# ---- acc_x_c_adapter ----
Figure 1. Placement density heat map (acc_x_c_adapter).
Bar = 50 µm. 22 x 23 tiles, from dark purple (low) to yellow (high), 0 to 100% covered.
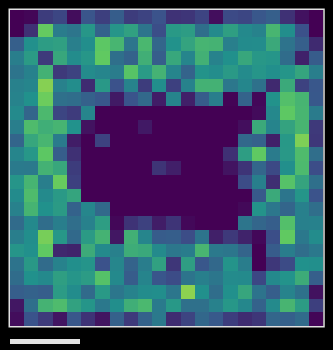

`src/rtl/acc_x_c_adapter.sv`:
```
// Bridge from the core-side X extension bus to the accelerator-side C bus.
// Predecodes offloads, registers C requests and X responses, and bounds write-backs in flight.
module acc_x_c_adapter #(
    parameter int unsigned DataWidth      = 32,
    parameter int unsigned NumAcc         = 4,
    parameter int unsigned AddrWidth      = (NumAcc > 1) ? $clog2(NumAcc) : 1,
    parameter int unsigned MaxOutstanding = 4
) (
    input  logic                   clk_i,
    input  logic                   rst_ni,
    input  logic [31:0]            hart_id_i,

    input  logic [31:0]            x_q_instr_data,
    input  logic [DataWidth-1:0]   x_q_rs1,
    input  logic [DataWidth-1:0]   x_q_rs2,
    input  logic [DataWidth-1:0]   x_q_rs3,
    input  logic [2:0]             x_q_rs_valid,
    input  logic [1:0]             x_q_rd_clean,
    input  logic                   x_q_valid,
    output logic                   x_q_ready,
    output logic                   x_k_accept,
    output logic [1:0]             x_k_writeback,

    output logic [DataWidth-1:0]   x_p_data0,
    output logic [DataWidth-1:0]   x_p_data1,
    output logic                   x_p_dual_writeback,
    output logic [4:0]             x_p_rd,
    output logic                   x_p_error,
    output logic                   x_p_valid,
    input  logic                   x_p_ready,

    output logic [31:0]            prd_q_instr_data,
    input  logic [NumAcc-1:0]      prd_p_accept,
    input  logic [2*NumAcc-1:0]    prd_p_writeback,
    input  logic [3*NumAcc-1:0]    prd_p_use_rs,

    output logic [AddrWidth-1:0]   c_q_addr,
    output logic [31:0]            c_q_data_op,
    output logic [DataWidth-1:0]   c_q_data_arga,
    output logic [DataWidth-1:0]   c_q_data_argb,
    output logic [DataWidth-1:0]   c_q_data_argc,
    output logic [31:0]            c_q_hart_id,
    output logic                   c_q_valid,
    input  logic                   c_q_ready,

    input  logic [DataWidth-1:0]   c_p_data0,
    input  logic [DataWidth-1:0]   c_p_data1,
    input  logic                   c_p_dual_writeback,
    input  logic [31:0]            c_p_hart_id,
    input  logic [4:0]             c_p_rd,
    input  logic                   c_p_error,
    input  logic                   c_p_valid,
    output logic                   c_p_ready
);

    localparam int unsigned CntWidth = $clog2(MaxOutstanding + 1);
    localparam logic [CntWidth-1:0] MaxCnt = CntWidth'(MaxOutstanding);

    logic                 any_acc;
    logic [AddrWidth-1:0] sel;
    logic [1:0]           wb;
    logic [2:0]           use_rs;
    logic                 req_free;
    logic                 accept;
    logic                 cnt_inc;
    logic                 cnt_dec;
    logic                 rsp_load;

    logic [AddrWidth-1:0] c_q_addr_reg;
    logic [31:0]          c_q_data_op_reg;
    logic [DataWidth-1:0] c_q_arga_reg;
    logic [DataWidth-1:0] c_q_argb_reg;
    logic [DataWidth-1:0] c_q_argc_reg;
    logic [31:0]          c_q_hart_id_reg;
    logic                 c_q_valid_reg;

    logic [DataWidth-1:0] x_p_data0_reg;
    logic [DataWidth-1:0] x_p_data1_reg;
    logic                 x_p_dual_reg;
    logic [4:0]           x_p_rd_reg;
    logic                 x_p_error_reg;
    logic                 x_p_valid_reg;

    logic [CntWidth-1:0]  outstanding_reg;

    // Scan from the top down so the lowest accepting predecoder is the last to assign.
    always_comb begin
        any_acc = 1'b0;
        sel     = '0;
        wb      = 2'b00;
        use_rs  = 3'b000;
        for (int i = int'(NumAcc) - 1; i >= 0; i--) begin
            if (prd_p_accept[i]) begin
                any_acc = 1'b1;
                sel     = AddrWidth'(i);
                wb      = prd_p_writeback[2*i +: 2];
                use_rs  = prd_p_use_rs[3*i +: 3];
            end
        end
    end

    assign req_free = !c_q_valid_reg || c_q_ready;
    assign accept   = any_acc && x_q_valid
                    && ((x_q_rs_valid & use_rs) == use_rs)
                    && ((x_q_rd_clean & wb) == wb)
                    && req_free
                    && ((wb == 2'b00) || (outstanding_reg < MaxCnt));

    // Offloads that no accelerator claims are rejected in the same cycle.
    assign x_q_ready     = accept || !any_acc;
    assign x_k_accept    = accept;
    assign x_k_writeback = accept ? wb : 2'b00;

    assign prd_q_instr_data = x_q_instr_data;

    always_ff @(posedge clk_i or negedge rst_ni) begin
        if (!rst_ni) begin
            c_q_valid_reg   <= 1'b0;
            c_q_addr_reg    <= '0;
            c_q_data_op_reg <= '0;
            c_q_arga_reg    <= '0;
            c_q_argb_reg    <= '0;
            c_q_argc_reg    <= '0;
            c_q_hart_id_reg <= '0;
        end else if (accept) begin
            c_q_valid_reg   <= 1'b1;
            c_q_addr_reg    <= sel;
            c_q_data_op_reg <= x_q_instr_data;
            c_q_arga_reg    <= x_q_rs1;
            c_q_argb_reg    <= x_q_rs2;
            c_q_argc_reg    <= x_q_rs3;
            c_q_hart_id_reg <= hart_id_i;
        end else if (c_q_ready) begin
            c_q_valid_reg   <= 1'b0;
        end
    end

    assign c_q_valid     = c_q_valid_reg;
    assign c_q_addr      = c_q_addr_reg;
    assign c_q_data_op   = c_q_data_op_reg;
    assign c_q_data_arga = c_q_arga_reg;
    assign c_q_data_argb = c_q_argb_reg;
    assign c_q_data_argc = c_q_argc_reg;
    assign c_q_hart_id   = c_q_hart_id_reg;

    // Responses for another hart are still consumed so they cannot block the C bus.
    assign c_p_ready = !x_p_valid_reg || x_p_ready;
    assign rsp_load  = c_p_valid && c_p_ready && (c_p_hart_id == hart_id_i);

    always_ff @(posedge clk_i or negedge rst_ni) begin
        if (!rst_ni) begin
            x_p_valid_reg <= 1'b0;
            x_p_data0_reg <= '0;
            x_p_data1_reg <= '0;
            x_p_dual_reg  <= 1'b0;
            x_p_rd_reg    <= '0;
            x_p_error_reg <= 1'b0;
        end else if (rsp_load) begin
            x_p_valid_reg <= 1'b1;
            x_p_data0_reg <= c_p_data0;
            x_p_data1_reg <= c_p_data1;
            x_p_dual_reg  <= c_p_dual_writeback;
            x_p_rd_reg    <= c_p_rd;
            x_p_error_reg <= c_p_error;
        end else if (x_p_ready) begin
            x_p_valid_reg <= 1'b0;
        end
    end

    assign x_p_valid          = x_p_valid_reg;
    assign x_p_data0          = x_p_data0_reg;
    assign x_p_data1          = x_p_data1_reg;
    assign x_p_dual_writeback = x_p_dual_reg;
    assign x_p_rd             = x_p_rd_reg;
    assign x_p_error          = x_p_error_reg;

    assign cnt_inc = accept && (wb != 2'b00);
    assign cnt_dec = x_p_valid_reg && x_p_ready;

    // A response handshake with nothing outstanding is tolerated and leaves the count at zero.
    always_ff @(posedge clk_i or negedge rst_ni) begin
        if (!rst_ni) begin
            outstanding_reg <= '0;
        end else if (cnt_inc && !cnt_dec && (outstanding_reg != MaxCnt)) begin
            outstanding_reg <= outstanding_reg + 1'b1;
        end else if (cnt_dec && !cnt_inc && (outstanding_reg != '0)) begin
            outstanding_reg <= outstanding_reg - 1'b1;
        end
    end

endmodule

```
`config.mk`:
```
export PLATFORM = sky130hd
export DESIGN_NAME = acc_x_c_adapter
export DESIGN_NICKNAME = d
export VERILOG_FILES = /design/src/rtl/acc_x_c_adapter.sv
export SDC_FILE = /design/constraint.sdc
export NUM_CORES = 1
export LEC_CHECK = 0
export CAP_MARGIN = 20
export CORE_AREA = 3 3 221 223
export CTS_CLUSTER_DIAMETER = 50
export DETAILED_ROUTE_END_ITERATION = 10
export DIE_AREA = 0 0 224 226
export HOLD_SLACK_MARGIN = 0.02
export PLACE_DENSITY = 0.47
export SYNTH_ARGS = -nofsm -noshare
export SYNTH_HDL_FRONTEND = slang
export SYNTH_SLANG_ARGS = --single-unit
```
`constraint.sdc`:
```
create_clock -name clk_i -period 4.15 [get_ports clk_i]
set_input_delay 1.245 -clock clk_i [delete_from_list [all_inputs] [get_ports clk_i]]
set_output_delay 1.245 -clock clk_i [all_outputs]
set_load 0.02 [all_outputs]
```
# ---- gen_skid_buf ----
File: src/rtl/gen_dffren.sv
// Enable flop with asynchronous active-low reset: the storage primitive of
// the skid buffer's data path.
module gen_dffren #(
  parameter int unsigned    W   = 32,
  parameter logic [W-1:0]   RST = {W{1'b0}}
) (
  input  logic         CLK,
  input  logic         RSTn,
  input  logic         i_en,
  input  logic [W-1:0] i_d,
  output logic [W-1:0] o_q
);

  logic [W-1:0] r_q;

  // Load on enable, otherwise hold; reset value applies without a clock.
  // NOTE: sequential state uses non-blocking (<=) so every flop samples the
  // pre-edge values of its inputs, independent of block evaluation order.
  always_ff @(posedge CLK or negedge RSTn) begin
    if (!RSTn) begin
      r_q <= RST;
    end else if (i_en) begin
      r_q <= i_d;
    end
  end

  assign o_q = r_q;

endmodule

File: src/rtl/gen_skid_buf.sv
// Two-entry valid/ready register slice. The main register drives the
// consumer; the skid register catches the one word that arrives in the cycle
// the consumer stalls. enq_ready comes from state only, so no ready path
// runs combinationally from consumer to producer.
module gen_skid_buf #(
  parameter int unsigned   DW       = 32,
  parameter logic [DW-1:0] rstValue = {DW{1'b0}}
) (
  input  logic          CLK,
  input  logic          RSTn,
  input  logic          flush,
  input  logic          enq_valid,
  output logic          enq_ready,
  input  logic [DW-1:0] enq_data,
  output logic          deq_valid,
  input  logic          deq_ready,
  output logic [DW-1:0] deq_data
);

  typedef enum logic [1:0] {
    EMPTY = 2'b00,  // no entries
    BUSY  = 2'b01,  // main valid
    FULL  = 2'b10   // main and skid valid
  } state_t;

  state_t        r_state;
  state_t        w_state_nxt;

  logic          w_enq_fire;
  logic          w_deq_fire;
  logic          w_main_en;
  logic          w_skid_en;
  logic [DW-1:0] w_main_d;
  logic [DW-1:0] w_main_q;
  logic [DW-1:0] w_skid_q;

  // Outputs decode from state and the main register only.
  assign deq_valid  = (r_state != EMPTY);
  assign enq_ready  = (r_state != FULL);
  assign deq_data   = w_main_q;

  assign w_enq_fire = enq_valid & enq_ready;
  assign w_deq_fire = deq_valid & deq_ready;

  // State register.
  always_ff @(posedge CLK or negedge RSTn) begin
    if (!RSTn) begin
      r_state <= EMPTY;
    end else begin
      r_state <= w_state_nxt;
    end
  end

  // Next state and data-register enables. A flush empties the buffer and
  // suppresses every load, so a word offered in that cycle is dropped.
  // NOTE: every output of this block is given a default first; a path that
  // leaves one unassigned would infer a latch.
  always_comb begin
    w_state_nxt = r_state;
    w_main_en   = 1'b0;
    w_skid_en   = 1'b0;
    w_main_d    = enq_data;
    if (flush) begin
      w_state_nxt = EMPTY;
    end else begin
      unique case (r_state)
        EMPTY: begin
          if (w_enq_fire) begin
            w_state_nxt = BUSY;
            w_main_en   = 1'b1;
          end
        end
        BUSY: begin
          if (w_enq_fire && w_deq_fire) begin
            w_main_en   = 1'b1;
          end else if (w_enq_fire) begin
            w_state_nxt = FULL;
            w_skid_en   = 1'b1;
          end else if (w_deq_fire) begin
            w_state_nxt = EMPTY;
          end
        end
        FULL: begin
          // enq_ready is low here, so only the consumer can move data.
          if (w_deq_fire) begin
            w_state_nxt = BUSY;
            w_main_en   = 1'b1;
            w_main_d    = w_skid_q;
          end
        end
        default: begin
          w_state_nxt = EMPTY;
        end
      endcase
    end
  end

  // Main register: the word presented to the consumer.
  // NOTE: the data registers are reset to a known value so deq_data is
  // defined straight out of reset; validity is carried by r_state alone.
  gen_dffren #(
    .W   (DW),
    .RST (rstValue)
  ) u_main (
    .CLK  (CLK),
    .RSTn (RSTn),
    .i_en (w_main_en),
    .i_d  (w_main_d),
    .o_q  (w_main_q)
  );

  // Skid register: second entry, filled only when main is stalled.
  gen_dffren #(
    .W   (DW),
    .RST (rstValue)
  ) u_skid (
    .CLK  (CLK),
    .RSTn (RSTn),
    .i_en (w_skid_en),
    .i_d  (enq_data),
    .o_q  (w_skid_q)
  );

endmodule

File: config.mk
export PLATFORM = sky130hd
export DESIGN_NAME = gen_skid_buf
export DESIGN_NICKNAME = d
export VERILOG_FILES = /design/src/rtl/gen_dffren.sv /design/src/rtl/gen_skid_buf.sv
export SDC_FILE = /design/constraint.sdc
export NUM_CORES = 1
export LEC_CHECK = 0
export ABC_AREA = 1
export CORE_MARGIN = 2
export CORE_UTILIZATION = 46
export DETAILED_ROUTE_END_ITERATION = 10
export GPL_ROUTABILITY_DRIVEN = 0
export PLACE_DENSITY = 0.77
export SLEW_MARGIN = 15
export SYNTH_ARGS = -nofsm -noshare
export SYNTH_HDL_FRONTEND = slang
export SYNTH_SLANG_ARGS = --single-unit
File: constraint.sdc
create_clock -name CLK -period 1.5 [get_ports CLK]
set_clock_uncertainty 0.2 [all_clocks]
set_input_delay 0.45 -clock CLK [delete_from_list [all_inputs] [get_ports CLK]]
set_output_delay 0.45 -clock CLK [all_outputs]
set_load 0.03 [all_outputs]
# ---- calc1_port ----
--- src/rtl/calc1_pkg.sv ---
// Shared command/response encodings and port FSM states for the calc1 golden model.
package calc1_pkg;

  localparam int NPORTS = 4;
  localparam int DW     = 32;

  localparam logic [0:3] CMD_NOP = 4'd0;
  localparam logic [0:3] CMD_ADD = 4'd1;
  localparam logic [0:3] CMD_SUB = 4'd2;
  localparam logic [0:3] CMD_LSH = 4'd5;
  localparam logic [0:3] CMD_RSH = 4'd6;

  localparam logic [0:1] RSP_NONE = 2'd0;
  localparam logic [0:1] RSP_SUCC = 2'd1;
  localparam logic [0:1] RSP_INOF = 2'd2;
  localparam logic [0:1] RSP_IERR = 2'd3;

  typedef enum logic [1:0] {
    ST_IDLE,
    ST_OP2,
    ST_RESP
  } port_state_t;

endpackage

--- src/rtl/calc1_port.sv ---
// One calc1 request port: command/operand FSM, ALU and registered one-cycle response.
module calc1_port
  import calc1_pkg::*;
(
  input  logic          c_clk,
  input  logic          reset,
  input  logic [0:3]    cmd_in,
  input  logic [0:DW-1] data_in,
  output logic [0:DW-1] out_data,
  output logic [0:1]    out_resp
);

  port_state_t   state, next_state;
  logic [0:3]    cmd_q;
  logic [0:DW-1] op1_q, op2_q;
  logic          accept;
  logic [0:DW]   sum;
  logic [0:4]    shamt;
  logic [0:1]    alu_resp;
  logic [0:DW-1] alu_data;

  always_ff @(posedge c_clk or negedge reset) begin
    if (!reset) state <= ST_IDLE;
    else        state <= next_state;
  end

  // RESP doubles as an IDLE for sampling, which gives the 2-cycle command pitch
  always_comb begin
    next_state = state;
    accept     = 1'b0;
    case (state)
      ST_IDLE: begin
        accept = (cmd_in != CMD_NOP);
        if (accept) next_state = ST_OP2;
      end
      ST_OP2:  next_state = ST_RESP;
      ST_RESP: begin
        accept     = (cmd_in != CMD_NOP);
        next_state = accept ? ST_OP2 : ST_IDLE;
      end
      default: next_state = ST_IDLE;
    endcase
  end

  always_ff @(posedge c_clk or negedge reset) begin
    if (!reset) begin
      cmd_q <= CMD_NOP;
      op1_q <= '0;
      op2_q <= '0;
    end else begin
      if (accept) begin
        cmd_q <= cmd_in;
        op1_q <= data_in;
      end
      if (state == ST_OP2) op2_q <= data_in;
    end
  end

  // Bit 0 is the MSB, so sum[0] is the carry out of the 32-bit add
  always_comb begin
    sum      = {1'b0, op1_q} + {1'b0, op2_q};
    shamt    = op2_q[DW-5:DW-1];
    alu_resp = RSP_INOF;
    alu_data = '0;
    case (cmd_q)
      CMD_ADD: begin
        if (!sum[0]) begin
          alu_resp = RSP_SUCC;
          alu_data = sum[1:DW];
        end
      end
      CMD_SUB: begin
        if (op2_q <= op1_q) begin
          alu_resp = RSP_SUCC;
          alu_data = op1_q - op2_q;
        end
      end
      CMD_LSH: begin
        alu_resp = RSP_SUCC;
        alu_data = op1_q << shamt;
      end
      CMD_RSH: begin
        alu_resp = RSP_SUCC;
        alu_data = op1_q >> shamt;
      end
      default: begin
        alu_resp = RSP_INOF;
        alu_data = '0;
      end
    endcase
  end

  always_ff @(posedge c_clk or negedge reset) begin
    if (!reset) begin
      out_resp <= RSP_NONE;
      out_data <= '0;
    end else if (state == ST_RESP) begin
      out_resp <= alu_resp;
      out_data <= (alu_resp == RSP_SUCC) ? alu_data : '0;
    end else begin
      out_resp <= RSP_NONE;
      out_data <= '0;
    end
  end

endmodule

--- config.mk ---
export PLATFORM = sky130hd
export DESIGN_NAME = calc1_port
export DESIGN_NICKNAME = d
export VERILOG_FILES = /design/src/rtl/calc1_pkg.sv /design/src/rtl/calc1_port.sv
export SDC_FILE = /design/constraint.sdc
export NUM_CORES = 1
export LEC_CHECK = 0
export CAP_MARGIN = 40
export CORE_UTILIZATION = 60
export DETAILED_ROUTE_END_ITERATION = 6
export PLACE_DENSITY = 0.81
export REMOVE_ABC_BUFFERS = 1
export SYNTH_ARGS = -nofsm -noshare
export SYNTH_HDL_FRONTEND = slang
export SYNTH_SLANG_ARGS = --single-unit
--- constraint.sdc ---
create_clock -name c_clk -period 4.1 [get_ports c_clk]
set_input_delay 0.82 -clock c_clk [delete_from_list [all_inputs] [get_ports c_clk]]
set_output_delay 0.82 -clock c_clk [all_outputs]
set_load 0.01 [all_outputs]

==> notes/layouts.md <==
Pictures saved along the way, in no particular order.

Clock wiring as the flow saved it.
(a)
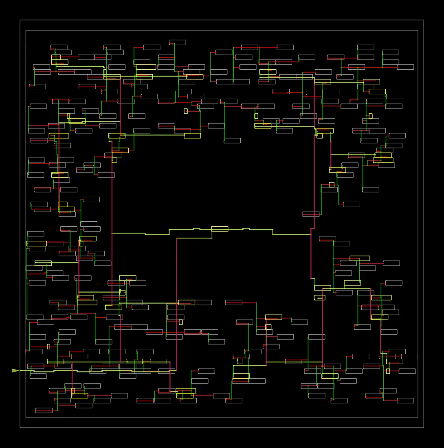
(b)
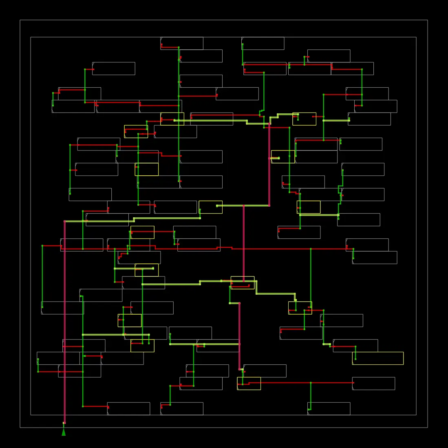
(c)
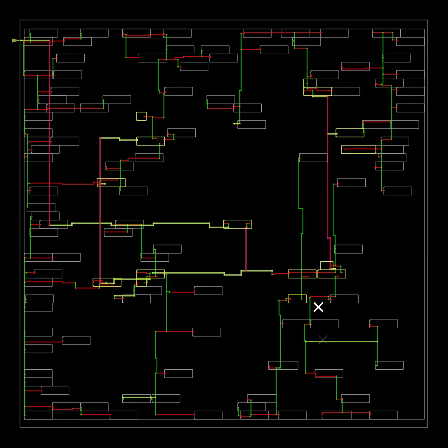
For acc_x_c_adapter, see (a).
For calc1_port, see (c).
For gen_skid_buf, see (b).

Figure 2. Placed cells, one color a class (acc_x_c_adapter).
Bar = 50 µm.
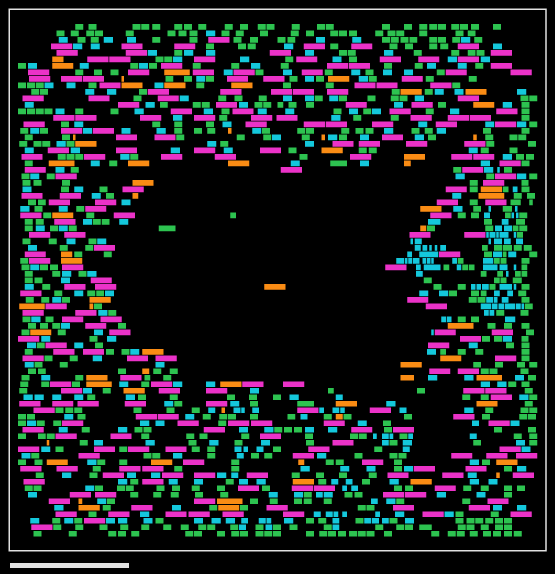
sequential cells -> magenta  # cells 238, share of their area 36%
remaining buffers and delay cells -> green  # cells 599, share of their area 36%
combinational and other logic -> cyan  # cells 344, share of their area 21%
clock drivers and dummy loads -> orange  # cells 63, share of their area 7.7%

Notes on Figure 1 above:
tiles over 75% full = 2.2%
emptiest ninth of the die = center
nearly empty tiles = 18%
fullest tile = 82%
mean over tiles = 33%

==> deck_impl_summary.md, acc_x_c_adapter <==
Physical Implementation Snapshot

Run status
  – Status: completed

Critical path
  – Crit-path cells: clkdlybuf4s50_1 > nor2b_2 > a221o_1 > a22oi_2 > nand3_4 > nor2_1 > buf_4
  – Critical Path Start Type: input pin
  – CP required: 2900 ps
  – CP Max Fanout: 7
  – Buf/Inv on CP: 2
  – FF-to-FF path depth: 10

Placed design
  – Placed insts: between 1,500 and 2,000

Power and ir drop
  – Clock Power Share: between 20% and 30%
  – Top pwr grp: combinational cells
  – Internal: about 0.0074 W
  – Comb. pwr: a little over 0.004 W
  – Leakage: 7.47 nW
  – Sw Ratio: between 30% and 40%

GRT
  – GR Util All Layers: between 10% and 20%
  – Met1 Usage GRT: between 10% and 20%
  – First-pass GRT wire length: 52.2 mm

Floorplanning
  – Core area: roughly 47,000 µm²
  – Die extent in x: approximately 220 µm

Routing
  – Detailed Route WL: 35.6 mm
  – Drt initial violations: approximately 170
  – DRT Pass-1 Iters: 4

Synthesis
  – Netlist cell types: 47
  – Post-synth ARST share: 100%
  – Synthesized Nets: between 900 and 1,000
  – Adder Share, Synth: 0.203%
  – Cells after Synth: about 640
  – Ys flops: 238
  – MUX area fraction: a little over a quarter
  – Synth top cells by count: 238 x dfrtp_1, 130 x mux2_2, 100 x mux2_1
  – Flip-flops with a built-in enable: 0
  – Average cell area after synthesis: approximately 15 µm²

Final layout
  – Commonest non-fill, non-tap cell in the layout: clkdlybuf4s50_1
  – Ratio of cells with drive above 1 in the final layout: ~19%
  – Layout non-clock buf frac: approximately a third
  – Logic share of the area: 19.8%
  – Clock-cell share of area: between 7 and 8%
  – Fraction of area in registers: approximately a third
  – Flops: around 240

Hold path
  – Hold_sp: c_q_addr[1]
  – Hold Path Sink: c_q_addr[1]

Clocking
  – CTS Hold Bufs: 0

Final timing
  – Measured slew at the worst slew-check pin: just under 800 ps
  – Post-layout minimum cycle time: between 4000 and 5000 ps
  – Final setup TNS: 0 ps
==> acc_x_c_adapter: stage by stage <==
stage	power (W)	util, %	area, µm²
3_3_place_gp	0.00776	34.4	16100
6_report	0.0109	37.3	17400
5_1_grt	0.0115	37.3	17400
4_1_cts	0.0112	37.2	17400
3_5_place_dp	0.00779	34.4	16100
2_1_floorplan	0.00538	-	9870
==> acc_x_c_adapter: worst reg2reg max path, stage by stage, from the launching register on <==
cell	delay, ps
dfrtp_1	430
nor2b_1	130
o22a_1	200
buf_4	120
buf_4	90
buf_4	90
and3_1	160
nand2_1	70
fa_1	370
or2_2	310
mux4_2	450
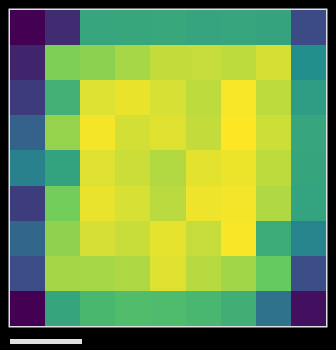
Figure 3: gen_skid_buf, placement density heat map.
Bar = 20 µm. 9 x 9 tiles, from dark purple (low) to yellow (high), 0 to 100% covered.
emptiest ninth of the die = upper left
nearly empty tiles = 2.5%
densest ninth of the die = center
fullest tile = 100%
mean over tiles = 71%
tiles over 75% full = 57%

==> deck_impl_summary.md, gen_skid_buf <==
Physical Implementation Snapshot

Power and ir drop
  – Clock Power: about 0.0017 W
  – Total power: about 0.0076 W

Run status
  – Status: finished with violations
  – Failing checks: negative setup slack

Synthesis
  – Top area cell types: dfrtp_1 51%, nand2_1 16%, inv_1 7.7%
  – Count leader, synth: nand2_1

Critical path
  – Worst r2r src: r_state[1]
  – Setup Crit Path Kind: register to register
  – CP required: approximately 1500 ps
  – CP max stage cell: dfrtp_2
  – CP endpoint: u_skid.o_q[21]

Clocking
  – CTS tree: built
  – Worst-path clk slew: approximately 80 ps
  – H-tree levels: 3
  – CTS Buffer Depth: 2

Final layout
  – FF+latch area: between 1500 and 2000 µm²
  – Final core occ: between 80% and 90%
  – Max-area cell class: buffers

GRT
  – Met1 Usage GRT: ~37%
  – GR Overflow Total: 0
  – GR Util All Layers: approximately 29%
  – First-pass GRT wire length: 17.1 mm

Floorplanning
  – DIE HEIGHT: a little under 90 µm

Final timing
  – Final worst setup slack: -317 ps
  – Setup violators final: approximately 100

Routing
  – Via count: slightly below 4,000

Flow run
  – OpenROAD warning count: 28
[gen_skid_buf: cells by family (layout without fill, tap and decap cells)]
| logic type | count (synthesis) | after routing | share of synthesized area [%] |
|---|---|---|---|
| AOI/OAI and AO/OA | 32 | 32 | 4.93 |
| buffers and inverters | 99 | 242 | 14.2 |
| and+or+nand+nor | 215 | 215 | 30.0 |
| DFF | 66 | 66 | 50.9 |
[gen_skid_buf: state kept, by name, indices dropped and copies added, names as in the netlist]
| name | cells |
|---|---|
| u_main.o_q | 32 |
| u_skid.o_q | 32 |
| r_state | 2 |
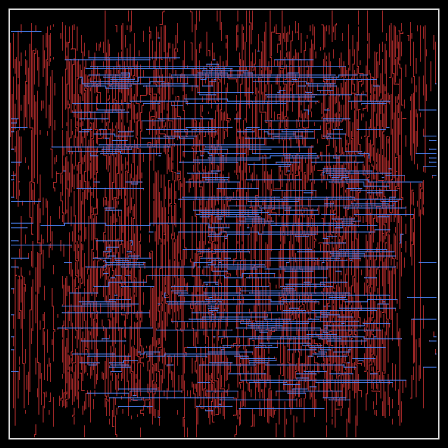
Figure 4: calc1_port, signal wires by layer.
Only two layers are drawn.
metal 3 -> blue  # wire length 4,650 µm
metal 2 -> red  # wire length 16,300 µm
Detailed Route WL: 37.9 mm
via count: 11,000
GR Util All Layers: 42.7%
wire per inst: 24.0 µm

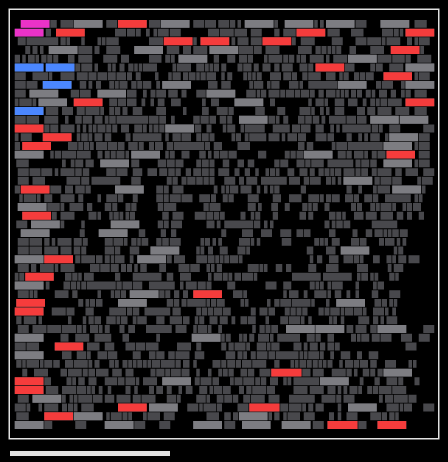
Figure 5: calc1_port, sequential cells colored by netlist name.
Bar = 50 µm. Other sequential cells in the stronger gray, the rest of the logic in the fainter gray.
cmd_q -> blue  # flops 4, where upper left
state -> magenta  # flops 2
op2_q -> red  # flops 32, where spread over the die
P_seq: 0.00159 W
final core occ: 69.5%
FF+latch area: 2610 µm²
fraction of area in registers: 22.4%

==> deck_impl_summary.md, calc1_port <==
Physical Implementation Snapshot

Final timing
  – F_max: about 250 MHz
  – Measured slew at the worst slew-check pin: 890 ps

Clocking
  – Post-CTS Setup Inserts: 0
  – PostCTS Resize Cnt: 0

Run status
  – Failing checks: design-rule violations
  – Status: finished with violations

Routing
  – DRC Markers: 15

GRT
  – GR Overflow Total: 0
  – Met1 Usage GRT: 57.4%

Power and ir drop
  – Internal: approximately 0.0045 W
  – Clock Power Share: 9.4%

Final layout
  – # clk buffers: 9
  – Logic share of the area: 61.7%

Synthesis
  – Flip-flops with a built-in enable: 0
  – Ys flops: between 100 and 150
  – Register area share after synthesis: approximately a quarter

Placed design
  – Area post-placement: ~11,000 µm²
  – Placed insts: 1,560
  – Port bufs: 71

Critical path
  – CP endpoint: out_data[0]
## calc1_port: cell usage after synthesis (13+ instances only)
library cell / number
nor2b_1: 13
inv_1: 59
mux2_2: 40
nand2b_1: 33
o21bai_1: 13
a21oi_1: 122
ha_1: 65
o211ai_1: 20
nor2_1: 131
nor3_1: 25
a31oi_1: 13
o31ai_1: 16
a211oi_1: 15
a21o_1: 14
buf_2: 22
dfrtp_1: 104
xnor2_1: 26
a22oi_1: 15
o22ai_1: 27
mux2i_1: 54
nand2_1: 117
clkbuf_1: 53
o21ai_0: 138

# ---- instr_fetch_unit_flat ----
Figure 6. Clock wiring as the flow saved it (instr_fetch_unit_flat).
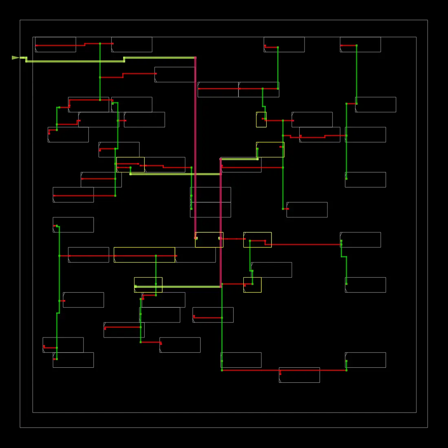

==> config.mk <==
export PLATFORM = sky130hd
export DESIGN_NAME = instr_fetch_unit_flat
export DESIGN_NICKNAME = d
export VERILOG_FILES = /design/src/rtl/instr_fetch_unit_if.sv /design/src/rtl/instr_fetch_unit.sv /design/src/flat_wrapper.sv
export SDC_FILE = /design/constraint.sdc
export NUM_CORES = 1
export LEC_CHECK = 0
export ABC_AREA = 0
export CAP_MARGIN = 20
export CORE_MARGIN = 2
export CORE_UTILIZATION = 37
export DETAILED_ROUTE_END_ITERATION = 7
export PLACE_DENSITY_LB_ADDON = 0.3
export SETUP_SLACK_MARGIN = 0.05
export SLEW_MARGIN = 25
export SYNTH_ARGS = -nofsm -noshare
export SYNTH_HDL_FRONTEND = slang
export SYNTH_SLANG_ARGS = --single-unit
==> constraint.sdc <==
create_clock -name clk -period 1.8 [get_ports clk]
set_input_delay 0.54 -clock clk [delete_from_list [all_inputs] [get_ports clk]]
set_output_delay 0.54 -clock clk [all_outputs]
set_load 0.03 [all_outputs]
==> src/rtl/instr_fetch_unit_if.sv <==
// -----------------------------------------------------------------------------
// instr_fetch_unit_if
// Bus bundle between the instruction fetch unit and its neighbours.
//   imem_*        : instruction-memory read channel (req/addr out, ack/rdata in)
//   instr_*       : issue channel to the decoder (valid/instr/opcode out, ready in)
//   branch, jump, branch_taken, target : redirect information for the
//                   instruction currently being issued
// Modports:
//   master : fetch-unit side
//   slave  : memory / decoder / datapath side
// -----------------------------------------------------------------------------
interface instr_fetch_unit_if #(
    parameter int ADDR_W  = 8,
    parameter int INSTR_W = 32
);
    logic               imem_req;
    logic [ADDR_W-1:0]  imem_addr;
    logic               imem_ack;
    logic [INSTR_W-1:0] imem_rdata;

    logic               instr_valid;
    logic               instr_ready;
    logic [INSTR_W-1:0] instr;
    logic [5:0]         opcode;

    logic               branch;
    logic               jump;
    logic               branch_taken;
    logic [ADDR_W-1:0]  target;

    modport master (
        output imem_req, imem_addr, instr_valid, instr, opcode,
        input  imem_ack, imem_rdata, instr_ready, branch, jump, branch_taken, target
    );

    modport slave (
        input  imem_req, imem_addr, instr_valid, instr, opcode,
        output imem_ack, imem_rdata, instr_ready, branch, jump, branch_taken, target
    );
endinterface

==> src/rtl/instr_fetch_unit.sv <==
// -----------------------------------------------------------------------------
// instr_fetch_unit
// Fetches one instruction word at a time from instruction memory, hands it to
// the decoder with a valid/ready handshake and computes the next program
// counter from the decoded jump/branch information.
//
// Ports:
//   clk, rst : clock and synchronous active-high reset
//   start    : leave IDLE and begin fetching at pc
//   bus      : instr_fetch_unit_if.master (memory read + issue channel)
//   pc       : current program counter (word address)
//   halted   : fetch stopped by a halt (or trapped) opcode; only rst exits
//   trap     : illegal opcode was captured
//
// Build option:
//   IFU_ILLEGAL_TRAP_EN : when defined, opcodes 7..62 halt the unit with
//                         trap=1; when undefined they issue normally and trap
//                         is tied to 0.
// -----------------------------------------------------------------------------
module instr_fetch_unit #(
    parameter int ADDR_W  = 8,
    parameter int INSTR_W = 32
) (
    input  logic                      clk,
    input  logic                      rst,
    input  logic                      start,
    instr_fetch_unit_if.master        bus,
    output logic [ADDR_W-1:0]         pc,
    output logic                      halted,
    output logic                      trap
);

    typedef enum logic [1:0] {
        IDLE  = 2'd0,
        REQ   = 2'd1,
        ISSUE = 2'd2,
        HALT  = 2'd3
    } state_t;

    localparam logic [5:0] OP_HALT = 6'h3F;

    state_t             state, state_nxt;
    logic [ADDR_W-1:0]  pc_p0, pc_nxt;
    logic [INSTR_W-1:0] instr_p1;
    logic               capture;
    logic [5:0]         rdata_op;
    logic               halt_op;
    logic               illegal_op;

    // Jump has priority over a branch; sequential flow wraps naturally.
    function automatic logic [ADDR_W-1:0] next_pc(
        input logic [ADDR_W-1:0] cur,
        input logic              jmp,
        input logic              br,
        input logic              taken,
        input logic [ADDR_W-1:0] tgt
    );
        if (jmp)
            return tgt;
        else if (br && taken)
            return tgt;
        else
            return cur + ADDR_W'(1);
    endfunction

    assign rdata_op = bus.imem_rdata[INSTR_W-1 -: 6];
    assign halt_op  = (rdata_op == OP_HALT);

`ifdef IFU_ILLEGAL_TRAP_EN
    assign illegal_op = (rdata_op >= 6'd7) && (rdata_op <= 6'd62);
`else
    assign illegal_op = 1'b0;
`endif

    always_ff @(posedge clk) begin
        if (rst)
            state <= IDLE;
        else
            state <= state_nxt;
    end

    always_comb begin
        state_nxt = state;
        pc_nxt    = pc_p0;
        capture   = 1'b0;
        case (state)
            IDLE: begin
                if (start)
                    state_nxt = REQ;
            end
            REQ: begin
                if (bus.imem_ack) begin
                    capture = 1'b1;
                    // Halt-class words are captured but never issued; pc keeps
                    // pointing at the word that stopped the fetch.
                    if (halt_op || illegal_op)
                        state_nxt = HALT;
                    else
                        state_nxt = ISSUE;
                end
            end
            ISSUE: begin
                if (bus.instr_ready) begin
                    pc_nxt    = next_pc(pc_p0, bus.jump, bus.branch,
                                        bus.branch_taken, bus.target);
                    state_nxt = REQ;
                end
            end
            HALT: begin
                state_nxt = HALT;
            end
            default: begin
                state_nxt = IDLE;
            end
        endcase
    end

    // ---- fetch stage: pc and captured instruction word ----
    always_ff @(posedge clk) begin
        if (rst) begin
            pc_p0    <= '0;
            instr_p1 <= '0;
        end else begin
            pc_p0 <= pc_nxt;
            if (capture)
                instr_p1 <= bus.imem_rdata;
        end
    end

`ifdef IFU_ILLEGAL_TRAP_EN
    logic trap_p1;

    always_ff @(posedge clk) begin
        if (rst)
            trap_p1 <= 1'b0;
        else if (capture && illegal_op)
            trap_p1 <= 1'b1;
    end

    assign trap = trap_p1;
`else
    assign trap = 1'b0;
`endif

    // ---- issue stage outputs ----
    assign bus.imem_req    = (state == REQ);
    assign bus.imem_addr   = pc_p0;
    assign bus.instr_valid = (state == ISSUE);
    assign bus.instr       = instr_p1;
    assign bus.opcode      = instr_p1[INSTR_W-1 -: 6];
    assign pc              = pc_p0;
    assign halted          = (state == HALT);

endmodule
==> src/flat_wrapper.sv <==
// flat-port wrapper written by rule: the top's interface ports become plain ports
module instr_fetch_unit_flat 
#(
    parameter int ADDR_W  = 8,
    parameter int INSTR_W = 32
)
  (clk, rst, start, pc, halted, trap, bus_imem_req, bus_imem_addr, bus_instr_valid, bus_instr, bus_opcode, bus_imem_ack, bus_imem_rdata, bus_instr_ready, bus_branch, bus_jump, bus_branch_taken, bus_target);
  instr_fetch_unit_if #(.ADDR_W(ADDR_W), .INSTR_W(INSTR_W)) bus_i ();
  input  logic clk;
  input  logic rst;
  input  logic start;
  output logic [ADDR_W-1:0] pc;
  output logic halted;
  output logic trap;
  output wire logic [$bits(bus_i.imem_req)-1:0] bus_imem_req;
  output wire logic [$bits(bus_i.imem_addr)-1:0] bus_imem_addr;
  output wire logic [$bits(bus_i.instr_valid)-1:0] bus_instr_valid;
  output wire logic [$bits(bus_i.instr)-1:0] bus_instr;
  output wire logic [$bits(bus_i.opcode)-1:0] bus_opcode;
  input wire logic [$bits(bus_i.imem_ack)-1:0] bus_imem_ack;
  input wire logic [$bits(bus_i.imem_rdata)-1:0] bus_imem_rdata;
  input wire logic [$bits(bus_i.instr_ready)-1:0] bus_instr_ready;
  input wire logic [$bits(bus_i.branch)-1:0] bus_branch;
  input wire logic [$bits(bus_i.jump)-1:0] bus_jump;
  input wire logic [$bits(bus_i.branch_taken)-1:0] bus_branch_taken;
  input wire logic [$bits(bus_i.target)-1:0] bus_target;
  assign bus_imem_req = bus_i.imem_req;
  assign bus_imem_addr = bus_i.imem_addr;
  assign bus_instr_valid = bus_i.instr_valid;
  assign bus_instr = bus_i.instr;
  assign bus_opcode = bus_i.opcode;
  assign bus_i.imem_ack = bus_imem_ack;
  assign bus_i.imem_rdata = bus_imem_rdata;
  assign bus_i.instr_ready = bus_instr_ready;
  assign bus_i.branch = bus_branch;
  assign bus_i.jump = bus_jump;
  assign bus_i.branch_taken = bus_branch_taken;
  assign bus_i.target = bus_target;
  instr_fetch_unit #(.ADDR_W(ADDR_W), .INSTR_W(INSTR_W)) u_core (.clk(clk), .rst(rst), .start(start), .bus(bus_i), .pc(pc), .halted(halted), .trap(trap));
endmodule
# ---- axilite_noc_request ----
[src/rtl/axilite_noc_pkg.sv]
// Shared types, message field layout and helpers for the AXI-lite to NoC request packetizer.
// Field positions follow the define.tmp.h header layout (3 x 64-bit header flits).
package axilite_noc_pkg;

    localparam int NOC_DATA_WIDTH = 64;
    localparam int PHY_ADDR_WIDTH = 40;

    typedef enum logic [2:0] {
        ST_IDLE = 3'd0,
        ST_HDR0 = 3'd1,
        ST_HDR1 = 3'd2,
        ST_HDR2 = 3'd3,
        ST_DATA = 3'd4
    } state_e;

    localparam logic [1:0] TAG_LOAD  = 2'd1;
    localparam logic [1:0] TAG_STORE = 2'd2;

    localparam int LOAD_FLITS  = 3;
    localparam int STORE_FLITS = 4;

    localparam logic [7:0] MSG_TYPE_NC_LOAD_REQ  = 8'd14;
    localparam logic [7:0] MSG_TYPE_NC_STORE_REQ = 8'd15;
    // MSG_LENGTH counts flits after header0
    localparam logic [7:0] MSG_LENGTH_LOAD  = 8'(LOAD_FLITS - 1);
    localparam logic [7:0] MSG_LENGTH_STORE = 8'(STORE_FLITS - 1);

    localparam logic [2:0] MSG_DATA_SIZE_1B = 3'b001;
    localparam logic [2:0] MSG_DATA_SIZE_2B = 3'b010;
    localparam logic [2:0] MSG_DATA_SIZE_4B = 3'b011;
    localparam logic [2:0] MSG_DATA_SIZE_8B = 3'b100;

    localparam int MSG_CHIPID_HI = 63, MSG_CHIPID_LO = 50;
    localparam int MSG_XPOS_HI   = 49, MSG_XPOS_LO   = 42;
    localparam int MSG_YPOS_HI   = 41, MSG_YPOS_LO   = 34;
    localparam int MSG_LENGTH_HI = 29, MSG_LENGTH_LO = 22;
    localparam int MSG_TYPE_HI   = 21, MSG_TYPE_LO   = 14;
    localparam int MSG_MSHRID_HI = 13, MSG_MSHRID_LO = 6;
    localparam int MSG_ADDR_HI   = 47, MSG_ADDR_LO   = 8;
    localparam int MSG_SIZE_HI   = 58, MSG_SIZE_LO   = 56;

    typedef struct packed {
        logic [2:0] size;
        logic [2:0] offset;
    } mask_t;

    // Contiguous aligned strobes shrink the access; anything else is a full 8B write.
    function automatic mask_t strb_to_mask(input logic [7:0] strb);
        mask_t m;
        logic [2:0] low;
        m.size   = MSG_DATA_SIZE_8B;
        m.offset = 3'd0;
        low      = 3'd0;
        for (int i = 7; i >= 0; i--) begin
            if (strb[i]) low = 3'(i);
        end
        case (strb)
            8'h0F, 8'hF0: begin
                m.size   = MSG_DATA_SIZE_4B;
                m.offset = low;
            end
            8'h03, 8'h0C, 8'h30, 8'hC0: begin
                m.size   = MSG_DATA_SIZE_2B;
                m.offset = low;
            end
            8'h01, 8'h02, 8'h04, 8'h08, 8'h10, 8'h20, 8'h40, 8'h80: begin
                m.size   = MSG_DATA_SIZE_1B;
                m.offset = low;
            end
            default: ;
        endcase
        return m;
    endfunction

    // Byte 0 lands in [63:56], undone by the response-path swap.
    function automatic logic [63:0] byte_swap64(input logic [63:0] d);
        logic [63:0] r;
        for (int i = 0; i < 8; i++) begin
            r[63-8*i -: 8] = d[8*i +: 8];
        end
        return r;
    endfunction

endpackage

[src/rtl/axilite_noc_hdr_gen.sv]
// Combinational builder for the three NoC header flits of a non-cacheable load/store.
module axilite_noc_hdr_gen
    import axilite_noc_pkg::*;
#(
    parameter logic [13:0] DEST_CHIPID = '0,
    parameter logic [7:0]  DEST_X      = '0,
    parameter logic [7:0]  DEST_Y      = '0,
    parameter logic [13:0] SRC_CHIPID  = '0,
    parameter logic [7:0]  SRC_X       = '0,
    parameter logic [7:0]  SRC_Y       = '0
) (
    input  logic                      is_store,
    input  logic [PHY_ADDR_WIDTH-1:0] addr,
    input  logic [2:0]                size,
    output logic [NOC_DATA_WIDTH-1:0] hdr0,
    output logic [NOC_DATA_WIDTH-1:0] hdr1,
    output logic [NOC_DATA_WIDTH-1:0] hdr2
);

    always_comb begin
        hdr0 = '0;
        hdr0[MSG_CHIPID_HI:MSG_CHIPID_LO] = DEST_CHIPID;
        hdr0[MSG_XPOS_HI:MSG_XPOS_LO]     = DEST_X;
        hdr0[MSG_YPOS_HI:MSG_YPOS_LO]     = DEST_Y;
        hdr0[MSG_LENGTH_HI:MSG_LENGTH_LO] = is_store ? MSG_LENGTH_STORE : MSG_LENGTH_LOAD;
        hdr0[MSG_TYPE_HI:MSG_TYPE_LO]     = is_store ? MSG_TYPE_NC_STORE_REQ : MSG_TYPE_NC_LOAD_REQ;
        hdr0[MSG_MSHRID_HI:MSG_MSHRID_LO] = '0;

        hdr1 = '0;
        hdr1[MSG_ADDR_HI:MSG_ADDR_LO] = addr;
        hdr1[MSG_SIZE_HI:MSG_SIZE_LO] = size;

        hdr2 = '0;
        hdr2[MSG_CHIPID_HI:MSG_CHIPID_LO] = SRC_CHIPID;
        hdr2[MSG_XPOS_HI:MSG_XPOS_LO]     = SRC_X;
        hdr2[MSG_YPOS_HI:MSG_YPOS_LO]     = SRC_Y;
    end

endmodule

[src/rtl/axilite_noc_request.sv]
// AXI-lite slave to NoC non-cacheable load/store packetizer with response-tag push.
// AXILITE_NOC_REQ_BYTEMASK_EN: derive store size/address low bits from wstrb.
module axilite_noc_request
    import axilite_noc_pkg::*;
#(
    parameter int          AXI_LITE_DATA_WIDTH = 64,
    parameter int          AXI_LITE_ADDR_WIDTH = 64,
    parameter int          AXI_LITE_RESP_WIDTH = 2,
    parameter logic [13:0] DEST_CHIPID         = '0,
    parameter logic [7:0]  DEST_X              = '0,
    parameter logic [7:0]  DEST_Y              = '0,
    parameter logic [13:0] SRC_CHIPID          = '0,
    parameter logic [7:0]  SRC_X               = '0,
    parameter logic [7:0]  SRC_Y               = '0
) (
    input  logic                             clk,
    input  logic                             rst,
    input  logic [AXI_LITE_ADDR_WIDTH-1:0]   s_axi_araddr,
    input  logic                             s_axi_arvalid,
    output logic                             s_axi_arready,
    input  logic [AXI_LITE_ADDR_WIDTH-1:0]   s_axi_awaddr,
    input  logic                             s_axi_awvalid,
    output logic                             s_axi_awready,
    input  logic [AXI_LITE_DATA_WIDTH-1:0]   s_axi_wdata,
    input  logic [AXI_LITE_DATA_WIDTH/8-1:0] s_axi_wstrb,
    input  logic                             s_axi_wvalid,
    output logic                             s_axi_wready,
    output logic                             noc_valid_out,
    output logic [NOC_DATA_WIDTH-1:0]        noc_data_out,
    input  logic                             noc_ready_in,
    output logic [2:0]                       transaction_type_wr_data,
    output logic                             transaction_type_wr,
    input  logic                             type_fifo_full
);

    localparam int PW = PHY_ADDR_WIDTH;
    localparam int unused_resp_w = AXI_LITE_RESP_WIDTH;

    state_e              state_q, state_d;
    logic                ar_valid_q, ar_valid_d, aw_valid_q, aw_valid_d, w_valid_q, w_valid_d;
    logic                ar_ready_q, ar_ready_d, aw_ready_q, aw_ready_d, w_ready_q, w_ready_d;
    logic [PW-1:0]       ar_addr_q, ar_addr_d, aw_addr_q, aw_addr_d;
    logic [63:0]         w_data_q, w_data_d;
    logic [7:0]          w_strb_q, w_strb_d;
    logic                rr_q, rr_d;
    logic                is_store_q, is_store_d;
    logic [PW-1:0]       addr_q, addr_d;
    logic [2:0]          size_q, size_d;
    logic [63:0]         data_q, data_d;
    logic                noc_valid_q, noc_valid_d;
    logic [63:0]         noc_data_q, noc_data_d;

    logic                rd_cand, wr_cand, pick_wr, grant;
    logic [PW-1:0]       base_addr;
    mask_t               mask;
    logic                sel_store;
    logic [PW-1:0]       sel_addr;
    logic [2:0]          sel_size;
    logic [63:0]         hdr0, hdr1, hdr2;

    // Arbitration and the fields a grant would latch; headers see them in IDLE.
    always_comb begin
        rd_cand   = ar_valid_q;
        wr_cand   = aw_valid_q && w_valid_q;
        pick_wr   = wr_cand && (!rd_cand || rr_q);
        base_addr = pick_wr ? aw_addr_q : ar_addr_q;
        grant     = (state_q == ST_IDLE) && !type_fifo_full && (rd_cand || wr_cand);
`ifdef AXILITE_NOC_REQ_BYTEMASK_EN
        mask = pick_wr ? strb_to_mask(w_strb_q) : '{MSG_DATA_SIZE_8B, 3'd0};
`else
        mask = '{MSG_DATA_SIZE_8B, 3'd0};
`endif
        if (state_q == ST_IDLE) begin
            sel_store = pick_wr;
            sel_addr  = {base_addr[PW-1:3], mask.offset};
            sel_size  = mask.size;
        end else begin
            sel_store = is_store_q;
            sel_addr  = addr_q;
            sel_size  = size_q;
        end
    end

    axilite_noc_hdr_gen #(
        .DEST_CHIPID (DEST_CHIPID),
        .DEST_X      (DEST_X),
        .DEST_Y      (DEST_Y),
        .SRC_CHIPID  (SRC_CHIPID),
        .SRC_X       (SRC_X),
        .SRC_Y       (SRC_Y)
    ) u_hdr_gen (
        .is_store (sel_store),
        .addr     (sel_addr),
        .size     (sel_size),
        .hdr0     (hdr0),
        .hdr1     (hdr1),
        .hdr2     (hdr2)
    );

    always_comb begin
        state_d     = state_q;
        ar_valid_d  = ar_valid_q;
        aw_valid_d  = aw_valid_q;
        w_valid_d   = w_valid_q;
        ar_addr_d   = ar_addr_q;
        aw_addr_d   = aw_addr_q;
        w_data_d    = w_data_q;
        w_strb_d    = w_strb_q;
        rr_d        = rr_q;
        is_store_d  = is_store_q;
        addr_d      = addr_q;
        size_d      = size_q;
        data_d      = data_q;
        noc_valid_d = noc_valid_q;
        noc_data_d  = noc_data_q;

        if (s_axi_arvalid && ar_ready_q) begin
            ar_valid_d = 1'b1;
            ar_addr_d  = s_axi_araddr[PW-1:0];
        end
        if (s_axi_awvalid && aw_ready_q) begin
            aw_valid_d = 1'b1;
            aw_addr_d  = s_axi_awaddr[PW-1:0];
        end
        if (s_axi_wvalid && w_ready_q) begin
            w_valid_d = 1'b1;
            w_data_d  = s_axi_wdata;
            w_strb_d  = s_axi_wstrb;
        end

        case (state_q)
            ST_IDLE: begin
                if (grant) begin
                    state_d     = ST_HDR0;
                    is_store_d  = sel_store;
                    addr_d      = sel_addr;
                    size_d      = sel_size;
                    data_d      = byte_swap64(w_data_q);
                    rr_d        = !pick_wr;
                    noc_valid_d = 1'b1;
                    noc_data_d  = hdr0;
                end
            end
            ST_HDR0: begin
                if (noc_ready_in) begin
                    state_d    = ST_HDR1;
                    noc_data_d = hdr1;
                end
            end
            ST_HDR1: begin
                if (noc_ready_in) begin
                    state_d    = ST_HDR2;
                    noc_data_d = hdr2;
                end
            end
            ST_HDR2: begin
                if (noc_ready_in) begin
                    if (is_store_q) begin
                        state_d    = ST_DATA;
                        noc_data_d = data_q;
                    end else begin
                        state_d     = ST_IDLE;
                        noc_valid_d = 1'b0;
                        noc_data_d  = '0;
                        ar_valid_d  = 1'b0;
                    end
                end
            end
            ST_DATA: begin
                if (noc_ready_in) begin
                    state_d     = ST_IDLE;
                    noc_valid_d = 1'b0;
                    noc_data_d  = '0;
                    aw_valid_d  = 1'b0;
                    w_valid_d   = 1'b0;
                end
            end
            default: begin
                state_d     = ST_IDLE;
                noc_valid_d = 1'b0;
                noc_data_d  = '0;
            end
        endcase

        // Ready tracks the next buffer state so it is registered yet never stale.
        ar_ready_d = !ar_valid_d;
        aw_ready_d = !aw_valid_d;
        w_ready_d  = !w_valid_d;
    end

    always_ff @(posedge clk) begin
        if (rst) begin
            state_q     <= ST_IDLE;
            ar_valid_q  <= 1'b0;
            aw_valid_q  <= 1'b0;
            w_valid_q   <= 1'b0;
            ar_ready_q  <= 1'b0;
            aw_ready_q  <= 1'b0;
            w_ready_q   <= 1'b0;
            ar_addr_q   <= '0;
            aw_addr_q   <= '0;
            w_data_q    <= '0;
            w_strb_q    <= '0;
            rr_q        <= 1'b0;
            is_store_q  <= 1'b0;
            addr_q      <= '0;
            size_q      <= '0;
            data_q      <= '0;
            noc_valid_q <= 1'b0;
            noc_data_q  <= '0;
        end else begin
            state_q     <= state_d;
            ar_valid_q  <= ar_valid_d;
            aw_valid_q  <= aw_valid_d;
            w_valid_q   <= w_valid_d;
            ar_ready_q  <= ar_ready_d;
            aw_ready_q  <= aw_ready_d;
            w_ready_q   <= w_ready_d;
            ar_addr_q   <= ar_addr_d;
            aw_addr_q   <= aw_addr_d;
            w_data_q    <= w_data_d;
            w_strb_q    <= w_strb_d;
            rr_q        <= rr_d;
            is_store_q  <= is_store_d;
            addr_q      <= addr_d;
            size_q      <= size_d;
            data_q      <= data_d;
            noc_valid_q <= noc_valid_d;
            noc_data_q  <= noc_data_d;
        end
    end

    assign s_axi_arready = ar_ready_q;
    assign s_axi_awready = aw_ready_q;
    assign s_axi_wready  = w_ready_q;
    assign noc_valid_out = noc_valid_q;
    assign noc_data_out  = noc_data_q;

    assign transaction_type_wr      = grant && !rst;
    assign transaction_type_wr_data = (grant && !rst) ?
                                      {pick_wr ? TAG_STORE : TAG_LOAD, base_addr[3]} : 3'b000;

    logic unused_bits;
`ifdef AXILITE_NOC_REQ_BYTEMASK_EN
    assign unused_bits = ^{s_axi_araddr[AXI_LITE_ADDR_WIDTH-1:PW], s_axi_awaddr[AXI_LITE_ADDR_WIDTH-1:PW],
                           base_addr[2:0]};
`else
    assign unused_bits = ^{s_axi_araddr[AXI_LITE_ADDR_WIDTH-1:PW], s_axi_awaddr[AXI_LITE_ADDR_WIDTH-1:PW],
                           base_addr[2:0], w_strb_q};
`endif

endmodule

[config.mk]
export PLATFORM = sky130hd
export DESIGN_NAME = axilite_noc_request
export DESIGN_NICKNAME = d
export VERILOG_FILES = /design/src/rtl/axilite_noc_pkg.sv /design/src/rtl/axilite_noc_hdr_gen.sv /design/src/rtl/axilite_noc_request.sv
export SDC_FILE = /design/constraint.sdc
export NUM_CORES = 1
export LEC_CHECK = 0
export CAP_MARGIN = 15
export CORE_MARGIN = 2
export CORE_UTILIZATION = 55
export CTS_BUF_LIST = sky130_fd_sc_hd__clkbuf_4 sky130_fd_sc_hd__clkbuf_8
export DETAILED_ROUTE_END_ITERATION = 8
export PLACE_DENSITY = 0.87
export SLEW_MARGIN = 15
export SYNTH_ARGS = -nofsm -noshare
export SYNTH_HDL_FRONTEND = slang
export SYNTH_SLANG_ARGS = --single-unit
[constraint.sdc]
create_clock -name clk -period 3.25 [get_ports clk]
set_input_delay 0.65 -clock clk [delete_from_list [all_inputs] [get_ports clk]]
set_output_delay 0.65 -clock clk [all_outputs]
set_load 0.02 [all_outputs]
# ---- pp_final_cpa_pipe_flat ----
## src/rtl/mult_pkg.sv

```systemverilog
// Shared multiplier package: default widths and common datapath typedefs.
package mult_pkg;

    localparam int PROD_W = 16;
    localparam int CNT_W  = 32;

    typedef logic [PROD_W-1:0] prod_t;
    typedef logic [CNT_W-1:0]  stat_t;

endpackage

```

## src/rtl/pp_final_cpa_pipe_if.sv

```systemverilog
// Handshake bundle between the compressor tree, the final CPA pipe and the
// product consumer. The slave modport is the pipe's view; master is the
// environment's view (tree on the input side, consumer on the output side).
// The golden-reference field exists only when PP_FINAL_CPA_ERR_STAT_EN is defined.
interface pp_final_cpa_pipe_if #(
    parameter int W = 16
);
    logic         in_valid;
    logic         in_ready;
    logic [W-1:0] in_sum;
    logic [W-1:0] in_carry;
    logic         out_valid;
    logic         out_ready;
    logic [W-1:0] out_prod;
    logic         out_cout;
`ifdef PP_FINAL_CPA_ERR_STAT_EN
    logic [W-1:0] in_ref;

    modport slave  (input  in_valid, in_sum, in_carry, in_ref, out_ready,
                    output in_ready, out_valid, out_prod, out_cout);
    modport master (output in_valid, in_sum, in_carry, in_ref, out_ready,
                    input  in_ready, out_valid, out_prod, out_cout);
`else
    modport slave  (input  in_valid, in_sum, in_carry, out_ready,
                    output in_ready, out_valid, out_prod, out_cout);
    modport master (output in_valid, in_sum, in_carry, out_ready,
                    input  in_ready, out_valid, out_prod, out_cout);
`endif
endinterface

```

## src/rtl/cpa_slice_add.sv

```systemverilog
// Combinational WIDTH-bit slice adder with carry-in and carry-out.
module cpa_slice_add #(
    parameter int WIDTH = 8
) (
    input  logic [WIDTH-1:0] i_a,
    input  logic [WIDTH-1:0] i_b,
    input  logic             i_cin,
    output logic [WIDTH-1:0] o_sum,
    output logic             o_cout
);

    // One extra bit captures the carry out of the slice.
    assign {o_cout, o_sum} = {1'b0, i_a} + {1'b0, i_b} + {{WIDTH{1'b0}}, i_cin};

endmodule

```

## src/rtl/pp_final_cpa_pipe.sv

```systemverilog
// Two-stage pipelined final carry-propagate adder behind the compressor tree.
// Stage 1 adds the low slice and registers the untouched high slices; stage 2
// finishes the high slice with the stage-1 carry. Valid/ready on both sides,
// max occupancy two items, one product per cycle.
// Optional macro PP_FINAL_CPA_ERR_STAT_EN adds a reference-product pipe and
// saturating error statistics (txn count, mismatch count, sum of |error|).
module pp_final_cpa_pipe
    import mult_pkg::*;
#(
    parameter int W    = PROD_W,
    parameter int LO_W = W / 2
`ifdef PP_FINAL_CPA_ERR_STAT_EN
    ,
    parameter int CNT_W = mult_pkg::CNT_W
`endif
) (
    input  logic               clk,
    input  logic               rst_n,
    pp_final_cpa_pipe_if.slave bus
`ifdef PP_FINAL_CPA_ERR_STAT_EN
    ,
    input  logic               stat_clr,
    output logic [CNT_W-1:0]   stat_txn,
    output logic [CNT_W-1:0]   stat_err_cnt,
    output logic [CNT_W-1:0]   stat_err_sum
`endif
);

    localparam int HI_W = W - LO_W;

    logic            r_s1_valid;
    logic [LO_W-1:0] r_s1_lo;
    logic            r_s1_c1;
    logic [HI_W-1:0] r_s1_sum_hi;
    logic [HI_W-1:0] r_s1_carry_hi;
    logic            r_s2_valid;
    logic [W-1:0]    r_out_prod;
    logic            r_out_cout;

    logic            w_adv1;
    logic            w_adv2;
    logic [LO_W-1:0] w_lo_sum;
    logic            w_lo_cout;
    logic [HI_W-1:0] w_hi_sum;
    logic            w_hi_cout;

    // A stage may load when it is empty or its content moves on this cycle.
    assign w_adv2 = !r_s2_valid || bus.out_ready;
    assign w_adv1 = !r_s1_valid || w_adv2;

    assign bus.in_ready  = w_adv1;
    assign bus.out_valid = r_s2_valid;
    assign bus.out_prod  = r_out_prod;
    assign bus.out_cout  = r_out_cout;

    cpa_slice_add #(.WIDTH(LO_W)) u_lo_add (
        .i_a    (bus.in_sum[LO_W-1:0]),
        .i_b    (bus.in_carry[LO_W-1:0]),
        .i_cin  (1'b0),
        .o_sum  (w_lo_sum),
        .o_cout (w_lo_cout)
    );

    cpa_slice_add #(.WIDTH(HI_W)) u_hi_add (
        .i_a    (r_s1_sum_hi),
        .i_b    (r_s1_carry_hi),
        .i_cin  (r_s1_c1),
        .o_sum  (w_hi_sum),
        .o_cout (w_hi_cout)
    );

    // Stage 1: low-slice sum plus carry, high slices passed through raw.
    always_ff @(posedge clk or negedge rst_n) begin
        if (!rst_n) begin
            r_s1_valid    <= 1'b0;
            r_s1_lo       <= '0;
            r_s1_c1       <= 1'b0;
            r_s1_sum_hi   <= '0;
            r_s1_carry_hi <= '0;
        end else if (w_adv1) begin
            r_s1_valid <= bus.in_valid;
            if (bus.in_valid) begin
                r_s1_lo       <= w_lo_sum;
                r_s1_c1       <= w_lo_cout;
                r_s1_sum_hi   <= bus.in_sum[W-1:LO_W];
                r_s1_carry_hi <= bus.in_carry[W-1:LO_W];
            end
        end
    end

    // Stage 2: high-slice completion; output held while the consumer stalls.
    always_ff @(posedge clk or negedge rst_n) begin
        if (!rst_n) begin
            r_s2_valid <= 1'b0;
            r_out_prod <= '0;
            r_out_cout <= 1'b0;
        end else if (w_adv2) begin
            r_s2_valid <= r_s1_valid;
            if (r_s1_valid) begin
                r_out_prod <= {w_hi_sum, r_s1_lo};
                r_out_cout <= w_hi_cout;
            end
        end
    end

`ifdef PP_FINAL_CPA_ERR_STAT_EN
    logic [W-1:0]     r_s1_ref;
    logic [W-1:0]     r_s2_ref;
    logic [CNT_W-1:0] r_stat_txn;
    logic [CNT_W-1:0] r_stat_err_cnt;
    logic [CNT_W-1:0] r_stat_err_sum;
    logic             w_xfer;
    logic [W:0]       w_diff_pos;
    logic [W:0]       w_diff_neg;
    logic [W:0]       w_abs;
    logic [CNT_W:0]   w_sum_ext;

    assign w_xfer     = r_s2_valid && bus.out_ready;
    assign w_diff_pos = {1'b0, r_out_prod} - {1'b0, r_s2_ref};
    assign w_diff_neg = {1'b0, r_s2_ref} - {1'b0, r_out_prod};
    assign w_abs      = w_diff_pos[W] ? w_diff_neg : w_diff_pos;
    assign w_sum_ext  = {1'b0, r_stat_err_sum} + (CNT_W+1)'(w_abs);

    assign stat_txn     = r_stat_txn;
    assign stat_err_cnt = r_stat_err_cnt;
    assign stat_err_sum = r_stat_err_sum;

    // Reference product travels in lockstep with the data registers.
    always_ff @(posedge clk or negedge rst_n) begin
        if (!rst_n) begin
            r_s1_ref <= '0;
            r_s2_ref <= '0;
        end else begin
            if (w_adv1 && bus.in_valid) r_s1_ref <= bus.in_ref;
            if (w_adv2 && r_s1_valid)   r_s2_ref <= r_s1_ref;
        end
    end

    // Saturating statistics; a clear overrides a coincident transfer.
    always_ff @(posedge clk or negedge rst_n) begin
        if (!rst_n) begin
            r_stat_txn     <= '0;
            r_stat_err_cnt <= '0;
            r_stat_err_sum <= '0;
        end else if (stat_clr) begin
            r_stat_txn     <= '0;
            r_stat_err_cnt <= '0;
            r_stat_err_sum <= '0;
        end else if (w_xfer) begin
            if (!(&r_stat_txn)) r_stat_txn <= r_stat_txn + 1'b1;
            if ((r_out_prod != r_s2_ref) && !(&r_stat_err_cnt))
                r_stat_err_cnt <= r_stat_err_cnt + 1'b1;
            r_stat_err_sum <= w_sum_ext[CNT_W] ? '1 : w_sum_ext[CNT_W-1:0];
        end
    end
`endif

endmodule

```

## src/flat_wrapper.sv

```systemverilog
// flat-port wrapper written by rule: the top's interface ports become plain ports
module pp_final_cpa_pipe_flat import mult_pkg::*;
#(
    parameter int W    = PROD_W,
    parameter int LO_W = W / 2

)
  (clk, rst_n, bus_in_valid, bus_in_sum, bus_in_carry, bus_out_ready, bus_in_ready, bus_out_valid, bus_out_prod, bus_out_cout);
  pp_final_cpa_pipe_if #(.W(W)) bus_i ();
  input  logic clk;
  input  logic rst_n;
  input wire logic [$bits(bus_i.in_valid)-1:0] bus_in_valid;
  input wire logic [$bits(bus_i.in_sum)-1:0] bus_in_sum;
  input wire logic [$bits(bus_i.in_carry)-1:0] bus_in_carry;
  input wire logic [$bits(bus_i.out_ready)-1:0] bus_out_ready;
  output wire logic [$bits(bus_i.in_ready)-1:0] bus_in_ready;
  output wire logic [$bits(bus_i.out_valid)-1:0] bus_out_valid;
  output wire logic [$bits(bus_i.out_prod)-1:0] bus_out_prod;
  output wire logic [$bits(bus_i.out_cout)-1:0] bus_out_cout;
  assign bus_i.in_valid = bus_in_valid;
  assign bus_i.in_sum = bus_in_sum;
  assign bus_i.in_carry = bus_in_carry;
  assign bus_i.out_ready = bus_out_ready;
  assign bus_in_ready = bus_i.in_ready;
  assign bus_out_valid = bus_i.out_valid;
  assign bus_out_prod = bus_i.out_prod;
  assign bus_out_cout = bus_i.out_cout;
  pp_final_cpa_pipe #(.W(W), .LO_W(LO_W)) u_core (.clk(clk), .rst_n(rst_n), .bus(bus_i));
endmodule
```

## config.mk

```make
export PLATFORM = sky130hd
export DESIGN_NAME = pp_final_cpa_pipe_flat
export DESIGN_NICKNAME = d
export VERILOG_FILES = /design/src/rtl/mult_pkg.sv /design/src/rtl/pp_final_cpa_pipe_if.sv /design/src/rtl/cpa_slice_add.sv /design/src/rtl/pp_final_cpa_pipe.sv /design/src/flat_wrapper.sv
export SDC_FILE = /design/constraint.sdc
export NUM_CORES = 1
export LEC_CHECK = 0
export CAP_MARGIN = 10
export CORE_UTILIZATION = 50
export CTS_BUF_LIST = sky130_fd_sc_hd__clkbuf_16
export DETAILED_ROUTE_END_ITERATION = 12
export PLACE_DENSITY = 0.8
export SYNTH_ARGS = -nofsm -noshare
export SYNTH_HDL_FRONTEND = slang
export SYNTH_SLANG_ARGS = --single-unit
```

## constraint.sdc

```tcl
create_clock -name clk -period 3 [get_ports clk]
set_clock_uncertainty 0.2 [all_clocks]
set_input_delay 0.45 -clock clk [delete_from_list [all_inputs] [get_ports clk]]
set_output_delay 0.45 -clock clk [all_outputs]
set_load 0.01 [all_outputs]
```


==> notes/layouts.md <==
Pictures saved along the way, in no particular order.

Sequential cells colored by netlist name.
picture 1
Bar = 20 µm. Other cells in gray.
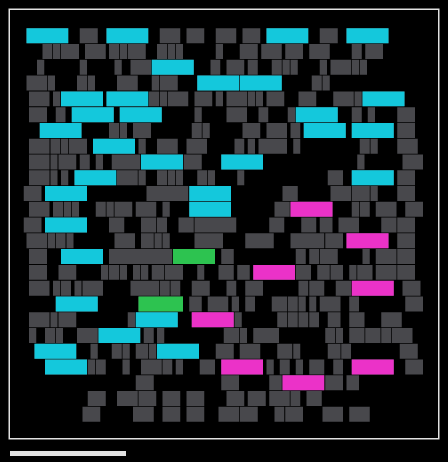
picture 2
Bar = 50 µm. Other sequential cells in the stronger gray, the rest of the logic in the fainter gray.
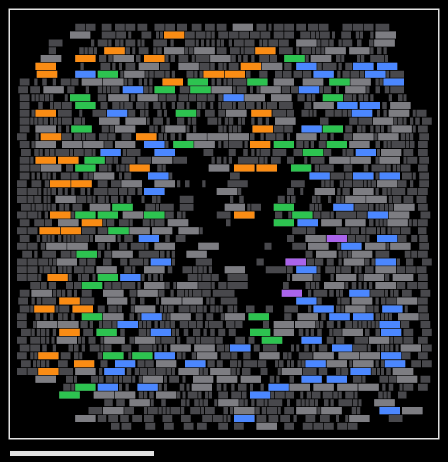
picture 3
Bar = 20 µm. Other sequential cells in the stronger gray, the rest of the logic in the fainter gray.
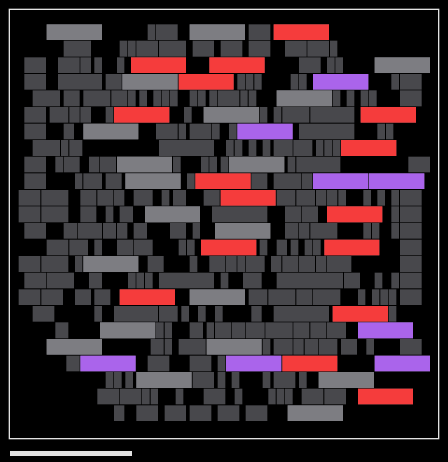
picture 3: pp_final_cpa_pipe_flat
picture 2: axilite_noc_request
picture 1: instr_fetch_unit_flat
- most sequential cells: picture 2
- largest die: picture 2

Key to picture 2:
addr_q -> green  # flops 40
data_q -> blue  # flops 64, where spread over the die
ar_addr_q -> orange  # flops 37
size_q -> purple  # flops 3

Figure 7. Signal wires by layer (axilite_noc_request).
Only two layers are drawn.
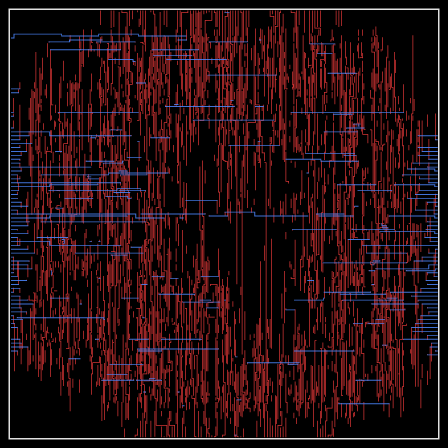
metal 3 -> blue  # wire length 2,140 µm
metal 2 -> red  # wire length 15,100 µm

==> deck_impl_summary.md, axilite_noc_request <==
Physical Implementation Snapshot

Placed design
  – Dpl ws: -204 ps

Critical path
  – CP Depth: 6
  – Worst path top cell family by delay: simple AND/OR/NAND/NOR gates
  – CP required: 2600 ps
  – Critical Path Start Type: input pin
  – CP max stage cell: or4_2

Hold path
  – WHS Path Cells: 2
  – Worst hold path type: register to register

Power and ir drop
  – Top pwr grp: registers
  – Flop pwr share: around 50%
  – Sw power: slightly below 0.002 W
  – Comb. pwr: ~0.00075 W
  – Comb pwr share: 9.0%

GRT
  – First-pass GRT wire length: approximately 49 mm
  – Pin count of the biggest net entering global routing: approximately 170

Floorplanning
  – DIE HEIGHT: roughly 150 µm
  – Tap Cells: between 200 and 300

Final layout
  – Layout non-clock buf frac: 16.5%
  – Max-area cell class: registers
  – Commonest non-fill, non-tap cell in the layout: nand2_1
  – Logic inverters: 1
  – Final Net Count: roughly 1,700
  – Cell area after layout: ~15,000 µm²
  – Logic area: around 4700 µm²
  – MI comb cells: approximately 900

Synthesis
  – Cells in synth_stat.txt: 1,333
  – Adder Share, Synth: 0%
  – Synthesized Nets: 1,540
  – Synth top cells by count: 419 x nand2_1, 321 x dfxtp_1, 205 x a21oi_1
  – Yosys xor share: less than 1%
  – Post-synth ARST share: 0%

Routing
  – DRC Markers: 0

Final timing
  – Post-layout minimum cycle time: around 3100 ps
  – Final period utilization: a little over nine tenths
  – F_max: ~320 MHz
  – Setup violators final: 0
  – Measured slew at the worst slew-check pin: 862 ps
  – Final worst setup slack: 107 ps

Run status
  – Status: completed

Clocking
  – Worst-path clk slew: about 70 ps
  – CTS Hold Bufs: 0

Flow run
  – OpenROAD warning count: about 90
-- axilite_noc_request: per-layer routing --
| layer | wire (µm) | track usage [%] | vias to the layer above | share of wire [%] |
|---|---|---|---|---|
| met5 | 0 | 0 | - | 0 |
| li1 | - | - | 4909 | - |
| met4 | 643 | 9.62 | 0 | 2.1 |
| met1 | 13000 | 34.7 | 4798 | 42 |
| met3 | 2140 | 5.32 | 56 | 6.9 |
| met2 | 15100 | 47.4 | 349 | 49 |
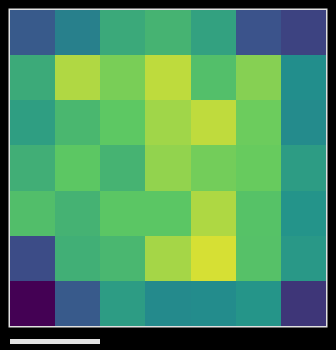
Figure 8: pp_final_cpa_pipe_flat, placement density heat map.
Bar = 20 µm. 7 x 7 tiles, from dark purple (low) to yellow (high), 0 to 100% covered.
fullest tile = 94%
emptiest ninth of the die = lower left
tiles over 75% full = 27%
final core occ: 70.2%
core area: 4410 µm²

==> deck_impl_summary.md, pp_final_cpa_pipe_flat <==
Physical Implementation Snapshot

Run status
  – Status: completed

Power and ir drop
  – Top pwr grp: registers
  – Power Dens Cells: between 600 and 700 nW/µm²
  – Comb pwr share: just over 30%

Synthesis
  – Top area cell types: dfrtp_1 47%, nand2_1 16%, ha_1 8.1%
  – Netlist cell types: 45
  – Yosys xor share: under 10%
  – Synth top cells by count: 101 x nand2_1, 44 x dfrtp_1, 15 x ha_1
  – Register area share after synthesis: 47.3%
  – Main flop type: dfrtp_1

Final layout
  – # clk buffers: 5
  – Number of flip-flops in the largest register: 16
  – Flops: around 44
  – Ratio of cells with drive above 1 in the final layout: under 10%
  – Clock-cell share of area: 5.41%

Routing
  – Detailed Route WL: roughly 5.4 mm

Clocking
  – Clock sinks: around 44
  – PostCTS Resize Cnt: 0

GRT
  – First-pass GRT wire length: around 9.2 mm

Placed design
  – Dpl ws: between 200 and 300 ps

Final timing
  – Post-layout minimum cycle time: about 2500 ps

Critical path
  – Critical Path AT: between 2000 and 2500 ps
## pp_final_cpa_pipe_flat: per-layer routing
layer | vias to the layer above | track usage, % | share of wire, %
met5 | - | 0 | 0
met4 | 0 | 9.11 | 1.6
met3 | 8 | 2.89 | 4.1
met2 | 63 | 40.2 | 51
met1 | 963 | 30.6 | 44
li1 | 983 | - | -
## pp_final_cpa_pipe_flat: worst max-delay path: cells and delay by family, from the launching register on
kind | cells | cell delay [ps]
compound gates | 4 | 870
fa+ha+maj | 2 | 930
flops | 1 | 400
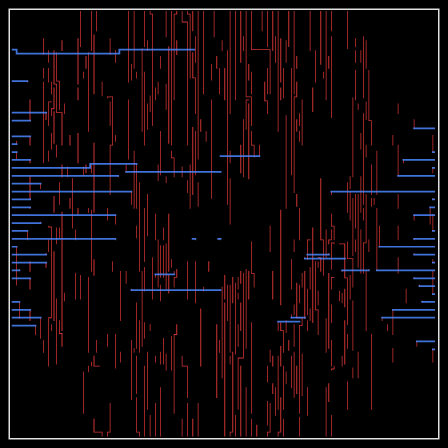
Figure 9: instr_fetch_unit_flat, signal wires by layer.
Only two layers are drawn.
metal 2 -> red  # wire length 2,310 µm
metal 3 -> blue  # wire length 350 µm
GR Util All Layers: 18.3%
via count: 1,878

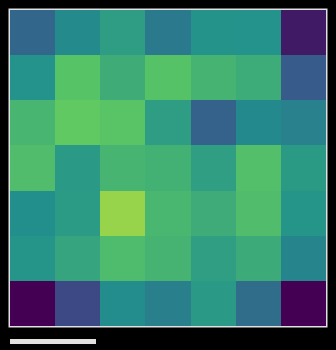
Figure 10: instr_fetch_unit_flat, placement density heat map.
Bar = 20 µm. 7 x 7 tiles, from dark purple (low) to yellow (high), 0 to 100% covered.
nearly empty tiles = 4.1%
mean over tiles = 52%
fullest tile = 84%
tiles over 75% full = 4.1%

About Figure 6:
Late-Pin Clk Latency: 290 ps
clock buffer count from CTS: 5
Worst Skew: 7.82 ps

==> deck_impl_summary.md, instr_fetch_unit_flat <==
Physical Implementation Snapshot

Final layout
  – Filler cells: roughly 430
  – Logic inverters: 3
  – Flops: around 42
  – # clk buffers: 5
  – Max-area cell class: buffers

Power and ir drop
  – Leakage: roughly 1.3 nW
  – Clock Power Share: between 30% and 40%
  – Comb. pwr: roughly 0.00045 W
  – Max VDD drop: approximately 0.57 mV
  – P_seq: between 0.0009 and 0.001 W
  – Flop pwr share: between 40% and 50%

Critical path
  – Buf/Inv on CP: 1
  – Crit-path cells: dlygate4sd2_1
  – CP Max Fanout: 5
  – CP Depth: 1
  – CP Capture Type: output pin

Synthesis
  – Register area share after synthesis: between 40% and 50%
  – Yosys xor share: 0%
  – Synth Cell Area: 1800 µm²
  – Average cell area after synthesis: ~7.7 µm²
  – Syn. warnings: 0
  – Cells in synth_stat.txt: between 200 and 250
  – Cells after Synth: roughly 230
  – MUX area fraction: 0%
  – Compound Share, Synth: approximately a fifth
  – Dominant cell type by area after synthesis: dfxtp_1
  – Synth top cells by count: 73 x nand2_1, 42 x dfxtp_1, 41 x a21oi_1

Routing
  – DRT Pass-1 Iters: 4
  – Detailed Route WL: just under 5 mm
  – Met1 WL: 2.13 mm
  – Remaining antenna violation count after routing: 0
  – Met3 wire length: approximately 350 µm
  – Wire length on met2: ~2.3 mm
  – Wire per inst: around 12 µm

Final timing
  – RSZ-0062 raised after global routing: false
  – Setup violators final: 0
  – Final Slew Violations: 0

Floorplanning
  – IO Count: roughly 110
  – Die area: roughly 5400 µm²
  – DIE HEIGHT: around 74 µm

Clocking
  – Worst-path clk slew: 80 ps
  – Clk root buf: clkbuf_8

Run status
  – Status: completed

Flow run
  – OpenROAD warning count: 26

Placed design
  – Placed insts: 392
## instr_fetch_unit_flat: worst paths after layout
kind	start	end	slack [ps]
worst min-delay path	u_core.bus.instr[5]	u_core.bus.instr[5]	450
worst max-delay path	u_core.bus.imem_addr[1]	pc[1]	150
worst min register to register	u_core.bus.instr[5]	u_core.bus.instr[5]	450
worst max register to register	u_core.bus.imem_addr[2]	u_core.bus.imem_addr[7]	280
## instr_fetch_unit_flat: sequential cells by signal, indices dropped and copies added, names as in the netlist
register              cells
u_core.bus.instr         32
u_core.bus.imem_addr      8
u_core.state              2


==> gallery <==
Signal wires by layer.
Only two layers are drawn.
shot_01.png
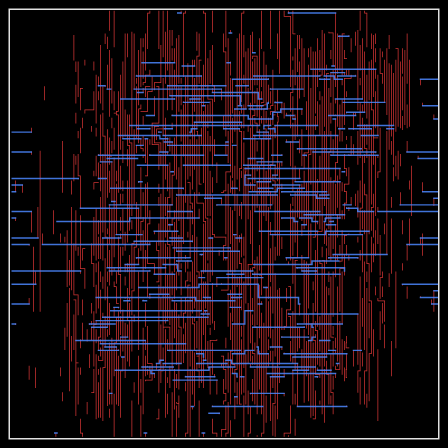
shot_02.png
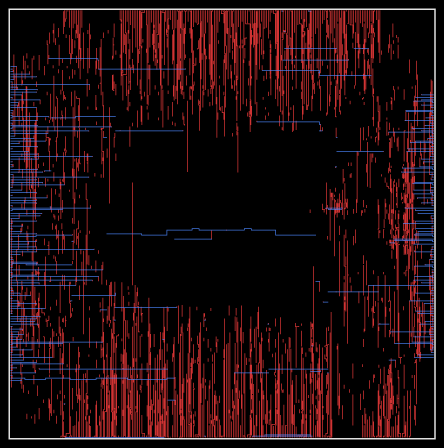
shot_03.png
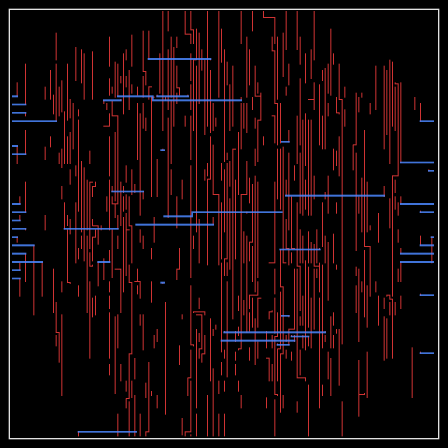
- gen_skid_buf = shot_01.png
- acc_x_c_adapter = shot_02.png
- pp_final_cpa_pipe_flat = shot_03.png
Of these, least wire: shot_03.png
Of these, most wire: shot_02.png

Key to shot_02.png:
metal 2 -> red  # wire length 18,900 µm
metal 3 -> blue  # wire length 3,160 µm


## Gallery

Routed metal per tile.
Plate I
18 x 18 tiles, from dark purple (low) to yellow (high), scaled to the fullest tile. Values are wire area over tile area, all layers added.
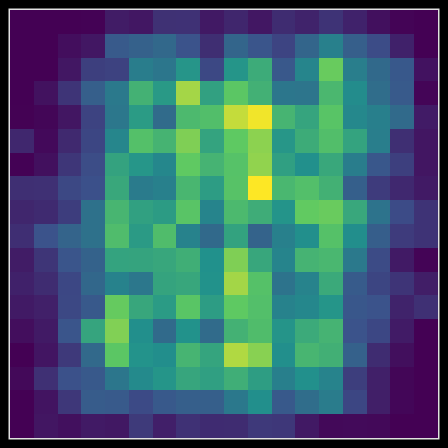
Plate II
22 x 23 tiles, from dark purple (low) to yellow (high), scaled to the fullest tile. Values are wire area over tile area, all layers added.
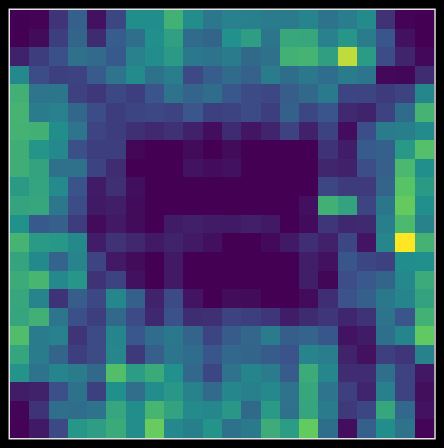
Plate III
27 x 27 tiles, from dark purple (low) to yellow (high), scaled to the fullest tile. Values are wire area over tile area, all layers added.
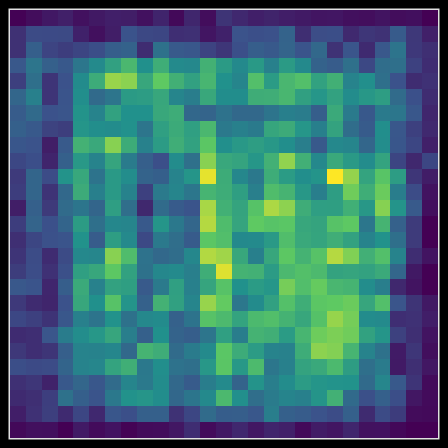
Plate IV
14 x 14 tiles, from dark purple (low) to yellow (high), scaled to the fullest tile. Values are wire area over tile area, all layers added.
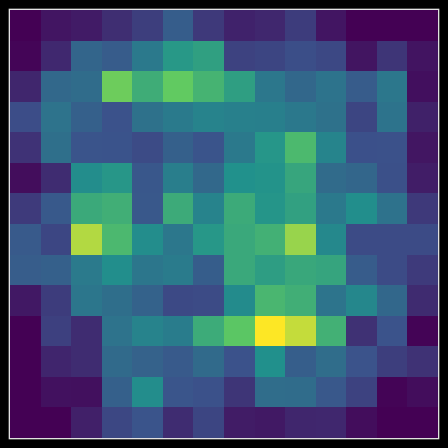
Plate V
30 x 30 tiles, from dark purple (low) to yellow (high), scaled to the fullest tile. Values are wire area over tile area, all layers added.
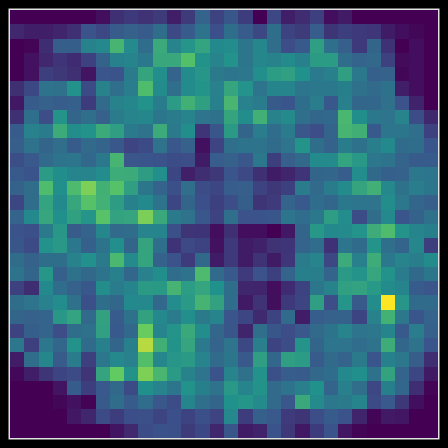
Plate VI
15 x 15 tiles, from dark purple (low) to yellow (high), scaled to the fullest tile. Values are wire area over tile area, all layers added.
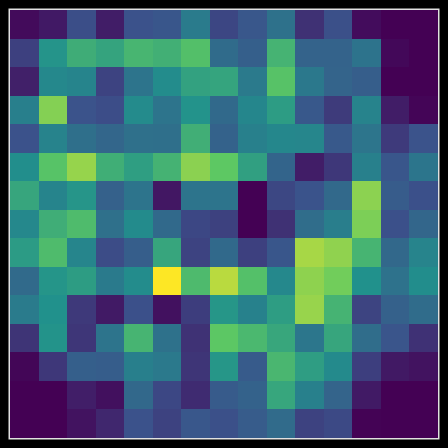
- calc1_port = Plate III
- pp_final_cpa_pipe_flat = Plate IV
- gen_skid_buf = Plate I
- acc_x_c_adapter = Plate II
- instr_fetch_unit_flat = Plate VI
- axilite_noc_request = Plate V

Power is estimated from default activity; no workload was simulated.
